==================== sprite_scheduler
[src/rtl/sprite_scheduler_pkg.sv]
// Shared sprite constants and slot state encoding for the sprite scheduler.
package sprite_scheduler_pkg;

  localparam int SPRITE_HEIGHT = 8;
  localparam int SPRITE_SCALE  = 2;
  localparam int SPR_LINES_DEF = SPRITE_HEIGHT * SPRITE_SCALE;
  localparam int Y_W_DEF       = 10;
  localparam int RES_V         = 480;

  localparam logic [3:0] SPR_ID_PLAYER = 4'd0;
  localparam logic [3:0] SPR_ID_ENEMY  = 4'd1;
  localparam logic [3:0] SPR_ID_SHOT   = 4'd2;

  // DONE is the all-zero encoding so reset lands every slot there
  typedef enum logic [1:0] {
    SLOT_DONE   = 2'd0,
    SLOT_ARMED  = 2'd1,
    SLOT_ACTIVE = 2'd2
  } slot_state_t;

  function automatic int cnt_width(input int lines);
    return $clog2(lines) + 1;
  endfunction

endpackage

[src/rtl/sprite_scheduler_slot.sv]
// One sprite slot: ARMED -> ACTIVE -> DONE per frame, with start pulse and line counter.
module sprite_scheduler_slot
  import sprite_scheduler_pkg::*;
#(
  parameter int SPR_LINES = SPR_LINES_DEF,
  parameter int Y_W       = Y_W_DEF
) (
  input  logic           clk,
  input  logic           rst,
  input  logic           frame_start,
  input  logic           line_start,
  input  logic [Y_W-1:0] line_y,
  input  logic           slot_en,
  input  logic [Y_W-1:0] slot_y,
  output logic           start,
  output logic           active
);

  localparam int CNT_W = cnt_width(SPR_LINES);
  localparam logic [CNT_W-1:0] LAST_CNT = CNT_W'(SPR_LINES - 1);

  slot_state_t      state_reg, state_next;
  logic [CNT_W-1:0] cnt_reg, cnt_next;
  logic             start_reg, start_next;
  logic             hit;

  assign hit = slot_en && (line_y == slot_y);

  always_ff @(posedge clk) begin
    if (rst) begin
      state_reg <= SLOT_DONE;
      cnt_reg   <= '0;
      start_reg <= 1'b0;
    end else begin
      state_reg <= state_next;
      cnt_reg   <= cnt_next;
      start_reg <= start_next;
    end
  end

  // frame_start re-arms first so a same-cycle line_start can match the fresh slot
  always_comb begin
    state_next = state_reg;
    cnt_next   = cnt_reg;
    start_next = 1'b0;
    if (frame_start) begin
      state_next = SLOT_ARMED;
      cnt_next   = '0;
    end
    case (state_next)
      SLOT_ARMED: begin
        if (line_start && hit) begin
          state_next = SLOT_ACTIVE;
          cnt_next   = '0;
          start_next = 1'b1;
        end
      end
      SLOT_ACTIVE: begin
        if (line_start) begin
          if (cnt_reg == LAST_CNT) state_next = SLOT_DONE;
          else cnt_next = cnt_reg + CNT_W'(1);
        end
      end
      default: ;
    endcase
  end

  assign start  = start_reg;
  assign active = (state_reg == SLOT_ACTIVE);

endmodule

[src/rtl/sprite_scheduler.sv]
// Sprite scheduler top: per-slot start sequencing plus prioritized pixel merge.
// Optional sticky overlap flags are built when SPRITE_SCHED_COLLISION_EN is defined.
module sprite_scheduler
  import sprite_scheduler_pkg::*;
#(
  parameter  int NUM_SPRITES = 8,
  parameter  int SPR_LINES   = SPR_LINES_DEF,
  parameter  int Y_W         = Y_W_DEF,
  localparam int ID_W        = (NUM_SPRITES > 1) ? $clog2(NUM_SPRITES) : 1
) (
  input  logic                       clk,
  input  logic                       rst,
  input  logic                       frame_start,
  input  logic                       line_start,
  input  logic [Y_W-1:0]             line_y,
  input  logic [NUM_SPRITES-1:0]     spr_en,
  input  logic [NUM_SPRITES*Y_W-1:0] spr_y,
  input  logic [NUM_SPRITES-1:0]     spr_draw,
  output logic [NUM_SPRITES-1:0]     spr_start,
  output logic [NUM_SPRITES-1:0]     active_mask,
  output logic                       pix_valid,
  output logic [ID_W-1:0]            pix_id,
  output logic [NUM_SPRITES-1:0]     collision
);

  generate
    for (genvar gi = 0; gi < NUM_SPRITES; gi++) begin : g_slot
      sprite_scheduler_slot #(
        .SPR_LINES(SPR_LINES),
        .Y_W      (Y_W)
      ) u_slot (
        .clk        (clk),
        .rst        (rst),
        .frame_start(frame_start),
        .line_start (line_start),
        .line_y     (line_y),
        .slot_en    (spr_en[gi]),
        .slot_y     (spr_y[gi*Y_W +: Y_W]),
        .start      (spr_start[gi]),
        .active     (active_mask[gi])
      );
    end
  endgenerate

  logic            pix_valid_reg;
  logic [ID_W-1:0] pix_id_reg, pix_id_next;

  // scan downward so the lowest drawing slot wins
  always_comb begin
    pix_id_next = '0;
    for (int i = NUM_SPRITES - 1; i >= 0; i--) begin
      if (spr_draw[i]) pix_id_next = ID_W'(i);
    end
  end

  always_ff @(posedge clk) begin
    if (rst) begin
      pix_valid_reg <= 1'b0;
      pix_id_reg    <= '0;
    end else begin
      pix_valid_reg <= |spr_draw;
      pix_id_reg    <= pix_id_next;
    end
  end

  assign pix_valid = pix_valid_reg;
  assign pix_id    = pix_id_reg;

`ifdef SPRITE_SCHED_COLLISION_EN
  logic [NUM_SPRITES-1:0] overlap;
  logic [NUM_SPRITES-1:0] collision_reg;

  generate
    for (genvar gi = 0; gi < NUM_SPRITES; gi++) begin : g_overlap
      assign overlap[gi] = spr_draw[gi] & |(spr_draw & ~(NUM_SPRITES'(1) << gi));
    end
  endgenerate

  // a new overlap in the frame_start cycle survives the clear
  always_ff @(posedge clk) begin
    if (rst) collision_reg <= '0;
    else if (frame_start) collision_reg <= overlap;
    else collision_reg <= collision_reg | overlap;
  end

  assign collision = collision_reg;
`else
  assign collision = '0;
`endif

endmodule

[config.mk]
export PLATFORM = sky130hd
export DESIGN_NAME = sprite_scheduler
export DESIGN_NICKNAME = d
export VERILOG_FILES = /design/src/rtl/sprite_scheduler_pkg.sv /design/src/rtl/sprite_scheduler_slot.sv /design/src/rtl/sprite_scheduler.sv
export SDC_FILE = /design/constraint.sdc
export NUM_CORES = 1
export LEC_CHECK = 0
export CORE_MARGIN = 2
export CORE_UTILIZATION = 30
export DETAILED_ROUTE_END_ITERATION = 8
export HOLD_SLACK_MARGIN = 0.06
export PLACE_DENSITY = 0.58
export SETUP_SLACK_MARGIN = 0.5
export SKIP_LAST_GASP = 1
export SLEW_MARGIN = 25
export SYNTH_ARGS = -nofsm -noshare
export SYNTH_HDL_FRONTEND = slang
export SYNTH_SLANG_ARGS = --single-unit
export TNS_END_PERCENT = 20
[constraint.sdc]
create_clock -name clk -period 3.9 [get_ports clk]
set_input_delay 1.17 -clock clk [delete_from_list [all_inputs] [get_ports clk]]
set_output_delay 1.17 -clock clk [all_outputs]
set_load 0.01 [all_outputs]
==================== frame_dispatch_sched
==> config.mk <==
export PLATFORM = sky130hd
export DESIGN_NAME = frame_dispatch_sched
export DESIGN_NICKNAME = d
export VERILOG_FILES = /design/src/rtl/frame_dispatch_pkg.sv /design/src/rtl/frame_dispatch_sched_watchdog.sv /design/src/rtl/frame_dispatch_sched.sv
export SDC_FILE = /design/constraint.sdc
export NUM_CORES = 1
export LEC_CHECK = 0
export ABC_CLOCK_PERIOD_IN_PS = 3700
export CAP_MARGIN = 20
export CORE_UTILIZATION = 44
export DETAILED_ROUTE_END_ITERATION = 8
export HOLD_SLACK_MARGIN = 0.03
export PLACE_DENSITY = 0.76
export SYNTH_ARGS = -nofsm -noshare
export SYNTH_HDL_FRONTEND = slang
export SYNTH_SLANG_ARGS = --single-unit
==> constraint.sdc <==
create_clock -name clk_in -period 3.7 [get_ports clk_in]
set_clock_uncertainty 0.15 [all_clocks]
set_input_delay 0.74 -clock clk_in [delete_from_list [all_inputs] [get_ports clk_in]]
set_output_delay 0.74 -clock clk_in [all_outputs]
set_load 0.005 [all_outputs]
==> src/rtl/frame_dispatch_pkg.sv <==
// frame_dispatch_pkg: shared types for the frame dispatch scheduler.
// Holds the FSM state encoding, the 140-bit record field layout and a
// packed view of the record as it arrives from the frame FIFO.
package frame_dispatch_pkg;

  typedef enum logic [1:0] {
    ST_IDLE  = 2'd0,
    ST_FETCH = 2'd1,
    ST_LATCH = 2'd2,
    ST_SEND  = 2'd3
  } state_t;

  localparam int REC_W   = 140;
  localparam int LEN_MSB = 139;
  localparam int LEN_LSB = 136;
  localparam int CH_MSB  = 135;
  localparam int CH_LSB  = 128;
  localparam int PAY_MSB = 127;

  localparam int LEN_W = LEN_MSB - LEN_LSB + 1;
  localparam int CH_W  = CH_MSB - CH_LSB + 1;
  localparam int PAY_W = PAY_MSB + 1;

  // Word 0 of the payload sits in the top 16 bits of the payload field.
  typedef struct packed {
    logic [LEN_W-1:0] len;
    logic [CH_W-1:0]  sel;
    logic [PAY_W-1:0] payload;
  } rec_t;

endpackage

==> src/rtl/frame_dispatch_sched_watchdog.sv <==
// dispatch_watchdog: stall counter for the SEND state of the dispatcher.
// Only built when DISPATCH_TIMEOUT_EN is defined. The counter restarts
// whenever the dispatcher is outside SEND or a word is transferred, and
// o_abort is raised on the TIMEOUT-th consecutive stalled SEND cycle.
`ifdef DISPATCH_TIMEOUT_EN
module dispatch_watchdog #(
  parameter int TIMEOUT = 255
) (
  input  logic clk_in,
  input  logic rst,
  input  logic i_send,
  input  logic i_xfer,
  output logic o_abort
);

  localparam int CNT_W = $clog2(TIMEOUT + 1);

  logic [CNT_W-1:0] r_cnt;
  logic             w_stall;

  assign w_stall = i_send && !i_xfer;
  assign o_abort = w_stall && (r_cnt == CNT_W'(TIMEOUT - 1));

  // Count consecutive stalled SEND cycles; restart on transfer, abort or leaving SEND.
  always_ff @(posedge clk_in or posedge rst) begin
    if (rst) begin
      r_cnt <= '0;
    end else if (!w_stall || o_abort) begin
      r_cnt <= '0;
    end else begin
      r_cnt <= r_cnt + 1'b1;
    end
  end

endmodule
`endif

==> src/rtl/frame_dispatch_sched.sv <==
// frame_dispatch_sched: pops frame records from the frame FIFO, validates
// them and serializes the payload words onto a shared bus, strobing every
// selected channel. A word only advances when all selected channels are
// ready in the same cycle.
// Optional feature: define DISPATCH_TIMEOUT_EN to build the stall watchdog
// (dispatch_watchdog); otherwise SEND waits forever and timeout_err is 0.
module frame_dispatch_sched
  import frame_dispatch_pkg::*;
#(
  parameter int NUM_CH    = 8,
  parameter int DATA_W    = 16,
  parameter int MAX_WORDS = 8,
  parameter int TIMEOUT   = 255
) (
  input  logic              clk_in,
  input  logic              rst,
  input  logic              fifo_empty,
  output logic              fifo_r_enable,
  input  logic [REC_W-1:0]  fifo_r_data,
  input  logic [NUM_CH-1:0] ch_ready,
  output logic [DATA_W-1:0] dout,
  output logic [NUM_CH-1:0] dout_valid,
  output logic              frame_last,
  output logic              frame_err,
  output logic              timeout_err,
  output logic              busy
);

  localparam int IDX_W = (MAX_WORDS > 1) ? $clog2(MAX_WORDS) : 1;
  localparam logic [LEN_W-1:0] MAX_LEN = LEN_W'(MAX_WORDS);

  // Word idx of a payload, word 0 in the most significant slot.
  function automatic logic [DATA_W-1:0] word_at(input logic [PAY_W-1:0] pay,
                                                input logic [IDX_W-1:0] idx);
    logic [PAY_W-1:0] sh;
    sh = pay << (DATA_W * int'(idx));
    return sh[PAY_MSB -: DATA_W];
  endfunction

  state_t            r_state;
  state_t            w_next;
  rec_t              w_rec;
  logic              w_illegal;
  logic              w_in_send;
  logic              w_xfer;
  logic              w_last;
  logic              w_abort;
  logic [LEN_W-1:0]  w_len_m1;
  logic [IDX_W-1:0]  w_idx_nxt;

  logic [LEN_W-1:0]  r_len;
  logic [NUM_CH-1:0] r_sel;
  logic [PAY_W-1:0]  r_payload;
  logic [IDX_W-1:0]  r_idx;

  logic [DATA_W-1:0] r_dout;
  logic [NUM_CH-1:0] r_dout_valid;
  logic              r_frame_last;
  logic              r_frame_err;
  logic              r_timeout_err;

  assign w_rec     = rec_t'(fifo_r_data);
  assign w_illegal = (w_rec.len == '0) || (w_rec.len > MAX_LEN) || (w_rec.sel == '0);
  assign w_in_send = (r_state == ST_SEND);
  assign w_xfer    = w_in_send && ((ch_ready & r_sel) == r_sel);
  assign w_len_m1  = r_len - LEN_W'(1);
  assign w_last    = (LEN_W'(r_idx) == w_len_m1);
  assign w_idx_nxt = r_idx + 1'b1;

`ifdef DISPATCH_TIMEOUT_EN
  dispatch_watchdog #(
    .TIMEOUT (TIMEOUT)
  ) u_watchdog (
    .clk_in  (clk_in),
    .rst     (rst),
    .i_send  (w_in_send),
    .i_xfer  (w_xfer),
    .o_abort (w_abort)
  );
`else
  logic w_unused_timeout;
  assign w_unused_timeout = (TIMEOUT == 0);
  assign w_abort = 1'b0;
`endif

  // State register.
  always_ff @(posedge clk_in or posedge rst) begin
    if (rst) begin
      r_state <= ST_IDLE;
    end else begin
      r_state <= w_next;
    end
  end

  // Next-state logic; fifo_empty only matters in IDLE.
  always_comb begin
    w_next = r_state;
    case (r_state)
      ST_IDLE:  if (!fifo_empty) w_next = ST_FETCH;
      ST_FETCH: w_next = ST_LATCH;
      ST_LATCH: w_next = w_illegal ? ST_IDLE : ST_SEND;
      ST_SEND:  if (w_abort || (w_xfer && w_last)) w_next = ST_IDLE;
      default:  w_next = ST_IDLE;
    endcase
  end

  // State-decoded outputs: the pop strobe is exactly the FETCH cycle.
  always_comb begin
    fifo_r_enable = (r_state == ST_FETCH);
    busy          = (r_state != ST_IDLE);
  end

  // Record capture in LATCH; contents are only consulted while in SEND.
  always_ff @(posedge clk_in) begin
    if (r_state == ST_LATCH) begin
      r_len     <= w_rec.len;
      r_sel     <= w_rec.sel;
      r_payload <= w_rec.payload;
    end
  end

  // Registered outputs and word index; word 0 is presented straight out of LATCH.
  always_ff @(posedge clk_in or posedge rst) begin
    if (rst) begin
      r_idx         <= '0;
      r_dout        <= '0;
      r_dout_valid  <= '0;
      r_frame_last  <= 1'b0;
      r_frame_err   <= 1'b0;
      r_timeout_err <= 1'b0;
    end else begin
      r_frame_err   <= (r_state == ST_LATCH) && w_illegal;
      r_timeout_err <= w_abort;
      case (r_state)
        ST_LATCH: begin
          if (!w_illegal) begin
            r_idx        <= '0;
            r_dout       <= w_rec.payload[PAY_MSB -: DATA_W];
            r_dout_valid <= w_rec.sel;
            r_frame_last <= (w_rec.len == LEN_W'(1));
          end
        end
        ST_SEND: begin
          if (w_abort) begin
            r_dout_valid <= '0;
            r_frame_last <= 1'b0;
          end else if (w_xfer) begin
            if (w_last) begin
              r_dout_valid <= '0;
              r_frame_last <= 1'b0;
            end else begin
              r_idx        <= w_idx_nxt;
              r_dout       <= word_at(r_payload, w_idx_nxt);
              r_frame_last <= (LEN_W'(w_idx_nxt) == w_len_m1);
            end
          end
        end
        default: ;
      endcase
    end
  end

  assign dout        = r_dout;
  assign dout_valid  = r_dout_valid;
  assign frame_last  = r_frame_last;
  assign frame_err   = r_frame_err;
  assign timeout_err = r_timeout_err;

endmodule

==================== vidc_dma_capture
## src/rtl/vidc_dma_capture.sv

```systemverilog
// VIDC DMA capture: synchronises the raw VIDC acknowledges and data bus,
// glitch-filters the acks, emits one load strobe per accepted word and keeps
// per-frame word statistics plus sticky error flags behind a small register file.

// One acknowledge channel: two-flop synchroniser, low-run counter and
// single-shot accept / glitch detection.
module vidc_dma_ack_filter #(
    parameter int MIN_LOW = 2
) (
    input  logic clk,
    input  logic reset,
    input  logic nack_i,
    output logic acc_o,
    output logic glitch_o
);

    localparam logic [2:0] ACC_CNT = 3'(MIN_LOW - 1);

    logic       s1_q, s2_q;
    logic [2:0] lowcnt_q, lowcnt_d;

    // Synchroniser idles high so a reset never looks like an ack.
    always_ff @(posedge clk or posedge reset) begin
        if (reset) begin
            s1_q <= 1'b1;
            s2_q <= 1'b1;
        end else begin
            s1_q <= nack_i;
            s2_q <= s1_q;
        end
    end

    // Count synchronised low samples, saturating so long pulses cannot wrap
    // back into the accept value.
    always_comb begin
        lowcnt_d = lowcnt_q;
        if (s2_q)
            lowcnt_d = 3'd0;
        else if (lowcnt_q != 3'd7)
            lowcnt_d = lowcnt_q + 3'd1;
    end

    // Low-run counter register.
    always_ff @(posedge clk or posedge reset) begin
        if (reset)
            lowcnt_q <= 3'd0;
        else
            lowcnt_q <= lowcnt_d;
    end

    // Exactly one accept per pulse: only the sample where the run reaches
    // MIN_LOW matches.
    assign acc_o    = !s2_q && (lowcnt_q == ACC_CNT);
    // A pulse that ended before reaching MIN_LOW samples is a glitch.
    assign glitch_o = s2_q && (lowcnt_q != 3'd0) && (int'(lowcnt_q) < MIN_LOW);

endmodule

module vidc_dma_capture #(
    parameter int MIN_LOW = 2
) (
    input  logic        clk,
    input  logic        reset,
    input  logic [31:0] vidc_d,
    input  logic        vidc_nvidak,
    input  logic        vidc_ncurak,
    input  logic        sync_flybk,
    output logic        load_dma,
    output logic        load_dma_cursor,
    output logic [31:0] load_dma_data,
    input  logic [5:0]  reg_addr,
    input  logic [31:0] reg_wdata,
    input  logic        reg_wstrobe,
    output logic [31:0] reg_rdata
);

    localparam int NUM_CH = 2;   // channel 0 = video, channel 1 = cursor

    // Sticky flag bit positions.
    localparam int F_OVL   = 0;
    localparam int F_DROP  = 1;
    localparam int F_BURST = 2;

    logic [NUM_CH-1:0] acc, glitch;

    logic [31:0] d_s1_q, d_s2_q;
    logic        flybk_s1_q, flybk_s2_q, flybk_s3_q;
    logic        flybk_rise;

    logic        load_dma_q, load_dma_cursor_q;
    logic [31:0] load_dma_data_q, load_dma_data_d;
    logic        pend_q, pend_d;
    logic [31:0] pend_data_q, pend_data_d;
    logic        iss_vid, iss_cur;

    logic [15:0] vid_words_q, vid_words_d;
    logic [7:0]  cur_words_q, cur_words_d;
    logic [15:0] last_vid_q, last_vid_d;
    logic [7:0]  last_cur_q, last_cur_d;
    logic [15:0] frames_q, frames_d;
    logic [7:0]  glitch_q, glitch_d;
    logic [2:0]  flags_q, flags_d;
    logic [2:0]  flag_set, flag_clr;

    logic [3:0]  reg_idx;
    logic        wr_stat, wr_glitch;
    logic        unused_bits;

    vidc_dma_ack_filter #(.MIN_LOW(MIN_LOW)) u_flt [NUM_CH-1:0] (
        .clk      (clk),
        .reset    (reset),
        .nack_i   ({vidc_ncurak, vidc_nvidak}),
        .acc_o    (acc),
        .glitch_o (glitch)
    );

    // Data bus and flyback synchronisers; data moves in lockstep with the acks
    // so d_s2 holds the word that was on the bus when the ack was sampled.
    always_ff @(posedge clk or posedge reset) begin
        if (reset) begin
            d_s1_q     <= 32'h0;
            d_s2_q     <= 32'h0;
            flybk_s1_q <= 1'b0;
            flybk_s2_q <= 1'b0;
            flybk_s3_q <= 1'b0;
        end else begin
            d_s1_q     <= vidc_d;
            d_s2_q     <= d_s1_q;
            flybk_s1_q <= sync_flybk;
            flybk_s2_q <= flybk_s1_q;
            flybk_s3_q <= flybk_s2_q;
        end
    end

    assign flybk_rise = flybk_s2_q && !flybk_s3_q;

    // Issue arbitration: video always goes first; a colliding cursor word
    // waits one cycle in the pending slot, and a second cursor word arriving
    // while the slot is busy is dropped.
    always_comb begin
        iss_vid         = acc[0];
        iss_cur         = !acc[0] && (pend_q || acc[1]);
        pend_d          = pend_q;
        pend_data_d     = pend_data_q;
        load_dma_data_d = load_dma_data_q;
        flag_set        = 3'b000;
        if (acc[0]) begin
            load_dma_data_d = d_s2_q;
            if (acc[1]) begin
                if (pend_q) begin
                    flag_set[F_DROP] = 1'b1;
                end else begin
                    pend_d          = 1'b1;
                    pend_data_d     = d_s2_q;
                    flag_set[F_OVL] = 1'b1;
                end
            end
        end else if (pend_q) begin
            load_dma_data_d = pend_data_q;
            pend_d          = 1'b0;
            if (acc[1])
                flag_set[F_DROP] = 1'b1;
        end else if (acc[1]) begin
            load_dma_data_d = d_s2_q;
        end
        if (flybk_rise && (vid_words_q[1:0] != 2'b00))
            flag_set[F_BURST] = 1'b1;
    end

    // Strobe, data and pending-slot registers.
    always_ff @(posedge clk or posedge reset) begin
        if (reset) begin
            load_dma_q        <= 1'b0;
            load_dma_cursor_q <= 1'b0;
            load_dma_data_q   <= 32'h0;
            pend_q            <= 1'b0;
            pend_data_q       <= 32'h0;
        end else begin
            load_dma_q        <= iss_vid;
            load_dma_cursor_q <= iss_cur;
            load_dma_data_q   <= load_dma_data_d;
            pend_q            <= pend_d;
            pend_data_q       <= pend_data_d;
        end
    end

    assign load_dma        = load_dma_q;
    assign load_dma_cursor = load_dma_cursor_q;
    assign load_dma_data   = load_dma_data_q;

    assign reg_idx   = reg_addr[5:2];
    assign wr_stat   = reg_wstrobe && (reg_idx == 4'd0);
    assign wr_glitch = reg_wstrobe && (reg_idx == 4'd4);
    assign flag_clr  = wr_stat ? reg_wdata[2:0] : 3'b000;

    // Frame accounting, glitch count and sticky flags. On a flyback rise the
    // running counts are latched first, so a word issued in that same cycle
    // lands in the new frame.
    always_comb begin
        vid_words_d = vid_words_q;
        cur_words_d = cur_words_q;
        last_vid_d  = last_vid_q;
        last_cur_d  = last_cur_q;
        frames_d    = frames_q;
        if (flybk_rise) begin
            last_vid_d  = vid_words_q;
            last_cur_d  = cur_words_q;
            vid_words_d = 16'h0;
            cur_words_d = 8'h0;
            frames_d    = frames_q + 16'h1;
        end
        if (iss_vid && (vid_words_d != 16'hFFFF))
            vid_words_d = vid_words_d + 16'h1;
        if (iss_cur && (cur_words_d != 8'hFF))
            cur_words_d = cur_words_d + 8'h1;
        // A set in the same cycle as a write-1-to-clear keeps the flag.
        flags_d  = (flags_q & ~flag_clr) | flag_set;
        glitch_d = (wr_glitch ? 8'h0 : glitch_q)
                   + {7'h0, glitch[0]} + {7'h0, glitch[1]};
    end

    // Statistics registers.
    always_ff @(posedge clk or posedge reset) begin
        if (reset) begin
            vid_words_q <= 16'h0;
            cur_words_q <= 8'h0;
            last_vid_q  <= 16'h0;
            last_cur_q  <= 8'h0;
            frames_q    <= 16'h0;
            glitch_q    <= 8'h0;
            flags_q     <= 3'b000;
        end else begin
            vid_words_q <= vid_words_d;
            cur_words_q <= cur_words_d;
            last_vid_q  <= last_vid_d;
            last_cur_q  <= last_cur_d;
            frames_q    <= frames_d;
            glitch_q    <= glitch_d;
            flags_q     <= flags_d;
        end
    end

    // Combinational register read mux.
    always_comb begin
        reg_rdata = 32'h0;
        case (reg_idx)
            4'd0:    reg_rdata = {24'h0, flybk_s2_q, 4'h0, flags_q};
            4'd1:    reg_rdata = {16'h0, last_vid_q};
            4'd2:    reg_rdata = {24'h0, last_cur_q};
            4'd3:    reg_rdata = {16'h0, frames_q};
            4'd4:    reg_rdata = {24'h0, glitch_q};
            default: reg_rdata = 32'h0;
        endcase
    end

    // Address LSBs and upper write-data bits carry no meaning here.
    assign unused_bits = ^{reg_addr[1:0], reg_wdata[31:3]};

endmodule

```

## config.mk

```make
export PLATFORM = sky130hd
export DESIGN_NAME = vidc_dma_capture
export DESIGN_NICKNAME = d
export VERILOG_FILES = /design/src/rtl/vidc_dma_capture.sv
export SDC_FILE = /design/constraint.sdc
export NUM_CORES = 1
export LEC_CHECK = 0
export CAP_MARGIN = 20
export CORE_MARGIN = 2
export CORE_UTILIZATION = 55
export DETAILED_ROUTE_END_ITERATION = 8
export HOLD_SLACK_MARGIN = 0.06
export PLACE_DENSITY = 0.82
export REMOVE_ABC_BUFFERS = 1
export SYNTH_ARGS = -nofsm -noshare
export SYNTH_HDL_FRONTEND = slang
export SYNTH_HIERARCHICAL = 1
export SYNTH_SLANG_ARGS = --single-unit
```

## constraint.sdc

```tcl
create_clock -name clk -period 21 [get_ports clk]
set_input_delay 4.2 -clock clk [delete_from_list [all_inputs] [get_ports clk]]
set_output_delay 4.2 -clock clk [all_outputs]
set_load 0.01 [all_outputs]
```

==================== sat_counter_predictor_flat
### src/rtl/sat_counter_predictor_if.sv
// Fetch/resolve side bundle for the saturating-counter branch predictor.
// master = fetch + resolution logic, slave = predictor.
interface sat_counter_predictor_if #(
  parameter int ADDR_WIDTH = 32,
  parameter int INDEX_BITS = 4
);
  logic                  request;
  logic [ADDR_WIDTH-1:0] req_addr;
  logic                  prediction;
  logic                  pred_strong;
  logic [INDEX_BITS-1:0] pred_index;
  logic                  pred_valid;
  logic                  result;
  logic [INDEX_BITS-1:0] upd_index;
  logic                  taken;

  modport master (
    output request, req_addr, result, upd_index, taken,
    input  prediction, pred_strong, pred_index, pred_valid
  );

  modport slave (
    input  request, req_addr, result, upd_index, taken,
    output prediction, pred_strong, pred_index, pred_valid
  );
endinterface

### src/rtl/sat_counter_predictor.sv
// Table of saturating counters predicting branch direction, with optional
// gshare indexing. One request and one training update per cycle.
module sat_counter_predictor_entry #(
  parameter int CTR_WIDTH = 2,
  parameter int INIT_CTR  = 3
) (
  input  logic                 clk,
  input  logic                 rst,
  input  logic                 upd,
  input  logic                 taken,
  output logic [CTR_WIDTH-1:0] ctr
);
  always_ff @(posedge clk or posedge rst) begin
    if (rst) begin
      ctr <= CTR_WIDTH'(INIT_CTR);
    end else if (upd) begin
      if (taken && (ctr != '1))
        ctr <= ctr + 1'b1;
      else if (!taken && (ctr != '0))
        ctr <= ctr - 1'b1;
    end
  end
endmodule

module sat_counter_predictor #(
  parameter int CTR_WIDTH  = 2,
  parameter int INDEX_BITS = 4,
  parameter int ADDR_WIDTH = 32,
  parameter int ADDR_LSB   = 2,
  parameter int HIST_BITS  = 0,
  parameter int INIT_CTR   = 2**CTR_WIDTH - 1
) (
  input logic                   clk,
  input logic                   rst,
  sat_counter_predictor_if.slave bus
);
  localparam int NUM_ENT = 1 << INDEX_BITS;

  logic [NUM_ENT-1:0][CTR_WIDTH-1:0] ctrs;
  logic [INDEX_BITS-1:0]             hist_ext;
  logic [INDEX_BITS-1:0]             idx;
  logic [CTR_WIDTH-1:0]              rd_ctr;

  logic                  pred_q;
  logic                  strong_q;
  logic [INDEX_BITS-1:0] index_q;
  logic                  valid_q;

  genvar g;
  generate
    for (g = 0; g < NUM_ENT; g++) begin : g_ent
      sat_counter_predictor_entry #(
        .CTR_WIDTH (CTR_WIDTH),
        .INIT_CTR  (INIT_CTR)
      ) u_ent (
        .clk   (clk),
        .rst   (rst),
        .upd   (bus.result && (bus.upd_index == INDEX_BITS'(g))),
        .taken (bus.taken),
        .ctr   (ctrs[g])
      );
    end

    if (HIST_BITS > 0) begin : g_hist
      logic [HIST_BITS-1:0] ghr;
      // Truncating cast keeps the shift well-formed for a 1-bit history too.
      always_ff @(posedge clk or posedge rst) begin
        if (rst)             ghr <= '0;
        else if (bus.result) ghr <= HIST_BITS'({ghr, bus.taken});
      end
      assign hist_ext = INDEX_BITS'(ghr);
    end else begin : g_nohist
      assign hist_ext = '0;
    end
  endgenerate

  // Reads see pre-update counters and pre-shift history of the same edge.
  assign idx    = bus.req_addr[ADDR_LSB +: INDEX_BITS] ^ hist_ext;
  assign rd_ctr = ctrs[idx];

  always_ff @(posedge clk or posedge rst) begin
    if (rst) begin
      pred_q   <= 1'b0;
      strong_q <= 1'b0;
      index_q  <= '0;
      valid_q  <= 1'b0;
    end else begin
      valid_q <= bus.request;
      if (bus.request) begin
        pred_q   <= rd_ctr[CTR_WIDTH-1];
        strong_q <= (rd_ctr == '0) || (rd_ctr == '1);
        index_q  <= idx;
      end
    end
  end

  assign bus.prediction  = pred_q;
  assign bus.pred_strong = strong_q;
  assign bus.pred_index  = index_q;
  assign bus.pred_valid  = valid_q;
endmodule

### src/flat_wrapper.sv
// flat-port wrapper written by rule: the top's interface ports become plain ports
module sat_counter_predictor_flat 
#(
  parameter int CTR_WIDTH  = 2,
  parameter int INDEX_BITS = 4,
  parameter int ADDR_WIDTH = 32,
  parameter int ADDR_LSB   = 2,
  parameter int HIST_BITS  = 0,
  parameter int INIT_CTR   = 2**CTR_WIDTH - 1
)
  (clk, rst, bus_request, bus_req_addr, bus_result, bus_upd_index, bus_taken, bus_prediction, bus_pred_strong, bus_pred_index, bus_pred_valid);
  sat_counter_predictor_if #(.ADDR_WIDTH(ADDR_WIDTH), .INDEX_BITS(INDEX_BITS)) bus_i ();
  input logic clk;
  input logic rst;
  input wire logic [$bits(bus_i.request)-1:0] bus_request;
  input wire logic [$bits(bus_i.req_addr)-1:0] bus_req_addr;
  input wire logic [$bits(bus_i.result)-1:0] bus_result;
  input wire logic [$bits(bus_i.upd_index)-1:0] bus_upd_index;
  input wire logic [$bits(bus_i.taken)-1:0] bus_taken;
  output wire logic [$bits(bus_i.prediction)-1:0] bus_prediction;
  output wire logic [$bits(bus_i.pred_strong)-1:0] bus_pred_strong;
  output wire logic [$bits(bus_i.pred_index)-1:0] bus_pred_index;
  output wire logic [$bits(bus_i.pred_valid)-1:0] bus_pred_valid;
  assign bus_i.request = bus_request;
  assign bus_i.req_addr = bus_req_addr;
  assign bus_i.result = bus_result;
  assign bus_i.upd_index = bus_upd_index;
  assign bus_i.taken = bus_taken;
  assign bus_prediction = bus_i.prediction;
  assign bus_pred_strong = bus_i.pred_strong;
  assign bus_pred_index = bus_i.pred_index;
  assign bus_pred_valid = bus_i.pred_valid;
  sat_counter_predictor #(.CTR_WIDTH(CTR_WIDTH), .INDEX_BITS(INDEX_BITS), .ADDR_WIDTH(ADDR_WIDTH), .ADDR_LSB(ADDR_LSB), .HIST_BITS(HIST_BITS), .INIT_CTR(INIT_CTR)) u_core (.clk(clk), .rst(rst), .bus(bus_i));
endmodule
### config.mk
export PLATFORM = sky130hd
export DESIGN_NAME = sat_counter_predictor_flat
export DESIGN_NICKNAME = d
export VERILOG_FILES = /design/src/rtl/sat_counter_predictor_if.sv /design/src/rtl/sat_counter_predictor.sv /design/src/flat_wrapper.sv
export SDC_FILE = /design/constraint.sdc
export NUM_CORES = 1
export LEC_CHECK = 0
export ABC_AREA = 1
export CAP_MARGIN = 20
export CELL_PAD_IN_SITES_DETAIL_PLACEMENT = 0
export CELL_PAD_IN_SITES_GLOBAL_PLACEMENT = 1
export CORE_MARGIN = 2
export CORE_UTILIZATION = 40
export CTS_BUF_LIST = sky130_fd_sc_hd__clkbuf_8 sky130_fd_sc_hd__clkbuf_16
export DETAILED_ROUTE_END_ITERATION = 8
export DONT_BUFFER_PORTS = 1
export GPL_TIMING_DRIVEN = 0
export PLACE_DENSITY = 0.87
export SYNTH_ARGS = -nofsm -noshare
export SYNTH_HDL_FRONTEND = slang
export SYNTH_HIERARCHICAL = 1
export SYNTH_SLANG_ARGS = --single-unit
### constraint.sdc
create_clock -name clk -period 1.4 [get_ports clk]
set_clock_uncertainty 0.2 [all_clocks]
set_input_delay 0.28 -clock clk [delete_from_list [all_inputs] [get_ports clk]]
set_output_delay 0.28 -clock clk [all_outputs]
set_load 0.02 [all_outputs]
### Clock distribution, frame_dispatch_sched

The bar under the picture is 50 microns long.
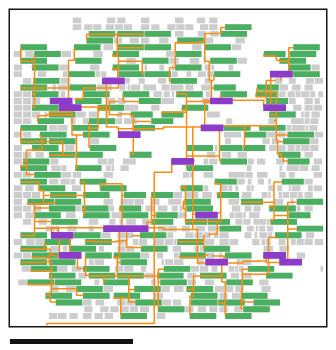
clock drivers -> purple  # count 17
clock wires -> orange  # length 1,880 microns
flip-flops -> green  # count 171
flops lie = all over the die
routed clock nets = 18
Power Clock: 1620 uW
Clock Power Share: 26.7%

==> impl_metrics.tcl, frame_dispatch_sched <==
# flow metrics
set metrics [dict create \
    maxSlewHeadroom_pct 39.74 \
    place_hpwl_mm 10.34 \
    finalPower_uw 6073 \
    swShare_pct 29.89 \
    cts_buffers 17 \
    status "finished, final reports clean" \
    yosys.cell_count.top_type "edfxtp_1" \
    cp-startpoint "fifo_r_data[131]" \
    fp_nets 569 \
    internal_power_uw 4258 \
    synth_flops 171 \
    slew_viol_final 0 \
    design_area_sq_um 9537 \
    core_area_sq_um 15370 \
    synth.distinct_cells 44 \
    r2r_cells 6 \
    synthAoiAreaFrac_pct 8.117 \
    grt_first_pass_wirelength_mm 23.49 \
    cp.buffers_inverters 1 \
    combPwrFrac_pct 33.5 \
    layout_min_cycle_time_ns 2.849 \
    worst_slack_ns 0.8505 \
    drt_iter0_markers 232 \
    p_sw_uw 1815 \
    place_inst 790 \
    clock_sinks 171 \
    worstReg2RegEnd "dout[13]" \
    syn_inst 416 \
    syn_avg_cell_area_sq_um 16.79 \
    finalCritPeriodShare_pct 77.01 \
    via_count 4290 \
    top_cells_by_count "edfxtp_1, mux2_2, o22ai_1" \
    ff_type "edfxtp_1" \
    pg_seq_uw 2420 \
    ys_sh_mux_pct 14.05 \
    setup_violations 0 \
]
-- frame_dispatch_sched: layout make-up --
type | count | area [sq um] | share of cell area [%]
Clock buffer | 17 | 425.4 | 4.461
Clock inverter | 15 | 115.1 | 1.207
Inverter | 7 | 30.03 | 0.3149
Multi-Input combinational cell | 217 | 1882 | 19.73
Sequential cell | 171 | 4981 | 52.23
Tap cell | 211 | 264.0 | 2.768
Timing Repair Buffer | 184 | 1839 | 19.29
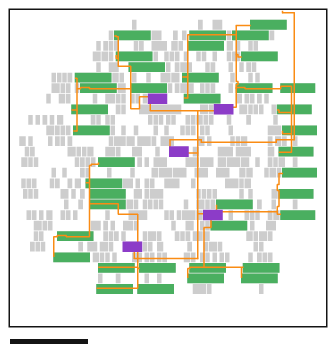
*Clock distribution, sat_counter_predictor_flat*
The bar under the picture is 20 microns long.
flip-flops -> green  # count 39
clock wires -> orange  # length 489 microns
clock drivers -> purple  # count 5
flops lie = all over the die
Clock Power Share: 29.2%
clk latency of the worst-skew pair: 0.29 ns
Power Clock: 962 uW

==> impl_metrics.tcl, sat_counter_predictor_flat <==
# flow metrics
set metrics [dict create \
    status "complete, but fails checks" \
    violations "negative hold slack, negative setup slack" \
    num_antenna_cells 0 \
    fmax_mhz 669.4 \
    largest_class "logic gates" \
    place_inst 444 \
    fp_util_pct 40.87 \
    p_sw_uw 963.1 \
    r2r_cells 9 \
    die_height_microns 81.32 \
    worst_slack_ns -0.09384 \
    setup_violations 1 \
    worst_hold_slack_ns -0.1916 \
    nWellTaps 75 \
    worstPathRequired_ns 1.39 \
    cts-root-buf "clkbuf_8" \
    dp_slack_ns -0.1649 \
    grt_first_pass_wirelength_mm 8.700 \
    ff_type "dfstp_2" \
    finalHoldViolCount 34 \
    pwr-share-seq_pct 49.4 \
    cts_tree "built" \
    tool_warnings 58 \
]
## sat_counter_predictor_flat: state kept, by name (all words and copies together), names as in the netlist
name and flops:
u_core/g_ent.u_ent/ctr 32, u_core/bus.pred_index 4, u_core/bus.pred_valid 1, u_core/bus.pred_strong 1, u_core/bus.prediction 1
## sat_counter_predictor_flat: worst max-delay path, stage by stage, from the launching register on
cell     delay (ns)
dfstp_2        0.53
inv_1          0.04
o21ai_1        0.12
nand2_1        0.08
nand3_2        0.08
nand3_2        0.09
nand2_2        0.07
nand2_1        0.04
nand3_1        0.07
nand2_1        0.06
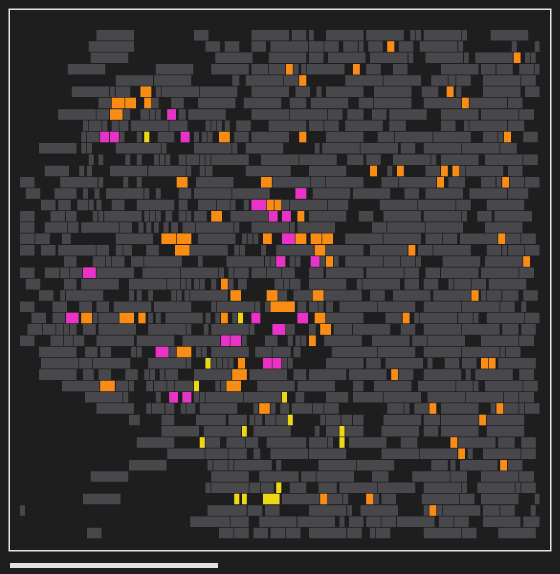
*Logic cells by family, vidc_dma_capture*
The bar under the picture is 50 microns long.
inv cells -> yellow  # cells 14, where bottom center
aoi and oai cells -> orange  # cells 71
and/or cells -> magenta  # cells 23, where center
Layout Cells excl Fill: 1,048
Comb/total area: 28.24%

==> impl_metrics.tcl, vidc_dma_capture <==
# flow metrics
set metrics [dict create \
    status "finished, final reports clean" \
    async_flop_share_pct 100.0 \
    cp_max_fo 10 \
    yosys-top-cells-area "dfrtp_1, nand2_1, mux2_2, mux2i_1, nor2_1" \
    placed_cell_area_sq_um 9856 \
    slowest_stage "nor4b_2" \
    bufAreaShareNonClock_pct 9.814 \
    n_all_buffers 106 \
    slew_viol_final 0 \
    clk_share_pct 7.308 \
    core_area_sq_um 15310 \
    seq_area_sq_um 5485 \
    synthAoiAreaFrac_pct 6.280 \
    largest_class "sequential cells" \
    num_antenna_cells 0 \
    grt-ovfl-total 0 \
    worst_slack_ns 10.11 \
    grt_setup_unrepaired "false" \
    final_net_count 911 \
    swShare_pct 24.33 \
    design_area_sq_um 10630 \
    io_buffers 94 \
    post_cts_buffers 0 \
    grt_pass1_vias 5799 \
]
-- vidc_dma_capture: flip-flops by register name (all words and copies together), names as in the netlist, 16 cells and up --
signal / count
frames_q: 16
d_s2_q: 32
vid_words_q: 16
last_vid_q: 16
pend_data_q: 32
d_s1_q: 32
load_dma_data: 32
-- vidc_dma_capture: path summary, 6_finish.rpt --
path,to,slack (ns)
min reg2reg,d_s2_q[29],0.34
max in group asynchronous,d_s2_q[22],15.18
max,reg_rdata[1],10.11
max reg2reg,vid_words_q[14],18.20
min,d_s2_q[29],0.34
min in group asynchronous,u_flt[1]/lowcnt_q[2],4.09
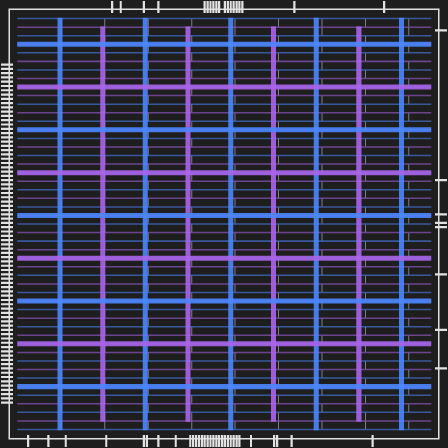
*PDN straps and rails, sprite_scheduler*
Pins as bars on the die edge. Tap cells in gray.
VSS -> blue
VDD -> purple
signal pins = 138
met4 straps = 9
tap cells = 225
rows = 48
met5 straps = 9
Max VDD drop: 213.7 uV
core box area: 17,180 sq um
chip height: 136.0 microns

==> impl_metrics.tcl, sprite_scheduler <==
# flow metrics
set metrics [dict create \
    worst_hold_slack_ns 0.4709 \
    swShare_pct 27.01 \
    fin_skew_ns 0.006745 \
    worst_slack_ns 0.7136 \
    yosysTopAreaCellShare_pct 26.04 \
    fmax_mhz 313.8 \
    worst-path-stages 7 \
    yosys.cell_count.top_type "xor2_1" \
    seq_area_sq_um 1361 \
    yosys_cells 667 \
    post_cts_resized 0 \
    largest_reg_flops 40 \
    pwr_density_cell_nw_per_um2 287.9 \
    cts_tree "built" \
    cts_buffer_depth 2 \
    path_delay_family "buffers and inverters" \
    syn_avg_cell_area_sq_um 7.837 \
    syn-cell-area_sq_um 5228 \
    wl_met2_mm 7.219 \
    cp-start-kind "input pin" \
    io_pins 138 \
    place_inst 996 \
    grt_max_degree 35 \
    firstDrtPassIters 5 \
    routed_wl_mm 15.81 \
    comb_area_sq_um 3395 \
    largest_class "logic gates" \
    synth.distinct_cells 64 \
    cp-startpoint "line_y[6]" \
    status "finished, final reports clean" \
    nFlopsAndLatches 68 \
    p_sw_uw 544.9 \
    drive_above_1_share_pct 6.353 \
    die-area_sq_um 18500 \
    topRoutingLayerUsed "met4" \
]
==> sprite_scheduler: logic make-up (layout without fill, tap and decap cells) <==
kind of cell    Yosys count  count (layout)  share of synthesized area [%]
compound gates          139             139                          17.71
simple gates            237             237                          24.27
fa+ha+maj                24              24                          5.744
xor+xnor                 90              90                          15.08
other cells               1               8                        0.07174
flops                    68              68                          26.04
buf+inv                 100             213                          9.526
mux                       8               8                          1.556
==> sprite_scheduler: worst min-delay path: cells and delay by family (launching register included) <==
family / cells / cell delay, ns
DFF: 1 / 0.33
AOI/OAI and AO/OA: 1 / 0.05
buffers and inverters: 1 / 0.05

## Gallery

The clock network.
Plate I
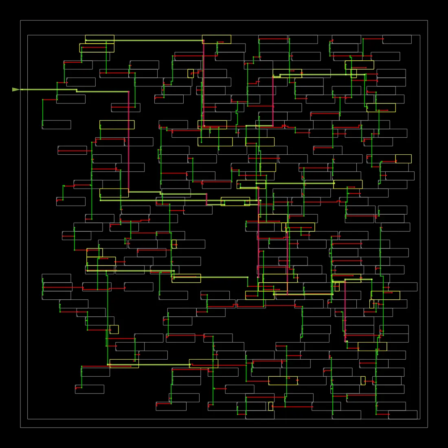
Plate II
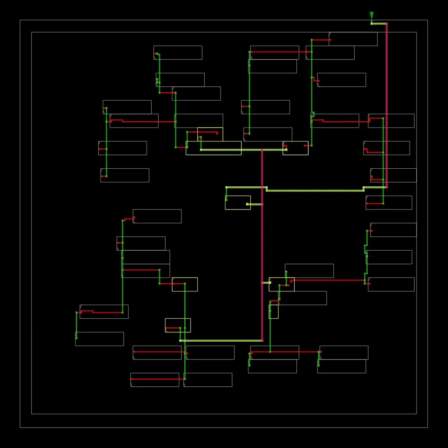
Plate III
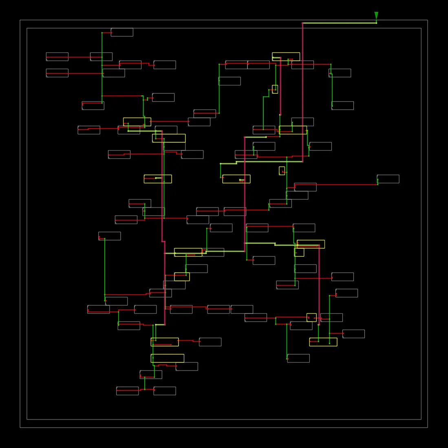
Plate IV
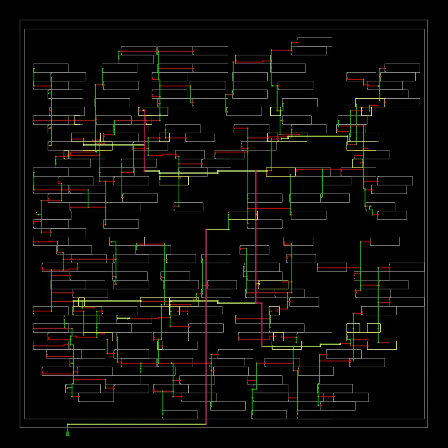
| from | picture |
|---|---|
| frame_dispatch_sched | Plate IV |
| vidc_dma_capture | Plate I |
| sprite_scheduler | Plate III |
| sat_counter_predictor_flat | Plate II |
Of these, most clock buffers: Plate I
Of these, fewest clock buffers: Plate II


==================== angle_pred_sequencer
### Placement by cell class, angle_pred_sequencer

The bar under the picture is 20 microns long.
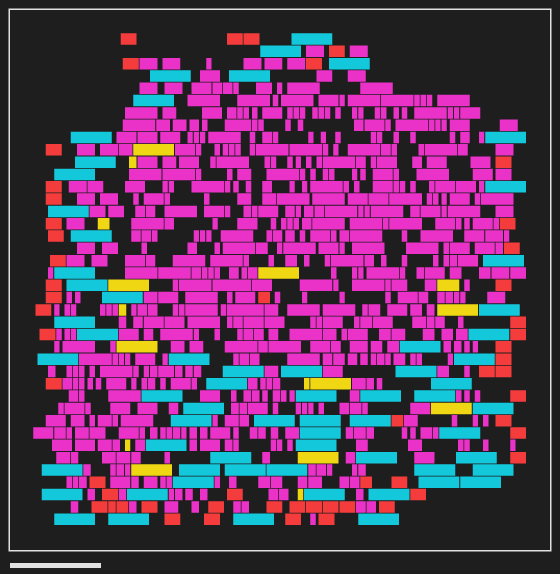

===== src/rtl/angle_pred_sequencer.sv =====
`default_nettype none
// ============================================================================
// angle_pred_sequencer : walks a BLK x BLK block, issues two-tap reference
// reads and produces interpolated angular predictions.   rev 1.0
// ============================================================================
module angle_pred_sequencer #(
  parameter int BLK    = 8,
  parameter int DATA_W = 8,
  parameter int REF_AW = 5
) (
  input  logic                    clk,
  input  logic                    rst_n,
  input  logic                    en1,
  input  logic                    en2,
  input  logic [4:0]              angle,
  output logic [REF_AW-1:0]       ref_addr0,
  output logic [REF_AW-1:0]       ref_addr1,
  input  logic [DATA_W-1:0]       ref_data0,
  input  logic [DATA_W-1:0]       ref_data1,
  output logic                    pred_valid,
  output logic [DATA_W-1:0]       pred_data,
  output logic [$clog2(BLK)-1:0]  pred_x,
  output logic [$clog2(BLK)-1:0]  pred_y,
  output logic                    restart,
  output logic                    busy
);

  localparam int XW = $clog2(BLK);
  localparam int PW = XW + 5;
  localparam int MW = DATA_W + 7;
  localparam logic [XW-1:0] MAXC = XW'(BLK - 1);

  typedef enum logic [2:0] {S_IDLE, S_PRIME, S_RUN, S_DRAIN, S_DONE} state_t;

  state_t              state_q, state_d;
  logic [4:0]          angle_q, angle_d;
  logic [XW-1:0]       ix_q, ix_d, iy_q, iy_d, cx_q, cx_d, cy_q, cy_d;
  logic [REF_AW-1:0]   addr0_q, addr0_d, addr1_q, addr1_d;
  logic                hold_q, hold_d, drain_q, drain_d;
  logic [DATA_W-1:0]   hold0_q, hold0_d, hold1_q, hold1_d;
  logic                pv_q, pv_d, restart_q, restart_d, busy_q, busy_d;
  logic [DATA_W-1:0]   pdata_q, pdata_d;
  logic [XW-1:0]       px_q, px_d, py_q, py_d;

  logic [XW-1:0]       nx, ny;
  logic                last_issue, do_issue, do_compute, do_capture;
  logic [DATA_W-1:0]   d0, d1;
  logic [4:0]          frac;
  logic [MW-1:0]       sum;

  function automatic logic [PW-1:0] pos_of(input logic [XW-1:0] y, input logic [4:0] ang);
    return (PW'(y) + PW'(1)) * PW'(ang);
  endfunction

  function automatic logic [REF_AW-1:0] addr_of(input logic [XW-1:0] x,
                                                input logic [XW-1:0] y,
                                                input logic [4:0]    ang);
    logic [PW-1:0] pos;
    pos = pos_of(y, ang);
    return REF_AW'(x) + REF_AW'(pos[PW-1:5]) + REF_AW'(1);
  endfunction

  always_comb begin
    state_d    = state_q;
    angle_d    = angle_q;
    ix_d       = ix_q;
    iy_d       = iy_q;
    cx_d       = cx_q;
    cy_d       = cy_q;
    addr0_d    = addr0_q;
    addr1_d    = addr1_q;
    hold_d     = hold_q;
    hold0_d    = hold0_q;
    hold1_d    = hold1_q;
    drain_d    = drain_q;
    pv_d       = 1'b0;
    pdata_d    = pdata_q;
    px_d       = px_q;
    py_d       = py_q;
    restart_d  = 1'b0;
    do_issue   = 1'b0;
    do_compute = 1'b0;
    do_capture = 1'b0;

    nx         = (ix_q == MAXC) ? '0 : ix_q + XW'(1);
    ny         = (ix_q == MAXC) ? iy_q + XW'(1) : iy_q;
    last_issue = (nx == MAXC) && (ny == MAXC);

    // During a stall the RAM keeps reading the held address, so the data
    // belonging to the pending position is parked in the hold registers.
    d0   = hold_q ? hold0_q : ref_data0;
    d1   = hold_q ? hold1_q : ref_data1;
    frac = pos_of(cy_q, angle_q)[4:0];
    sum  = MW'(6'd32 - {1'b0, frac}) * MW'(d0) + MW'(frac) * MW'(d1) + MW'(16);

    case (state_q)
      S_IDLE: if (en1) begin
        state_d = S_PRIME;
        angle_d = angle;
        ix_d    = '0;
        iy_d    = '0;
        cx_d    = '0;
        cy_d    = '0;
        drain_d = 1'b0;
        addr0_d = addr_of('0, '0, angle);
        addr1_d = addr0_d + REF_AW'(1);
      end
      S_PRIME: if (!en1) state_d = S_IDLE;
               else begin
                 do_issue = 1'b1;
                 state_d  = S_RUN;
               end
      S_RUN: if (!en1) state_d = S_IDLE;
             else if (en2) begin
               do_issue   = 1'b1;
               do_compute = 1'b1;
               if (last_issue) state_d = S_DRAIN;
             end else do_capture = 1'b1;
      S_DRAIN: if (!en1) state_d = S_IDLE;
               else if (en2) begin
                 do_compute = 1'b1;
                 drain_d    = 1'b1;
                 if (drain_q) state_d = S_DONE;
               end else do_capture = 1'b1;
      S_DONE: if (!en1) state_d = S_IDLE;
              else restart_d = 1'b1;
      default: state_d = S_IDLE;
    endcase

    if (do_issue) begin
      ix_d    = nx;
      iy_d    = ny;
      addr0_d = addr_of(nx, ny, angle_q);
      addr1_d = addr0_d + REF_AW'(1);
    end
    if (do_compute) begin
      pv_d    = 1'b1;
      pdata_d = DATA_W'(sum >> 5);
      px_d    = cx_q;
      py_d    = cy_q;
      cx_d    = (cx_q == MAXC) ? '0 : cx_q + XW'(1);
      cy_d    = (cx_q == MAXC) ? cy_q + XW'(1) : cy_q;
      hold_d  = 1'b0;
    end
    if (do_capture && !hold_q) begin
      hold_d  = 1'b1;
      hold0_d = ref_data0;
      hold1_d = ref_data1;
    end
    if (state_d == S_IDLE) hold_d = 1'b0;
    busy_d = (state_d != S_IDLE);
  end

  always_ff @(posedge clk or negedge rst_n) begin
    if (!rst_n) begin
      state_q   <= S_IDLE;
      angle_q   <= '0;
      ix_q      <= '0;
      iy_q      <= '0;
      cx_q      <= '0;
      cy_q      <= '0;
      addr0_q   <= '0;
      addr1_q   <= '0;
      hold_q    <= 1'b0;
      hold0_q   <= '0;
      hold1_q   <= '0;
      drain_q   <= 1'b0;
      pv_q      <= 1'b0;
      pdata_q   <= '0;
      px_q      <= '0;
      py_q      <= '0;
      restart_q <= 1'b0;
      busy_q    <= 1'b0;
    end else begin
      state_q   <= state_d;
      angle_q   <= angle_d;
      ix_q      <= ix_d;
      iy_q      <= iy_d;
      cx_q      <= cx_d;
      cy_q      <= cy_d;
      addr0_q   <= addr0_d;
      addr1_q   <= addr1_d;
      hold_q    <= hold_d;
      hold0_q   <= hold0_d;
      hold1_q   <= hold1_d;
      drain_q   <= drain_d;
      pv_q      <= pv_d;
      pdata_q   <= pdata_d;
      px_q      <= px_d;
      py_q      <= py_d;
      restart_q <= restart_d;
      busy_q    <= busy_d;
    end
  end

  assign ref_addr0  = addr0_q;
  assign ref_addr1  = addr1_q;
  assign pred_valid = pv_q;
  assign pred_data  = pdata_q;
  assign pred_x     = px_q;
  assign pred_y     = py_q;
  assign restart    = restart_q;
  assign busy       = busy_q;

endmodule
`default_nettype wire

===== config.mk =====
export PLATFORM = sky130hd
export DESIGN_NAME = angle_pred_sequencer
export DESIGN_NICKNAME = d
export VERILOG_FILES = /design/src/rtl/angle_pred_sequencer.sv
export SDC_FILE = /design/constraint.sdc
export NUM_CORES = 1
export LEC_CHECK = 0
export CORE_MARGIN = 5
export CORE_UTILIZATION = 55
export CTS_CLUSTER_DIAMETER = 60
export DETAILED_ROUTE_END_ITERATION = 12
export HOLD_SLACK_MARGIN = 0.1
export PLACE_DENSITY_LB_ADDON = 0.3
export SLEW_MARGIN = 20
export SYNTH_ARGS = -nofsm -noshare
export SYNTH_HDL_FRONTEND = slang
export SYNTH_SLANG_ARGS = --single-unit

===== constraint.sdc =====
create_clock -name clk -period 12.1 [get_ports clk]
set_clock_uncertainty 0.1 [all_clocks]
set_input_delay 2.42 -clock clk [delete_from_list [all_inputs] [get_ports clk]]
set_output_delay 2.42 -clock clk [all_outputs]
set_load 0.03 [all_outputs]

==================== uart_tx_flat
`src/rtl/uart_pkg.sv`:
```
// rtl/uart_pkg.sv - UART state encoding, width decode and parity helpers shared by uart_tx and uart_rx
package uart_pkg;

    // Frame phase encoding, identical in uart_tx and uart_rx
    localparam logic [2:0] ST_IDLE   = 3'd0;
    localparam logic [2:0] ST_START  = 3'd1;
    localparam logic [2:0] ST_DATA   = 3'd2;
    localparam logic [2:0] ST_PARITY = 3'd3;
    localparam logic [2:0] ST_STOP   = 3'd4;

    // Character width code 00..11 -> 5..8 data bits
    function automatic logic [3:0] data_width(input logic [1:0] code);
        return 4'd5 + {2'b00, code};
    endfunction

    // Index of the last data bit of a character (width - 1)
    function automatic logic [2:0] last_bit_idx(input logic [1:0] code);
        return 3'd4 + {1'b0, code};
    endfunction

    // XOR of the active data bits, inverted for odd parity
    function automatic logic calc_parity(input logic [7:0] data,
                                         input logic [1:0] code,
                                         input logic       odd);
        logic [7:0] mask;
        mask = 8'hFF >> (4'd8 - data_width(code));
        return (^(data & mask)) ^ odd;
    endfunction

endpackage

```
`src/rtl/uart_tx_if.sv`:
```
// rtl/uart_tx_if.sv - host-side request/config and line/status signals of uart_tx
interface uart_tx_if;
    logic       i_tx_start;
    logic [7:0] i_data;
    logic [1:0] i_num_bit_data;
    logic       i_stop_bit;
    logic       i_parity_en;
    logic       i_parity_type;
    logic       o_tx_serial;
    logic       o_tx_busy;
    logic       o_tx_done;

    modport master (
        output i_tx_start, i_data, i_num_bit_data, i_stop_bit, i_parity_en, i_parity_type,
        input  o_tx_serial, o_tx_busy, o_tx_done
    );

    modport slave (
        input  i_tx_start, i_data, i_num_bit_data, i_stop_bit, i_parity_en, i_parity_type,
        output o_tx_serial, o_tx_busy, o_tx_done
    );
endinterface

```
`src/rtl/uart_tx.sv`:
```
// rtl/uart_tx.sv - UART serial transmitter, 5-8 data bits, optional parity, 1 or 2 stop bits
module uart_tx
    import uart_pkg::*;
#(
    parameter int OVERSAMPLE = 16
) (
    input  logic       clk,
    input  logic       rst_n,
    input  logic       tx_tick,
    uart_tx_if.slave   bus
);

    localparam int                CNT_W     = $clog2(OVERSAMPLE);
    localparam logic [CNT_W-1:0] TICK_LAST = CNT_W'(OVERSAMPLE - 1);

    logic [2:0]       state_q, state_d;
    logic [CNT_W-1:0] tick_q, tick_d;
    logic [2:0]       bit_q, bit_d;
    logic [7:0]       shift_q, shift_d;
    logic [1:0]       code_q, code_d;
    logic             stop2_q, stop2_d;
    logic             par_en_q, par_en_d;
    logic             par_bit_q, par_bit_d;
    logic             serial_q, serial_d;
    logic             busy_q, busy_d;
    logic             done_q, done_d;
    logic             bit_end;

    // The 16th tick of a bit period ends that bit; ticks in IDLE are never counted
    assign bit_end = (state_q != ST_IDLE) && tx_tick && (tick_q == TICK_LAST);

    // State, datapath and registered outputs; reset returns the line to idle immediately
    always_ff @(posedge clk) begin
        if (!rst_n) begin
            state_q   <= ST_IDLE;
            tick_q    <= '0;
            bit_q     <= '0;
            shift_q   <= '0;
            code_q    <= '0;
            stop2_q   <= 1'b0;
            par_en_q  <= 1'b0;
            par_bit_q <= 1'b0;
            serial_q  <= 1'b1;
            busy_q    <= 1'b0;
            done_q    <= 1'b0;
        end else begin
            state_q   <= state_d;
            tick_q    <= tick_d;
            bit_q     <= bit_d;
            shift_q   <= shift_d;
            code_q    <= code_d;
            stop2_q   <= stop2_d;
            par_en_q  <= par_en_d;
            par_bit_q <= par_bit_d;
            serial_q  <= serial_d;
            busy_q    <= busy_d;
            done_q    <= done_d;
        end
    end

    // Next-state: accept and latch a character in IDLE, then walk the frame one bit period at a time
    always_comb begin
        state_d   = state_q;
        tick_d    = tick_q;
        bit_d     = bit_q;
        shift_d   = shift_q;
        code_d    = code_q;
        stop2_d   = stop2_q;
        par_en_d  = par_en_q;
        par_bit_d = par_bit_q;

        if (state_q != ST_IDLE && tx_tick) begin
            tick_d = bit_end ? '0 : tick_q + 1'b1;
        end

        case (state_q)
            ST_IDLE: begin
                if (bus.i_tx_start) begin
                    state_d   = ST_START;
                    tick_d    = '0;
                    bit_d     = '0;
                    shift_d   = bus.i_data;
                    code_d    = bus.i_num_bit_data;
                    stop2_d   = bus.i_stop_bit;
                    par_en_d  = bus.i_parity_en;
                    par_bit_d = calc_parity(bus.i_data, bus.i_num_bit_data, bus.i_parity_type);
                end
            end
            ST_START: begin
                if (bit_end) state_d = ST_DATA;
            end
            ST_DATA: begin
                if (bit_end) begin
                    shift_d = shift_q >> 1;
                    if (bit_q == last_bit_idx(code_q)) begin
                        state_d = par_en_q ? ST_PARITY : ST_STOP;
                        bit_d   = '0;
                    end else begin
                        bit_d = bit_q + 3'd1;
                    end
                end
            end
            ST_PARITY: begin
                if (bit_end) state_d = ST_STOP;
            end
            ST_STOP: begin
                // bit_q counts completed stop bits; the second one is only sent when stop2_q is set
                if (bit_end) begin
                    if (bit_q[0] == stop2_q) state_d = ST_IDLE;
                    else                     bit_d   = 3'd1;
                end
            end
            default: state_d = ST_IDLE;
        endcase
    end

    // Outputs follow the next state so the line changes on the same edge as the state
    always_comb begin
        busy_d = (state_d != ST_IDLE);
        done_d = (state_q == ST_STOP) && (state_d == ST_IDLE);
        case (state_d)
            ST_START:  serial_d = 1'b0;
            ST_DATA:   serial_d = shift_d[0];
            ST_PARITY: serial_d = par_bit_d;
            default:   serial_d = 1'b1;
        endcase
    end

    assign bus.o_tx_serial = serial_q;
    assign bus.o_tx_busy   = busy_q;
    assign bus.o_tx_done   = done_q;

endmodule

```
`src/flat_wrapper.sv`:
```
// flat-port wrapper written by rule: the top's interface ports become plain ports
module uart_tx_flat import uart_pkg::*;
#(
    parameter int OVERSAMPLE = 16
)
  (clk, rst_n, tx_tick, bus_i_tx_start, bus_i_data, bus_i_num_bit_data, bus_i_stop_bit, bus_i_parity_en, bus_i_parity_type, bus_o_tx_serial, bus_o_tx_busy, bus_o_tx_done);
  uart_tx_if bus_i ();
  input  logic clk;
  input  logic rst_n;
  input  logic tx_tick;
  input wire logic [$bits(bus_i.i_tx_start)-1:0] bus_i_tx_start;
  input wire logic [$bits(bus_i.i_data)-1:0] bus_i_data;
  input wire logic [$bits(bus_i.i_num_bit_data)-1:0] bus_i_num_bit_data;
  input wire logic [$bits(bus_i.i_stop_bit)-1:0] bus_i_stop_bit;
  input wire logic [$bits(bus_i.i_parity_en)-1:0] bus_i_parity_en;
  input wire logic [$bits(bus_i.i_parity_type)-1:0] bus_i_parity_type;
  output wire logic [$bits(bus_i.o_tx_serial)-1:0] bus_o_tx_serial;
  output wire logic [$bits(bus_i.o_tx_busy)-1:0] bus_o_tx_busy;
  output wire logic [$bits(bus_i.o_tx_done)-1:0] bus_o_tx_done;
  assign bus_i.i_tx_start = bus_i_tx_start;
  assign bus_i.i_data = bus_i_data;
  assign bus_i.i_num_bit_data = bus_i_num_bit_data;
  assign bus_i.i_stop_bit = bus_i_stop_bit;
  assign bus_i.i_parity_en = bus_i_parity_en;
  assign bus_i.i_parity_type = bus_i_parity_type;
  assign bus_o_tx_serial = bus_i.o_tx_serial;
  assign bus_o_tx_busy = bus_i.o_tx_busy;
  assign bus_o_tx_done = bus_i.o_tx_done;
  uart_tx #(.OVERSAMPLE(OVERSAMPLE)) u_core (.clk(clk), .rst_n(rst_n), .tx_tick(tx_tick), .bus(bus_i));
endmodule
```
`config.mk`:
```
export PLATFORM = sky130hd
export DESIGN_NAME = uart_tx_flat
export DESIGN_NICKNAME = d
export VERILOG_FILES = /design/src/rtl/uart_pkg.sv /design/src/rtl/uart_tx_if.sv /design/src/rtl/uart_tx.sv /design/src/flat_wrapper.sv
export SDC_FILE = /design/constraint.sdc
export NUM_CORES = 1
export LEC_CHECK = 0
export ABC_AREA = 1
export CAP_MARGIN = 40
export CORE_MARGIN = 2
export CORE_UTILIZATION = 27
export CTS_CLUSTER_SIZE = 24
export DETAILED_ROUTE_END_ITERATION = 8
export HOLD_SLACK_MARGIN = 0.02
export SLEW_MARGIN = 20
export SYNTH_ARGS = -nofsm -noshare
export SYNTH_HDL_FRONTEND = slang
export SYNTH_SLANG_ARGS = --single-unit
```
`constraint.sdc`:
```
create_clock -name clk -period 4.4 [get_ports clk]
set_clock_uncertainty 0.05 [all_clocks]
set_input_delay 0.66 -clock clk [delete_from_list [all_inputs] [get_ports clk]]
set_output_delay 0.66 -clock clk [all_outputs]
set_load 0.005 [all_outputs]
```
==================== instr_sequencer_flat
--- src/rtl/instr_sequencer_pkg.sv ---
// mc14500_pkg: opcode map and width constants shared by the instruction sequencer files
package mc14500_pkg;

    localparam int OPCODE_W = 4;

    typedef enum logic [OPCODE_W-1:0] {
        NOPO = 4'h0, LD, LDC, AND, ANDC, OR, ORC, XNOR,
        STO, STOC, IEN, OEN, JMP, RTN, SKZ, NOPF
    } opcode_t;

    function automatic logic is_alu_op(opcode_t op);
        return op != NOPO && op < JMP;
    endfunction

endpackage

--- src/rtl/instr_sequencer_if.sv ---
// instr_sequencer_if: program word in, ALU strobe / PC load / flag pins out
interface instr_sequencer_if #(
    parameter int SIZE_LOG = 8,
    parameter int IO_W     = 3
);
    import mc14500_pkg::*;

    localparam int OPD_W = SIZE_LOG > IO_W ? SIZE_LOG : IO_W;

    logic [OPCODE_W+OPD_W-1:0] instr;
    logic [SIZE_LOG-1:0]       pc_in;
    logic                      rr;
    logic                      exec_en;
    logic [OPCODE_W-1:0]       opcode;
    logic [IO_W-1:0]           io_addr;
    logic                      pc_write;
    logic [SIZE_LOG-1:0]       pc_target;
    logic                      flag_jmp;
    logic                      flag_rtn;
    logic                      flag_0;
    logic                      flag_f;

    modport master (
        input  instr, pc_in, rr,
        output exec_en, opcode, io_addr, pc_write, pc_target,
               flag_jmp, flag_rtn, flag_0, flag_f
    );

    modport slave (
        output instr, pc_in, rr,
        input  exec_en, opcode, io_addr, pc_write, pc_target,
               flag_jmp, flag_rtn, flag_0, flag_f
    );

endinterface

--- src/rtl/instr_sequencer_ret_stack.sv ---
// ret_stack: circular LIFO of return addresses; a push when full overwrites the oldest entry
module ret_stack #(
    parameter int W     = 8,
    parameter int DEPTH = 4
) (
    input  logic         clk,
    input  logic         rst,
    input  logic         push_i,
    input  logic         pop_i,
    input  logic [W-1:0] data_i,
    output logic [W-1:0] data_o,
    output logic         empty_o,
    output logic         full_o
);
    localparam int PW = DEPTH > 1 ? $clog2(DEPTH) : 1;
    localparam int CW = $clog2(DEPTH + 1);

    logic [W-1:0]  mem_q [DEPTH];
    logic [PW-1:0] ptr_q, ptr_inc, ptr_dec;
    logic [CW-1:0] cnt_q;

    assign ptr_inc = ptr_q == PW'(DEPTH - 1) ? '0 : ptr_q + PW'(1);
    assign ptr_dec = ptr_q == '0 ? PW'(DEPTH - 1) : ptr_q - PW'(1);
    assign data_o  = mem_q[ptr_dec];
    assign empty_o = cnt_q == '0;
    assign full_o  = cnt_q == CW'(DEPTH);

    // ptr_q is the next free slot; the count saturates so overwrites keep it at DEPTH
    always_ff @(posedge clk) begin
        if (rst) begin
            ptr_q <= '0;
            cnt_q <= '0;
        end else if (push_i) begin
            ptr_q <= ptr_inc;
            cnt_q <= full_o ? cnt_q : cnt_q + CW'(1);
        end else if (pop_i && !empty_o) begin
            ptr_q <= ptr_dec;
            cnt_q <= cnt_q - CW'(1);
        end
    end

    // entry storage needs no reset; the count alone decides validity
    always_ff @(posedge clk) begin
        if (push_i) mem_q[ptr_q] <= data_i;
    end

endmodule

--- src/rtl/instr_sequencer.sv ---
// instr_sequencer: decodes program words into ALU strobe, PC load and flag pulses; RET_STACK_EN adds a return-address stack
module instr_sequencer
    import mc14500_pkg::*;
#(
    parameter int SIZE_LOG    = 8,
    parameter int IO_W        = 3,
    parameter int STACK_DEPTH = 4
) (
    input logic               clk,
    input logic               rst,
    instr_sequencer_if.master bus
);
    localparam int OPD_W = SIZE_LOG > IO_W ? SIZE_LOG : IO_W;

    typedef enum logic {RUN, SKIP} state_t;

    state_t              state_q, state_d;
    opcode_t             op;
    logic [OPD_W-1:0]    operand;
    logic [SIZE_LOG-1:0] pc_inc, st_top;
    logic                squash, push, pop, st_empty;

    assign op      = opcode_t'(bus.instr[OPCODE_W+OPD_W-1 -: OPCODE_W]);
    assign operand = bus.instr[OPD_W-1:0];
    assign pc_inc  = bus.pc_in + SIZE_LOG'(1);
    assign squash  = state_q == SKIP || rst;
    assign push    = !squash && op == JMP;
    assign pop     = !squash && op == RTN && !st_empty;

`ifdef RET_STACK_EN
    ret_stack #(.W(SIZE_LOG), .DEPTH(STACK_DEPTH)) u_ret_stack (
        .clk     (clk),
        .rst     (rst),
        .push_i  (push),
        .pop_i   (pop),
        .data_i  (pc_inc),
        .data_o  (st_top),
        .empty_o (st_empty),
        .full_o  ()
    );
`else
    assign st_empty = 1'b1;
    assign st_top   = '0;
`endif

    // skip register; a skipped slot never re-arms it
    always_ff @(posedge clk) begin
        state_q <= rst ? RUN : state_d;
    end

    // decode is purely combinational so the PC sees pc_write/pc_target before its falling edge
    always_comb begin
        state_d       = (!squash && ((op == RTN && !pop) || (op == SKZ && !bus.rr))) ? SKIP : RUN;
        bus.opcode    = op;
        bus.io_addr   = operand[IO_W-1:0];
        bus.exec_en   = !squash && is_alu_op(op);
        bus.pc_write  = push || pop;
        bus.pc_target = push ? operand[SIZE_LOG-1:0] : pop ? st_top : pc_inc;
        bus.flag_jmp  = push;
        bus.flag_rtn  = !squash && op == RTN;
        bus.flag_0    = !squash && op == NOPO;
        bus.flag_f    = !squash && op == NOPF;
    end

endmodule

--- src/flat_wrapper.sv ---
// flat-port wrapper written by rule: the top's interface ports become plain ports
module instr_sequencer_flat import mc14500_pkg::*;
#(
    parameter int SIZE_LOG    = 8,
    parameter int IO_W        = 3,
    parameter int STACK_DEPTH = 4
)
  (clk, rst, bus_instr, bus_pc_in, bus_rr, bus_exec_en, bus_opcode, bus_io_addr, bus_pc_write, bus_pc_target, bus_flag_jmp, bus_flag_rtn, bus_flag_0, bus_flag_f);
  instr_sequencer_if #(.SIZE_LOG(SIZE_LOG), .IO_W(IO_W)) bus_i ();
  input logic clk;
  input logic rst;
  input wire logic [$bits(bus_i.instr)-1:0] bus_instr;
  input wire logic [$bits(bus_i.pc_in)-1:0] bus_pc_in;
  input wire logic [$bits(bus_i.rr)-1:0] bus_rr;
  output wire logic [$bits(bus_i.exec_en)-1:0] bus_exec_en;
  output wire logic [$bits(bus_i.opcode)-1:0] bus_opcode;
  output wire logic [$bits(bus_i.io_addr)-1:0] bus_io_addr;
  output wire logic [$bits(bus_i.pc_write)-1:0] bus_pc_write;
  output wire logic [$bits(bus_i.pc_target)-1:0] bus_pc_target;
  output wire logic [$bits(bus_i.flag_jmp)-1:0] bus_flag_jmp;
  output wire logic [$bits(bus_i.flag_rtn)-1:0] bus_flag_rtn;
  output wire logic [$bits(bus_i.flag_0)-1:0] bus_flag_0;
  output wire logic [$bits(bus_i.flag_f)-1:0] bus_flag_f;
  assign bus_i.instr = bus_instr;
  assign bus_i.pc_in = bus_pc_in;
  assign bus_i.rr = bus_rr;
  assign bus_exec_en = bus_i.exec_en;
  assign bus_opcode = bus_i.opcode;
  assign bus_io_addr = bus_i.io_addr;
  assign bus_pc_write = bus_i.pc_write;
  assign bus_pc_target = bus_i.pc_target;
  assign bus_flag_jmp = bus_i.flag_jmp;
  assign bus_flag_rtn = bus_i.flag_rtn;
  assign bus_flag_0 = bus_i.flag_0;
  assign bus_flag_f = bus_i.flag_f;
  instr_sequencer #(.SIZE_LOG(SIZE_LOG), .IO_W(IO_W), .STACK_DEPTH(STACK_DEPTH)) u_core (.clk(clk), .rst(rst), .bus(bus_i));
endmodule
--- config.mk ---
export PLATFORM = sky130hd
export DESIGN_NAME = instr_sequencer_flat
export DESIGN_NICKNAME = d
export VERILOG_FILES = /design/src/rtl/instr_sequencer_pkg.sv /design/src/rtl/instr_sequencer_if.sv /design/src/rtl/instr_sequencer_ret_stack.sv /design/src/rtl/instr_sequencer.sv /design/src/flat_wrapper.sv
export SDC_FILE = /design/constraint.sdc
export NUM_CORES = 1
export LEC_CHECK = 0
export ABC_AREA = 0
export ABC_CLOCK_PERIOD_IN_PS = 2700
export CORE_MARGIN = 3
export CORE_UTILIZATION = 30
export DETAILED_ROUTE_END_ITERATION = 10
export GPL_TIMING_DRIVEN = 0
export PLACE_DENSITY = 0.95
export SLEW_MARGIN = 20
export SYNTH_ARGS = -nofsm -noshare
export SYNTH_HDL_FRONTEND = slang
export SYNTH_SLANG_ARGS = --single-unit
--- constraint.sdc ---
create_clock -name clk -period 2.7 [get_ports clk]
set_input_delay 0.54 -clock clk [delete_from_list [all_inputs] [get_ports clk]]
set_output_delay 0.54 -clock clk [all_outputs]
set_load 0.01 [all_outputs]

==> gallery <==
Clock distribution.
(a)
The bar under the picture is 20 microns long.
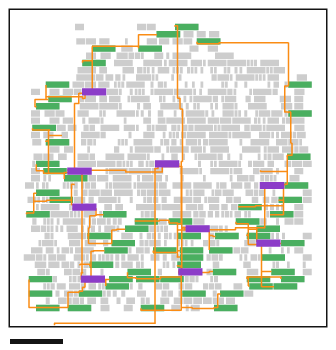
(b)
The bar under the picture is 20 microns long.
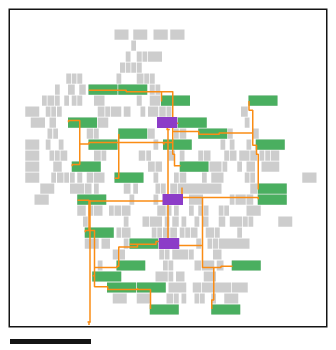
(c)
The bar under the picture is 10 microns long.
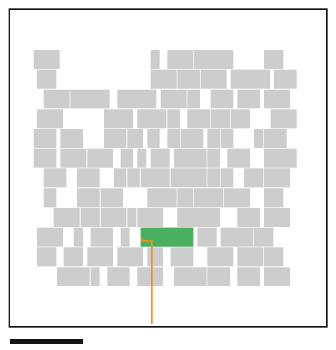
instr_sequencer_flat -> (c)
angle_pred_sequencer -> (a)
uart_tx_flat -> (b)

### PDN straps and rails, angle_pred_sequencer

Pins as bars on the die edge. Tap cells in gray.
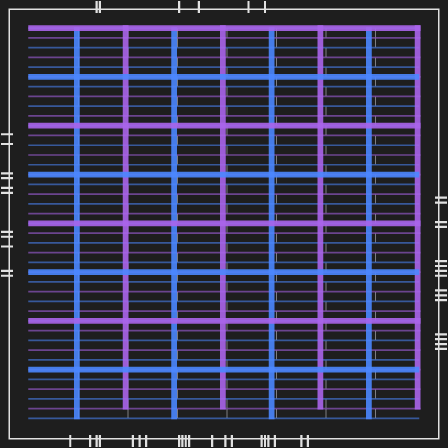
VSS -> blue
VDD -> purple
met4 straps = 8
tap cells = 147
signal pins = 52
rows = 40
chip height: 119.3 microns
Die X: 119.3 microns
core box area: 11,860 sq um

About 'Placement by cell class' of angle_pred_sequencer:
sequential cells -> cyan  # cells 64, share of their area 22%
combinational and other logic -> magenta  # cells 622, share of their area 67%
remaining buffers and delay cells -> red  # cells 54, share of their area 7.2%
clock drivers and dummy loads -> yellow  # cells 16, share of their area 3.7%
fraction of area in registers: 21.46%
row cnt: 40

==> impl_metrics.tcl, angle_pred_sequencer <==
# flow metrics
set metrics [dict create \
    status "finished, final reports clean" \
    synthAoiAreaFrac_pct 6.380 \
    firstDrtPassIters 5 \
    setup_violations 0 \
    final_net_count 917 \
    place.gp.congestion 0.8814 \
    gr-usage-met3_pct 2.517 \
    worst_slack_ns 2.817 \
    drive_above_1_share_pct 6.746 \
    cts_buffer_depth 2 \
    n_all_buffers 54 \
    nWellTaps 147 \
    grt_max_degree 65 \
    hp-class "reg2reg" \
    cp_max_fo 12 \
    io_pins 52 \
    nFlopsAndLatches 64 \
    cp_common_cell "fa_1" \
    die-area_sq_um 14230 \
    slowest_stage "xor3_1" \
    cts_buffers 9 \
    synth-adder-area-share_pct 34.62 \
]
-- angle_pred_sequencer: metrics by stage --
stage	cell area, sq um
floorplan	6570
global placement	7194
detailed placement	7194
CTS	7462
global route	7462
finish	7462
-- angle_pred_sequencer: logic make-up after synthesis --
kind of cell / after synthesis
and+or+nand+nor: 235
buffers and inverters: 144
adders and majority gates: 141
DFF: 64
AOI/OAI and AO/OA: 63
muxes: 34
xor gates and xnor gates: 25
other: 1
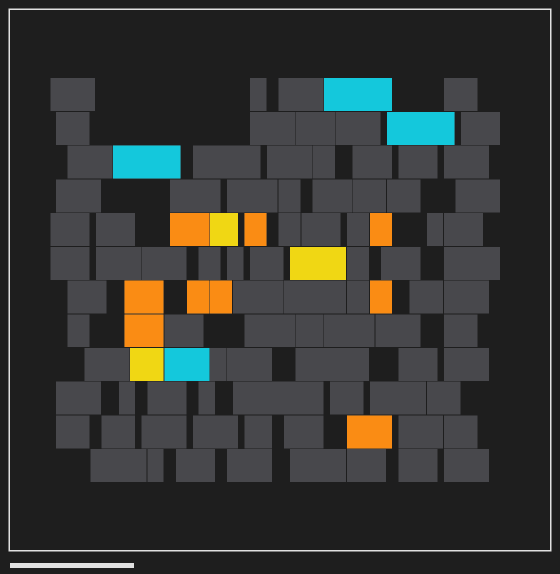
*Logic cells by family, instr_sequencer_flat*
The bar under the picture is 10 microns long.
mux cells -> cyan  # cells 4
aoi and oai cells -> orange  # cells 9
and/or cells -> yellow  # cells 3
Comb/total area: 36.25%
Layout Cells excl Fill: 113

==> impl_metrics.tcl, instr_sequencer_flat <==
# flow metrics
set metrics [dict create \
    status "finished, final reports clean" \
    post_cts_buffers 2 \
    holdPathEnd "u_core.state_q" \
    largest_class "non-clock buffers" \
    clkTransAtPathRegs_ns 0 \
    r2r_cells 2 \
    fp_nets 77 \
    post_cts_resized 19 \
    worst_slack_ns 0.08544 \
    synth.largest_area_cell "buf_4" \
    design_area_sq_um 887.1 \
    slowest_stage "dlygate4sd2_1" \
    wl_met2_microns 799 \
    dp_slack_ns -0.3439 \
    top_cells_by_count "buf_4, nand3_1" \
    antenna_found_initial 0 \
    largest_reg_flops 1 \
    cp_max_fo 9 \
    cp-startpoint "bus_instr[9]" \
    gr-usage-met3_pct 1.660 \
    n_all_inverters 2 \
    via_count 570 \
    sh_seq_area_pct 2.257 \
    critical-path-max-stage-delay_ns 0.29 \
    ys_seq_share_pct 4.734 \
    syn-cell-area_sq_um 422.9 \
    hold_depth 2 \
    comb_area_sq_um 321.6 \
    slew_viol_final 0 \
    drt_iter0_markers 9 \
    via_per_inst 5.044 \
    yosysTopAreaCellShare_pct 14.20 \
    endpoint "bus_pc_target[1]" \
    place.gp.congestion 0.7529 \
    worst_hold_slack_ns 0.6948 \
    synth_flops 1 \
    syn_avg_cell_area_sq_um 7.979 \
    ys_warn_count 0 \
]
instr_sequencer_flat: logic make-up (layout without fill, tap and decap cells):
logic type | count (synthesis) | after routing | share of synthesized area [%]
XOR/XNOR | 3 | 3 | 6.214
multiplexers | 4 | 4 | 13.02
AND/OR/NAND/NOR | 20 | 20 | 29.59
buffers and inverters | 12 | 58 | 21.30
adder cells (fa/ha/maj) | 1 | 1 | 2.958
flip-flops | 1 | 1 | 4.734
AND-OR/OR-AND | 12 | 12 | 22.19
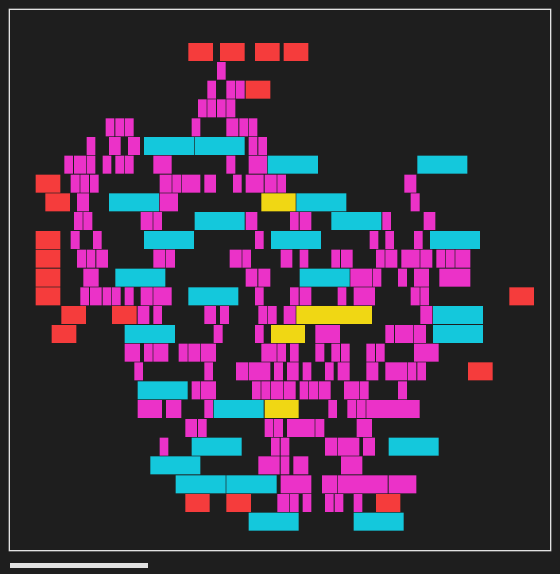
*Placement by cell class, uart_tx_flat*
The bar under the picture is 20 microns long.
remaining buffers and delay cells -> red  # cells 19, share of their area 11%
clock drivers and dummy loads -> yellow  # cells 4, share of their area 4.1%
combinational and other logic -> magenta  # cells 187, share of their area 55%
sequential cells -> cyan  # cells 26, share of their area 30%
core box area: 5405 sq um
post-layout util: 33.47%

==> impl_metrics.tcl, uart_tx_flat <==
# flow metrics
set metrics [dict create \
    status "finished, final reports clean" \
    syn_inst 217 \
    ys_top_logic_family "simple AND/OR/NAND/NOR gates" \
    place_hpwl_mm 2.397 \
    grt_first_pass_wirelength_mm 5.402 \
    grt-ovfl-total 0 \
    seq_area_sq_um 520.5 \
    place_inst 304 \
    wl_met2_mm 1.345 \
    fp_util_pct 27.48 \
    drt_iter0_markers 59 \
    comb-cell-share_pct 43.78 \
    xor_share_pct 2.359 \
    synth.distinct_cells 35 \
    firstDrtPassIters 4 \
    met2_usage_pct 17.76 \
    r2r_start "u_core.state_q[2]" \
    io_pins 20 \
    fp_nets 236 \
    cts_buffers 3 \
    cp-startpoint "bus_i_tx_start" \
    wl_met1_mm 1.537 \
    worst_hold_slack_ns 0.4199 \
    holdPathEnd "u_core.code_q[0]" \
    topRoutingLayerUsed "met4" \
    maxCapViolations 0 \
    nFlopsAndLatches 26 \
    cp.buffers_inverters 3 \
    top_cells_by_count "nand2_1, inv_1, dfxtp_1" \
    comb_area_sq_um 792.0 \
    slew_viol_final 0 \
    path_delay_family "simple AND/OR/NAND/NOR gates" \
    die_height_microns 78.17 \
    maxSlewHeadroom_pct 70.25 \
    syn_avg_cell_area_sq_um 6.844 \
    io_buffers 19 \
    n_all_buffers 19 \
    via_count 1352 \
]
## uart_tx_flat: state kept, by name, summed over array words and instances, names as in the netlist
| signal | count |
|---|---|
| u_core.bus.o_tx_done | 1 |
| u_core.code_q | 2 |
| u_core.stop2_q | 1 |
| u_core.tick_q | 4 |
| u_core.par_en_q | 1 |
| u_core.par_bit_q | 1 |
| u_core.state_q | 3 |
| u_core.bus.o_tx_serial | 1 |
| u_core.bit_q | 3 |
| u_core.bus.o_tx_busy | 1 |
| u_core.shift_q | 8 |

==================== shift_left_arbiter
### The clock network, shift_left_arbiter

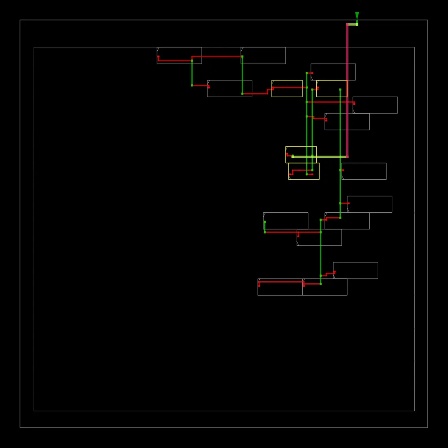

**config.mk**
```make
export PLATFORM = sky130hd
export DESIGN_NAME = shift_left_arbiter
export DESIGN_NICKNAME = d
export VERILOG_FILES = /design/src/rtl/shift_left_arb_pkg.sv /design/src/rtl/shift_left_arbiter_rr.sv /design/src/rtl/shift_left_arbiter_shl.sv /design/src/rtl/shift_left_arbiter.sv
export SDC_FILE = /design/constraint.sdc
export NUM_CORES = 1
export LEC_CHECK = 0
export CORE_MARGIN = 2
export CORE_UTILIZATION = 37
export DETAILED_ROUTE_END_ITERATION = 8
export GPL_ROUTABILITY_DRIVEN = 0
export PLACE_DENSITY_LB_ADDON = 0.1
export SETUP_SLACK_MARGIN = 0.2
export SLEW_MARGIN = 20
export SYNTH_ARGS = -nofsm -noshare
export SYNTH_HDL_FRONTEND = slang
export SYNTH_SLANG_ARGS = --single-unit
```
**constraint.sdc**
```tcl
create_clock -name clock -period 4.7 [get_ports clock]
set_input_delay 0.94 -clock clock [delete_from_list [all_inputs] [get_ports clock]]
set_output_delay 0.94 -clock clock [all_outputs]
set_load 0.01 [all_outputs]
```
**src/rtl/shift_left_arb_pkg.sv**
```systemverilog
// Shared constants, types and helpers for the shift-left arbiter slice.
package shift_left_arb_pkg;

    localparam int unsigned DEF_WIDTH   = 8;
    localparam int unsigned DEF_SHIFT_W = $clog2(DEF_WIDTH + 1);
    localparam int unsigned DEF_NUM_REQ = 4;

    // Requester index width, never narrower than one bit.
    function automatic int unsigned id_width(input int unsigned n);
        return (n < 2) ? 1 : $clog2(n);
    endfunction

    typedef struct packed {
        logic [DEF_WIDTH-1:0]   data;
        logic [DEF_SHIFT_W-1:0] shift;
    } shift_req_t;

endpackage

```
**src/rtl/shift_left_arbiter_rr.sv**
```systemverilog
// Combinational round-robin picker: first valid at or after the pointer, wrapping.
module rr_arbiter #(
    parameter int unsigned NUM_REQ  = 4,
    parameter int unsigned ID_WIDTH = 2
) (
    input  logic [NUM_REQ-1:0]  i_valid,
    input  logic [ID_WIDTH-1:0] i_ptr,
    input  logic                i_enable,
    output logic [NUM_REQ-1:0]  o_grant_c,
    output logic [ID_WIDTH-1:0] o_idx_c,
    output logic                o_any_c
);

    int unsigned w_best;
    int unsigned w_dist;

    // Smallest wrap distance from the pointer wins.
    always_comb begin
        o_idx_c = '0;
        o_any_c = 1'b0;
        w_best  = NUM_REQ;
        w_dist  = 0;
        for (int unsigned i = 0; i < NUM_REQ; i++) begin
            w_dist = (i + NUM_REQ - 32'(i_ptr)) % NUM_REQ;
            if (i_valid[i] && (w_dist < w_best)) begin
                w_best  = w_dist;
                o_idx_c = ID_WIDTH'(i);
                o_any_c = 1'b1;
            end
        end
    end

    always_comb begin
        o_grant_c = '0;
        for (int unsigned i = 0; i < NUM_REQ; i++) begin
            o_grant_c[i] = i_enable && o_any_c && (32'(o_idx_c) == i);
        end
    end

endmodule

```
**src/rtl/shift_left_arbiter_shl.sv**
```systemverilog
// Truncating left shift with a flag for any set bit pushed past the MSB.
module shift_left #(
    parameter int unsigned WIDTH           = 8,
    parameter int unsigned SHIFT_VAL_WIDTH = 4
) (
    input  logic [WIDTH-1:0]           i_data,
    input  logic [SHIFT_VAL_WIDTH-1:0] i_shift,
    output logic [WIDTH-1:0]           o_data_c,
    output logic                       o_overflow_c
);

    localparam logic [SHIFT_VAL_WIDTH-1:0] W_CODE = SHIFT_VAL_WIDTH'(WIDTH);

    logic                       w_in_range;
    logic [SHIFT_VAL_WIDTH-1:0] w_rshift;

    assign w_in_range = (i_shift < W_CODE);
    // A zero shift gives a right shift of WIDTH, which clears the flag naturally.
    assign w_rshift   = W_CODE - i_shift;

    assign o_data_c     = w_in_range ? (i_data << i_shift) : '0;
    assign o_overflow_c = w_in_range ? (|(i_data >> w_rshift)) : (|i_data);

endmodule

```
**src/rtl/shift_left_arbiter.sv**
```systemverilog
// Round-robin sharing of one left-shift datapath with a single registered result slot.
module shift_left_arbiter
    import shift_left_arb_pkg::*;
#(
    parameter int unsigned WIDTH           = DEF_WIDTH,
    parameter int unsigned SHIFT_VAL_WIDTH = $clog2(WIDTH + 1),
    parameter int unsigned NUM_REQ         = DEF_NUM_REQ,
    parameter int unsigned ID_WIDTH        = id_width(NUM_REQ)
) (
    input  logic                               clock,
    input  logic                               reset,
    input  logic [NUM_REQ-1:0]                 req_valid,
    output logic [NUM_REQ-1:0]                 req_ready,
    input  logic [NUM_REQ*WIDTH-1:0]           req_in,
    input  logic [NUM_REQ*SHIFT_VAL_WIDTH-1:0] req_shift,
    output logic                               out_valid,
    input  logic                               out_ready,
    output logic [WIDTH-1:0]                   out_data,
    output logic [ID_WIDTH-1:0]                out_id,
    output logic                               out_overflow
);

    logic                       r_out_valid;
    logic [WIDTH-1:0]           r_out_data;
    logic [ID_WIDTH-1:0]        r_out_id;
    logic                       r_out_overflow;
    logic [ID_WIDTH-1:0]        r_ptr;

    logic                       w_accept;
    logic                       w_enable;
    logic [NUM_REQ-1:0]         w_grant;
    logic [ID_WIDTH-1:0]        w_idx;
    logic                       w_any;
    logic                       w_take;
    logic [WIDTH-1:0]           w_sel_data;
    logic [SHIFT_VAL_WIDTH-1:0] w_sel_shift;
    logic [WIDTH-1:0]           w_shl_data;
    logic                       w_shl_ovf;
    logic [ID_WIDTH-1:0]        w_ptr_next;

    // Slot is free or drains this cycle; reset blocks any new acceptance.
    assign w_accept = !r_out_valid || out_ready;
    assign w_enable = w_accept && !reset;

    rr_arbiter #(
        .NUM_REQ  (NUM_REQ),
        .ID_WIDTH (ID_WIDTH)
    ) u_rr (
        .i_valid   (req_valid),
        .i_ptr     (r_ptr),
        .i_enable  (w_enable),
        .o_grant_c (w_grant),
        .o_idx_c   (w_idx),
        .o_any_c   (w_any)
    );

    assign req_ready = w_grant;
    assign w_take    = |w_grant;

    always_comb begin
        w_sel_data  = '0;
        w_sel_shift = '0;
        for (int unsigned i = 0; i < NUM_REQ; i++) begin
            if (32'(w_idx) == i) begin
                w_sel_data  = req_in[i*WIDTH +: WIDTH];
                w_sel_shift = req_shift[i*SHIFT_VAL_WIDTH +: SHIFT_VAL_WIDTH];
            end
        end
    end

    shift_left #(
        .WIDTH           (WIDTH),
        .SHIFT_VAL_WIDTH (SHIFT_VAL_WIDTH)
    ) u_shl (
        .i_data       (w_sel_data),
        .i_shift      (w_sel_shift),
        .o_data_c     (w_shl_data),
        .o_overflow_c (w_shl_ovf)
    );

    assign w_ptr_next = (32'(w_idx) == NUM_REQ - 1) ? '0 : w_idx + ID_WIDTH'(1);

    // Result slot and pointer; a drain without reload keeps the old payload.
    always_ff @(posedge clock) begin
        if (reset) begin
            r_out_valid    <= 1'b0;
            r_out_data     <= '0;
            r_out_id       <= '0;
            r_out_overflow <= 1'b0;
            r_ptr          <= '0;
        end else if (w_take) begin
            r_out_valid    <= 1'b1;
            r_out_data     <= w_shl_data;
            r_out_id       <= w_idx;
            r_out_overflow <= w_shl_ovf;
            r_ptr          <= w_ptr_next;
        end else if (out_ready) begin
            r_out_valid    <= 1'b0;
        end
    end

    assign out_valid    = r_out_valid;
    assign out_data     = r_out_data;
    assign out_id       = r_out_id;
    assign out_overflow = r_out_overflow;

    logic w_unused;
    assign w_unused = w_any;

endmodule

```
==================== psion_lcd_scan
--- config.mk ---
export PLATFORM = sky130hd
export DESIGN_NAME = psion_lcd_scan
export DESIGN_NICKNAME = d
export VERILOG_FILES = /design/src/rtl/psion_lcd_pkg.sv /design/src/rtl/psion_lcd_timing.sv /design/src/rtl/psion_lcd_scan.sv
export SDC_FILE = /design/constraint.sdc
export NUM_CORES = 1
export LEC_CHECK = 0
export CORE_MARGIN = 2
export CORE_UTILIZATION = 40
export DETAILED_ROUTE_END_ITERATION = 7
export GPL_TIMING_DRIVEN = 0
export MAX_ROUTING_LAYER = met4
export SLEW_MARGIN = 5
export SYNTH_ARGS = -nofsm -noshare
export SYNTH_HDL_FRONTEND = slang
export SYNTH_SLANG_ARGS = --single-unit
--- constraint.sdc ---
create_clock -name clk -period 4 [get_ports clk]
set_input_delay 0.8 -clock clk [delete_from_list [all_inputs] [get_ports clk]]
set_output_delay 0.8 -clock clk [all_outputs]
set_load 0.01 [all_outputs]
--- src/rtl/psion_lcd_pkg.sv ---
// Shared types and elaboration helpers for the Psion LCD scan controller.
package psion_lcd_pkg;

  typedef enum logic [1:0] {
    IDLE,
    DATA,
    LOAD,
    GAP
  } state_t;

  function automatic int words_of(input int h_pixels, input int bus_w);
    return h_pixels / bus_w;
  endfunction

  function automatic bit params_ok(input int h_pixels, input int bus_w, input int clk_div);
    return (h_pixels % bus_w == 0) && (clk_div % 2 == 0) && (clk_div >= 4);
  endfunction

endpackage

--- src/rtl/psion_lcd_timing.sv ---
// LCD period phase counter with per-period strobes; holds at phase 0 while run is low.
module psion_lcd_timing
  import psion_lcd_pkg::*;
#(
  parameter int CLK_DIV = 8,
  localparam int PH_W = $clog2(CLK_DIV)
) (
  input  logic            clk,
  input  logic            reset,
  input  logic            run,
  output logic [PH_W-1:0] phase,
  output logic            period_start,
  output logic            data_latch,
  output logic            clk_rise
);

  always_ff @(posedge clk) begin
    if (reset || !run) begin
      phase <= '0;
    end else if (phase == PH_W'(CLK_DIV - 1)) begin
      phase <= '0;
    end else begin
      phase <= phase + 1'b1;
    end
  end

  // period_start and clk_rise fire one clk early so registered outputs change
  // exactly on the phase they name; data_latch fires while read data is valid.
  assign period_start = run && (phase == PH_W'(CLK_DIV - 1));
  assign clk_rise     = run && (phase == PH_W'(CLK_DIV / 2 - 1));
  assign data_latch   = run && (phase == PH_W'(1));

endmodule

--- src/rtl/psion_lcd_scan.sv ---
// Frame/line scan FSM streaming framebuffer words (or a checkerboard) onto a
// frame/line-load/pixel-clock/nibble-data passive LCD bus.
module psion_lcd_scan
  import psion_lcd_pkg::*;
#(
  parameter int H_PIXELS = 640,
  parameter int V_LINES  = 240,
  parameter int BUS_W    = 4,
  parameter int CLK_DIV  = 8,
  parameter int ADDR_W   = 16
) (
  input  logic              clk,
  input  logic              reset,
  input  logic              enable,
  input  logic              pattern_sel,
  output logic              fb_rd_en,
  output logic [ADDR_W-1:0] fb_addr,
  input  logic [BUS_W-1:0]  fb_data,
  output logic              lcd_clk,
  output logic              lcd_line,
  output logic              lcd_frame,
  output logic [BUS_W-1:0]  lcd_data,
  output logic              lcd_en_n,
  output logic              busy,
  output logic              frame_done
);

  localparam int WORDS = words_of(H_PIXELS, BUS_W);
  localparam int TOTAL = WORDS * V_LINES;
  localparam int X_W   = (WORDS > 1) ? $clog2(WORDS) : 1;
  localparam int Y_W   = (V_LINES > 1) ? $clog2(V_LINES) : 1;
  localparam int PH_W  = $clog2(CLK_DIV);

  generate
    if (!params_ok(H_PIXELS, BUS_W, CLK_DIV) || ((64'd1 << ADDR_W) < 64'(TOTAL))) begin : g_bad_params
      $error("psion_lcd_scan: illegal geometry or clock division");
    end
  endgenerate

  state_t          state;
  logic [X_W-1:0]  x;
  logic [Y_W-1:0]  y;
  logic            pattern;
  logic [PH_W-1:0] phase;
  logic            period_start;
  logic            data_latch;
  logic            clk_rise;
  logic            last_word;
  logic            last_line;
  logic            last_addr;

  assign last_word = (x == X_W'(WORDS - 1));
  assign last_line = (y == Y_W'(V_LINES - 1));
  assign last_addr = (fb_addr == ADDR_W'(TOTAL - 1));

  psion_lcd_timing #(
    .CLK_DIV(CLK_DIV)
  ) u_timing (
    .clk         (clk),
    .reset       (reset),
    .run         (state != IDLE),
    .phase       (phase),
    .period_start(period_start),
    .data_latch  (data_latch),
    .clk_rise    (clk_rise)
  );

  always_ff @(posedge clk) begin
    if (reset) begin
      state      <= IDLE;
      x          <= '0;
      y          <= '0;
      pattern    <= 1'b0;
      fb_rd_en   <= 1'b0;
      fb_addr    <= '0;
      lcd_clk    <= 1'b0;
      lcd_line   <= 1'b0;
      lcd_frame  <= 1'b0;
      lcd_data   <= '0;
      lcd_en_n   <= 1'b1;
      busy       <= 1'b0;
      frame_done <= 1'b0;
    end else begin
      fb_rd_en   <= 1'b0;
      frame_done <= 1'b0;
      case (state)
        IDLE: begin
          if (enable) begin
            pattern  <= pattern_sel;
            fb_rd_en <= !pattern_sel;
            lcd_en_n <= 1'b0;
            busy     <= 1'b1;
            x        <= '0;
            y        <= '0;
            fb_addr  <= '0;
            state    <= DATA;
          end
        end
        DATA: begin
          if (data_latch) begin
            lcd_data <= pattern ? {BUS_W{x[0] ^ y[0]}} : fb_data;
          end
          if (clk_rise) begin
            lcd_clk <= 1'b1;
          end
          if (period_start) begin
            lcd_clk <= 1'b0;
            fb_addr <= last_addr ? '0 : fb_addr + 1'b1;
            if (last_word) begin
              state     <= LOAD;
              lcd_line  <= 1'b1;
              lcd_frame <= last_line;
            end else begin
              x        <= x + 1'b1;
              fb_rd_en <= !pattern;
            end
          end
        end
        LOAD: begin
          if (period_start) begin
            lcd_line <= 1'b0;
            state    <= GAP;
          end
        end
        GAP: begin
          // Registered one clk ahead so the pulse lands on the frame's last clk.
          if (last_line && phase == PH_W'(CLK_DIV - 2)) begin
            frame_done <= 1'b1;
          end
          if (period_start) begin
            lcd_frame <= 1'b0;
            x         <= '0;
            if (!last_line) begin
              y        <= y + 1'b1;
              fb_rd_en <= !pattern;
              state    <= DATA;
            end else begin
              y       <= '0;
              fb_addr <= '0;
              if (enable) begin
                pattern  <= pattern_sel;
                fb_rd_en <= !pattern_sel;
                state    <= DATA;
              end else begin
                lcd_en_n <= 1'b1;
                busy     <= 1'b0;
                state    <= IDLE;
              end
            end
          end
        end
        default: state <= IDLE;
      endcase
    end
  end

endmodule
==================== cabac_bin_decoder
$ cat config.mk
export PLATFORM = sky130hd
export DESIGN_NAME = cabac_bin_decoder
export DESIGN_NICKNAME = d
export VERILOG_FILES = /design/src/rtl/cabac_dec_pkg.sv /design/src/rtl/cabac_lps_calc.sv /design/src/rtl/cabac_bin_decoder.sv
export SDC_FILE = /design/constraint.sdc
export NUM_CORES = 1
export LEC_CHECK = 0
export ABC_AREA = 1
export ABC_CLOCK_PERIOD_IN_PS = 14000
export CAP_MARGIN = 25
export CORE_MARGIN = 1.5
export CORE_UTILIZATION = 38
export DETAILED_ROUTE_END_ITERATION = 10
export SLEW_MARGIN = 20
export SYNTH_ARGS = -nofsm -noshare
export SYNTH_HDL_FRONTEND = slang
export SYNTH_SLANG_ARGS = --single-unit
$ cat constraint.sdc
create_clock -name clk -period 14 [get_ports clk]
set_input_delay 2.8 -clock clk [delete_from_list [all_inputs] [get_ports clk]]
set_output_delay 2.8 -clock clk [all_outputs]
set_load 0.005 [all_outputs]
$ cat src/rtl/cabac_dec_pkg.sv
`default_nettype none
// ============================================================================
// Module      : cabac_dec_pkg
// Description : Shared constants and helpers for the CABAC bin decoder.
//               RANGE_INIT/RANGE_W/VALUE_W/EP_W size the arithmetic state;
//               lps_shift() gives the renormalisation shift for an LPS range.
// Revision    : 1.0 - initial release
// ============================================================================
package cabac_dec_pkg;

  localparam int RANGE_INIT = 510;
  localparam int RANGE_W    = 9;
  localparam int VALUE_W    = 16;
  localparam int EP_W       = 17;

  // Shift that brings an LPS range (4..236) back into 256..511,
  // i.e. 8 - floor(log2(lps)).
  function automatic logic [2:0] lps_shift(input logic [7:0] lps);
    logic [2:0] n;
    if (lps[7])      n = 3'd1;
    else if (lps[6]) n = 3'd2;
    else if (lps[5]) n = 3'd3;
    else if (lps[4]) n = 3'd4;
    else if (lps[3]) n = 3'd5;
    else             n = 3'd6;
    return n;
  endfunction

endpackage
`default_nettype wire

$ cat src/rtl/cabac_lps_calc.sv
`default_nettype none
// ============================================================================
// Module      : cabac_lps_calc
// Description : Combinational LPS sub-range and renormalisation shift.
//   pState_in   [7:0] probability state, bit 7 = MPS
//   range_q     [8:0] current arithmetic range
//   lps_range   [7:0] LPS sub-range, 4..236
//   lps_shift_n [2:0] shift that renormalises lps_range
// Revision    : 1.0 - initial release
// ============================================================================
module cabac_lps_calc
  import cabac_dec_pkg::*;
(
  input  logic [7:0]         pState_in,
  input  logic [RANGE_W-1:0] range_q,
  output logic [7:0]         lps_range,
  output logic [2:0]         lps_shift_n
);

  // Folding the state around the MPS bit always clears bit 7, so only
  // q[6:2] (i.e. q>>2) matters: at most 31 * 15 = 465, which fits 9 bits.
  logic [4:0] w_q_hi;
  logic [3:0] w_range_hi;
  logic [8:0] w_prod;
  logic       w_unused;

  assign w_q_hi     = pState_in[7] ? ~pState_in[6:2] : pState_in[6:2];
  assign w_range_hi = range_q[8:5];
  assign w_prod     = {4'b0, w_q_hi} * {5'b0, w_range_hi};
  assign lps_range  = w_prod[8:1] + 8'd4;
  assign lps_shift_n = lps_shift(lps_range);

  assign w_unused = ^{pState_in[1:0], range_q[4:0], w_prod[0]};

endmodule
`default_nettype wire

$ cat src/rtl/cabac_bin_decoder.sv
`default_nettype none
// ============================================================================
// Module      : cabac_bin_decoder
// Description : CABAC arithmetic bin decoder core. Decodes one regular bin or
//               BIN_WIDTH bypass bins per clock; byte insertion is done by an
//               external controller that feeds the offset back in.
//   clk, reset                synchronous active-high reset
//   bypass                    1 = bypass bins, 0 = regular (context) bin
//   pState_in          [7:0]  probability state, bit 7 = MPS
//   m_value_binRE_in   [15:0] next offset, loaded every cycle
//   m_value_binEP0_in  [16:0] doubled offset (+ byte) for bypass bin 0
//   bin                [BIN_WIDTH-1:0] decoded bins, bin k on bit k
//   numBits            [2:0]  renormalisation shift (regular only)
//   m_value_binRE_out  [15:0] updated offset before byte insertion
//   m_value_binEP0_out [16:0] {value_q, 1'b0}
//   mps_renorm, lps           regular-bin path flags
//   range_dbg          [8:0]  range_q, only with CABAC_DEC_RANGE_OBS_EN
// Optional    : define CABAC_DEC_RANGE_OBS_EN to expose range_dbg.
// Revision    : 1.0 - initial release
// ============================================================================
module cabac_bin_decoder
  import cabac_dec_pkg::*;
#(
  parameter int BIN_WIDTH = 1
) (
  input  logic                 clk,
  input  logic                 reset,
  input  logic                 bypass,
  input  logic [7:0]           pState_in,
  input  logic [VALUE_W-1:0]   m_value_binRE_in,
  input  logic [EP_W-1:0]      m_value_binEP0_in,
  output logic [BIN_WIDTH-1:0] bin,
  output logic [2:0]           numBits,
  output logic [VALUE_W-1:0]   m_value_binRE_out,
  output logic [EP_W-1:0]      m_value_binEP0_out,
  output logic                 mps_renorm,
  output logic                 lps
`ifdef CABAC_DEC_RANGE_OBS_EN
  ,
  output logic [RANGE_W-1:0]   range_dbg
`endif
);

  logic [RANGE_W-1:0] r_range;
  logic [VALUE_W-1:0] r_value;
  logic [RANGE_W-1:0] w_range_nxt;

  logic [7:0]         w_lps;
  logic [2:0]         w_n;
  logic [RANGE_W-1:0] w_rmps;
  logic [VALUE_W-1:0] w_scaled;
  logic               w_is_mps;
  logic [VALUE_W-1:0] w_lps_value;
  logic [RANGE_W-1:0] w_lps_range;

  cabac_lps_calc u_lps_calc (
    .pState_in   (pState_in),
    .range_q     (r_range),
    .lps_range   (w_lps),
    .lps_shift_n (w_n)
  );

  // Regular path: rMPS <= 506, so rMPS<<7 fits the 16-bit offset.
  assign w_rmps      = r_range - {1'b0, w_lps};
  assign w_scaled    = {w_rmps, 7'b0};
  assign w_is_mps    = r_value < w_scaled;
  assign w_lps_value = (r_value - w_scaled) << w_n;
  assign w_lps_range = {1'b0, w_lps} << w_n;

  // Bypass chain: each stage compares against range<<7 and passes the
  // doubled residue to the next stage.
  logic [EP_W-1:0]      w_scaled_rng;
  logic [EP_W-1:0]      w_v   [BIN_WIDTH];
  logic [EP_W-1:0]      w_res [BIN_WIDTH];
  logic [BIN_WIDTH-1:0] w_bb;

  assign w_scaled_rng = {1'b0, r_range, 7'b0};

  for (genvar k = 0; k < BIN_WIDTH; k++) begin : g_bypass
    if (k == 0) begin : g_first
      assign w_v[k] = m_value_binEP0_in;
    end else begin : g_next
      assign w_v[k] = w_res[k-1] << 1;
    end
    assign w_bb[k]  = w_v[k] >= w_scaled_rng;
    assign w_res[k] = w_bb[k] ? (w_v[k] - w_scaled_rng) : w_v[k];
  end

  always_comb begin
    bin               = '0;
    numBits           = 3'd0;
    mps_renorm        = 1'b0;
    lps               = 1'b0;
    m_value_binRE_out = r_value;
    w_range_nxt       = r_range;
    if (bypass) begin
      bin               = w_bb;
      m_value_binRE_out = VALUE_W'(w_res[BIN_WIDTH-1]);
    end else if (w_is_mps) begin
      bin[0] = pState_in[7];
      if (w_rmps[8]) begin
        w_range_nxt = w_rmps;
      end else begin
        w_range_nxt       = {w_rmps[7:0], 1'b0};
        numBits           = 3'd1;
        mps_renorm        = 1'b1;
        m_value_binRE_out = {r_value[14:0], 1'b0};
      end
    end else begin
      bin[0]            = ~pState_in[7];
      lps               = 1'b1;
      numBits           = w_n;
      w_range_nxt       = w_lps_range;
      m_value_binRE_out = w_lps_value;
    end
  end

  assign m_value_binEP0_out = {r_value, 1'b0};

`ifdef CABAC_DEC_RANGE_OBS_EN
  assign range_dbg = r_range;
`endif

  always_ff @(posedge clk) begin
    if (reset) begin
      r_range <= RANGE_W'(RANGE_INIT);
      r_value <= '0;
    end else begin
      r_range <= w_range_nxt;
      r_value <= m_value_binRE_in;
    end
  end

endmodule
`default_nettype wire

### Logic cells by family, shift_left_arbiter

The bar under the picture is 20 microns long.
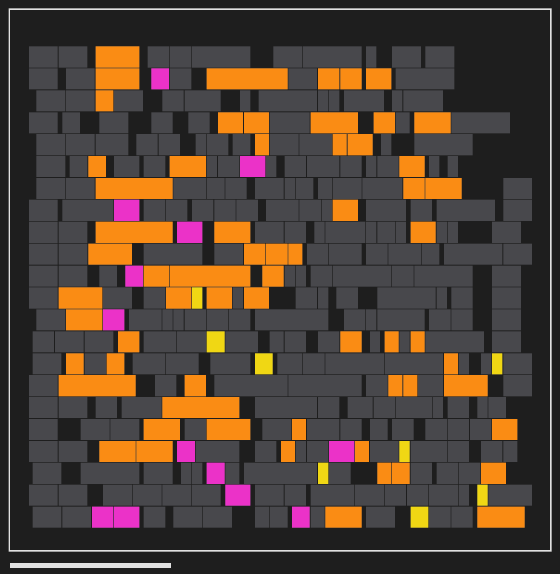
inv cells -> yellow  # cells 8
aoi and oai cells -> orange  # cells 63
and/or cells -> magenta  # cells 13
Layout Cells excl Fill: 382
Comb/total area: 45.36%
dominant logic cell type in the layout: buf_4

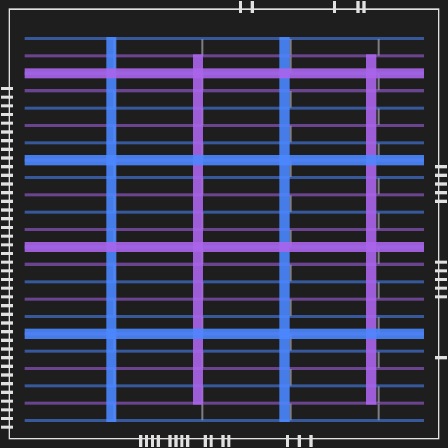
*PDN straps and rails, shift_left_arbiter*
Pins as bars on the die edge. Tap cells in gray.
VSS -> blue
VDD -> purple
met5 straps = 4
met1 rails = 23
signal pins = 71
chip height: 67.04 microns

Notes on 'The clock network' of shift_left_arbiter above:
Setup Skew: 0.001351 ns
# clk buffers: 4
Inserted Clock Buffers: 3
# clock sinks: 14

==> impl_metrics.tcl, shift_left_arbiter <==
# flow metrics
set metrics [dict create \
    drive_above_1_share_pct 45.81 \
    setup_tns_ns 0 \
    synth-adder-area-share_pct 5.106 \
    synth.distinct_cells 60 \
    status "finished, final reports clean" \
    gr-max-usage-layer "met2" \
    yosys_cells 192 \
    wl_met2_mm 3.627 \
    cp.buffers_inverters 5 \
    via_count 2350 \
    grt_pass1_vias 2043 \
    topRoutingLayerUsed "met4" \
    io_pins 71 \
    syn_inst 192 \
    placed_cell_area_sq_um 2577 \
    core_area_sq_um 3744 \
    ff_type "dfxtp_1" \
    drc 0 \
]
-- shift_left_arbiter: final cells by class --
cell class / instances / area (sq um) / area share [%]
flip-flops and latches: 14 / 280.3 / 8.743
repair buffers: 147 / 1319 / 41.14
well taps: 48 / 60.06 / 1.874
clock buffers: 4 / 55.05 / 1.717
inverters: 8 / 37.54 / 1.171
multi-input cells: 161 / 1454 / 45.36
-- shift_left_arbiter: state kept, by name, indices dropped and copies added (netlist names) --
signal and flops:
out_data 8, out_id 2, r_ptr 2, out_overflow 1, out_valid 1
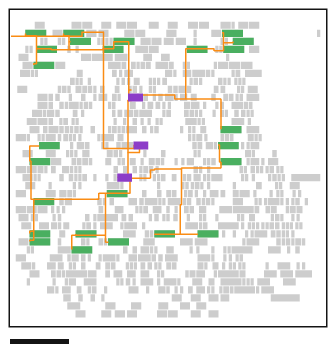
*Clock distribution, cabac_bin_decoder*
The bar under the picture is 20 microns long.
clock drivers -> purple  # count 3
flip-flops -> green  # count 25
clock wires -> orange  # length 480 microns
routed clock nets = 4
clk latency of the worst-skew pair: 0.28 ns

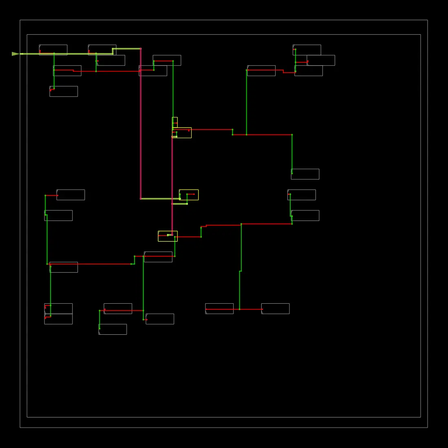
*The clock network, cabac_bin_decoder*
Inserted Clock Buffers: 3
# clk buffers: 4

==> impl_metrics.tcl, cabac_bin_decoder <==
# flow metrics
set metrics [dict create \
    post_cts_resized 0 \
    io_buffers 79 \
    seq_area_sq_um 500.5 \
    setup_violations 0 \
    ys_sh_mux_pct 0.2427 \
    nFlopsAndLatches 25 \
    comb_area_sq_um 3105 \
    async_flop_share_pct 0 \
    ys_top_logic_family "simple AND/OR/NAND/NOR gates" \
    syn_inst 681 \
    crit_path_end_kind "output pin" \
    cp_max_fo 18 \
    wl_met1_mm 5.580 \
    worstMarginPinSlew_ns 0.6966 \
    status "finished, final reports clean" \
    drive_above_1_share_pct 6.989 \
    grt_use_met1_pct 29.22 \
    setup_tns_ns 0 \
    top_cells_by_count "nand2_1, inv_1, nor2_1" \
    sh_seq_area_pct 9.968 \
    yosysTopAreaCellShare_pct 15.93 \
    finalHoldViolCount 0 \
    routed_wl_mm 12.66 \
    final_net_count 835 \
    design_area_sq_um 5021 \
    worstSetupPathType "in2out" \
    cts-root-buf "clkbuf_8" \
    postLayoutCoreUtil_pct 48.20 \
    synth-adder-area-share_pct 15.59 \
    yosys.cell_count.top_type "nand2_1" \
    antenna_found_initial 0 \
    synth.largest_area_cell "nand2_1" \
    cp-start-kind "input pin" \
    simple_gate_area_share_pct 34.92 \
    via_count 4516 \
]
cabac_bin_decoder: state kept, by name, summed over array words and instances (netlist names):
signal   cells
r_value     16
r_range      9
cabac_bin_decoder: worst paths after layout:
kind	from	slack [ns]	to	cells past startpoint
hold reg to reg	r_range[0]	0.51	r_range[0]	2
setup / recovery	pState_in[7]	1.24	m_value_binRE_out[12]	31
setup reg to reg	r_range[8]	7.48	r_range[2]	29
hold / removal	r_range[0]	0.51	r_range[0]	2
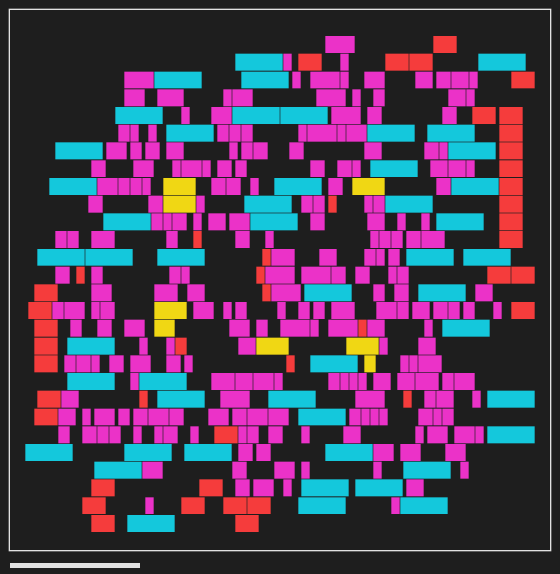
*Placement by cell class, psion_lcd_scan*
The bar under the picture is 20 microns long.
sequential cells -> cyan  # cells 49, share of their area 34%
combinational and other logic -> magenta  # cells 234, share of their area 50%
remaining buffers and delay cells -> red  # cells 44, share of their area 13%
clock drivers and dummy loads -> yellow  # cells 8, share of their area 3.3%
core box area: 5956 sq um
fraction of area in registers: 32.64%

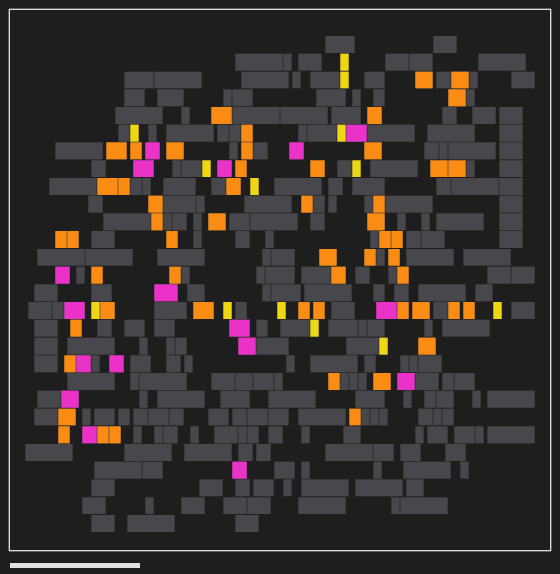
*Logic cells by family, psion_lcd_scan*
The bar under the picture is 20 microns long.
inv cells -> yellow  # cells 13
aoi and oai cells -> orange  # cells 54
and/or cells -> magenta  # cells 17
Comb/total area: 47.00%
Layout Cells excl Fill: 410

==> impl_metrics.tcl, psion_lcd_scan <==
# flow metrics
set metrics [dict create \
    cp-start-kind "input pin" \
    worst_slack_ns 1.246 \
    io_buffers 33 \
    die_width_microns 82.82 \
    cp.buffers_inverters 2 \
    cp.arrival_ns 2.99 \
    cp_common_cell "or4_1" \
    setup_tns_ns 0 \
    firstDrtPassIters 4 \
    fp_nets 315 \
    grt_pass1_vias 2025 \
    clock_sinks 49 \
    layout_top_cell "dfxtp_1" \
    routedWlPerCell_microns 14.09 \
    ys_warn_count 0 \
    finalHoldViolCount 0 \
    num_antenna_cells 0 \
    ant_nets 0 \
    hold_depth 1 \
    placed_cell_area_sq_um 2909 \
    status "finished, final reports clean" \
    clkTransAtPathRegs_ns 0.10 \
    clk_share_pct 3.206 \
    cts_tree "built" \
    num-multi-input-gates 221 \
    antenna_found_initial 0 \
    crit_path_end_kind "flop" \
    yosys_cells 294 \
    cts-root-buf "clkbuf_8" \
    largest_class "logic gates" \
    grt_max_degree 16 \
]
-- psion_lcd_scan: kinds of logic (layout without fill, tap and decap cells) --
family / after synthesis / count (layout) / share of synthesized area (%)
and+or+nand+nor: 125 / 125 / 26.64
AOI/OAI and AO/OA: 63 / 63 / 16.32
DFF: 49 / 49 / 39.48
xor gates and xnor gates: 15 / 15 / 5.287
buffers and inverters: 24 / 65 / 3.675
muxes: 5 / 5 / 2.064
adders and majority gates: 13 / 13 / 6.546
-- psion_lcd_scan: state kept, by name (all words and copies together) (netlist names), 2 cells and up --
name            flops
fb_addr            16
y                   8
u_timing.phase      3
state               2
x                   8
lcd_data            4


==> notes/layouts.md <==
Pictures saved along the way, in no particular order.

The clock network.
image #1
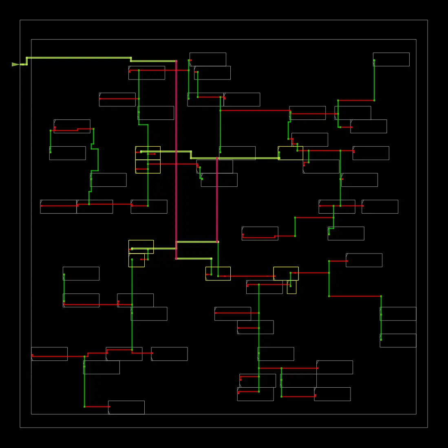
image #2
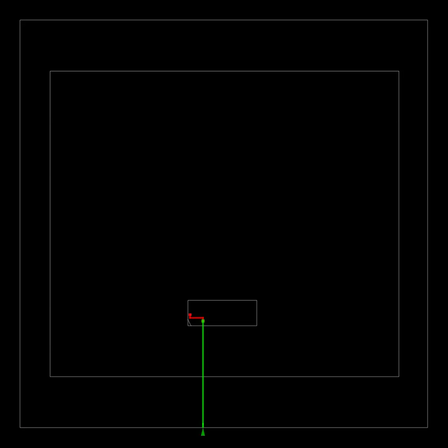
image #3
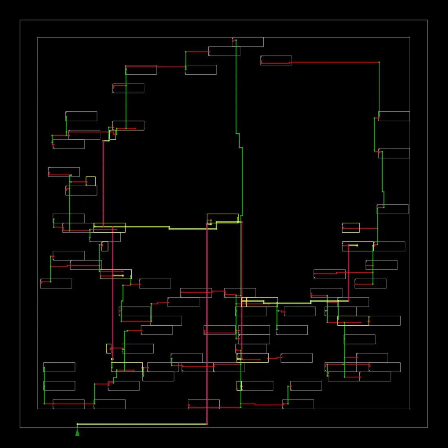
image #4
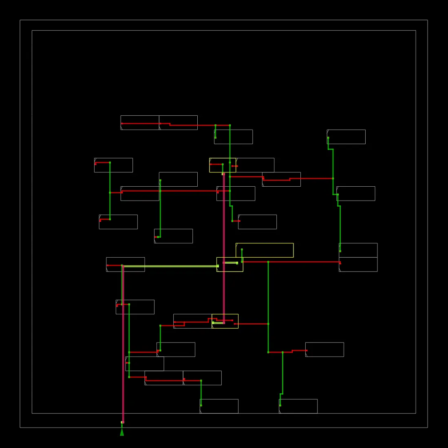
Of these, most sequential cells: image #3
psion_lcd_scan: image #1
uart_tx_flat: image #4
instr_sequencer_flat: image #2
angle_pred_sequencer: image #3


==> gallery <==
Clock distribution.
shot_01.png
The bar under the picture is 20 microns long.
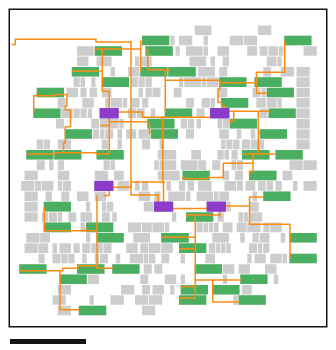
shot_02.png
The bar under the picture is 50 microns long.
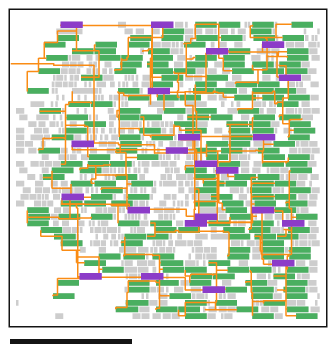
shot_03.png
The bar under the picture is 20 microns long.
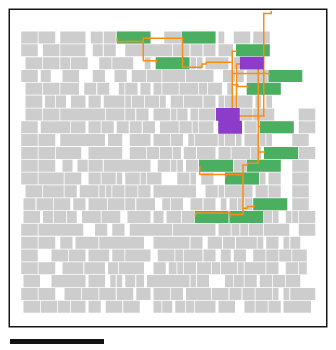
shot_04.png
The bar under the picture is 50 microns long.
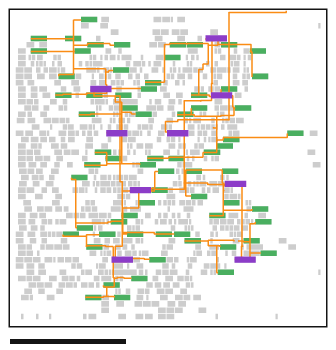
The one with the most sequential cells is shot_02.png.
The one with the fewest sequential cells is shot_03.png.
| picture | from |
|---|---|
| shot_04.png | sprite_scheduler |
| shot_01.png | psion_lcd_scan |
| shot_02.png | vidc_dma_capture |
| shot_03.png | shift_left_arbiter |

Key to shot_04.png:
clock wires -> orange  # length 1,220 microns
clock drivers -> purple  # count 9
flip-flops -> green  # count 68
routed clock nets = 10

Power is estimated from default activity; no workload was simulated.
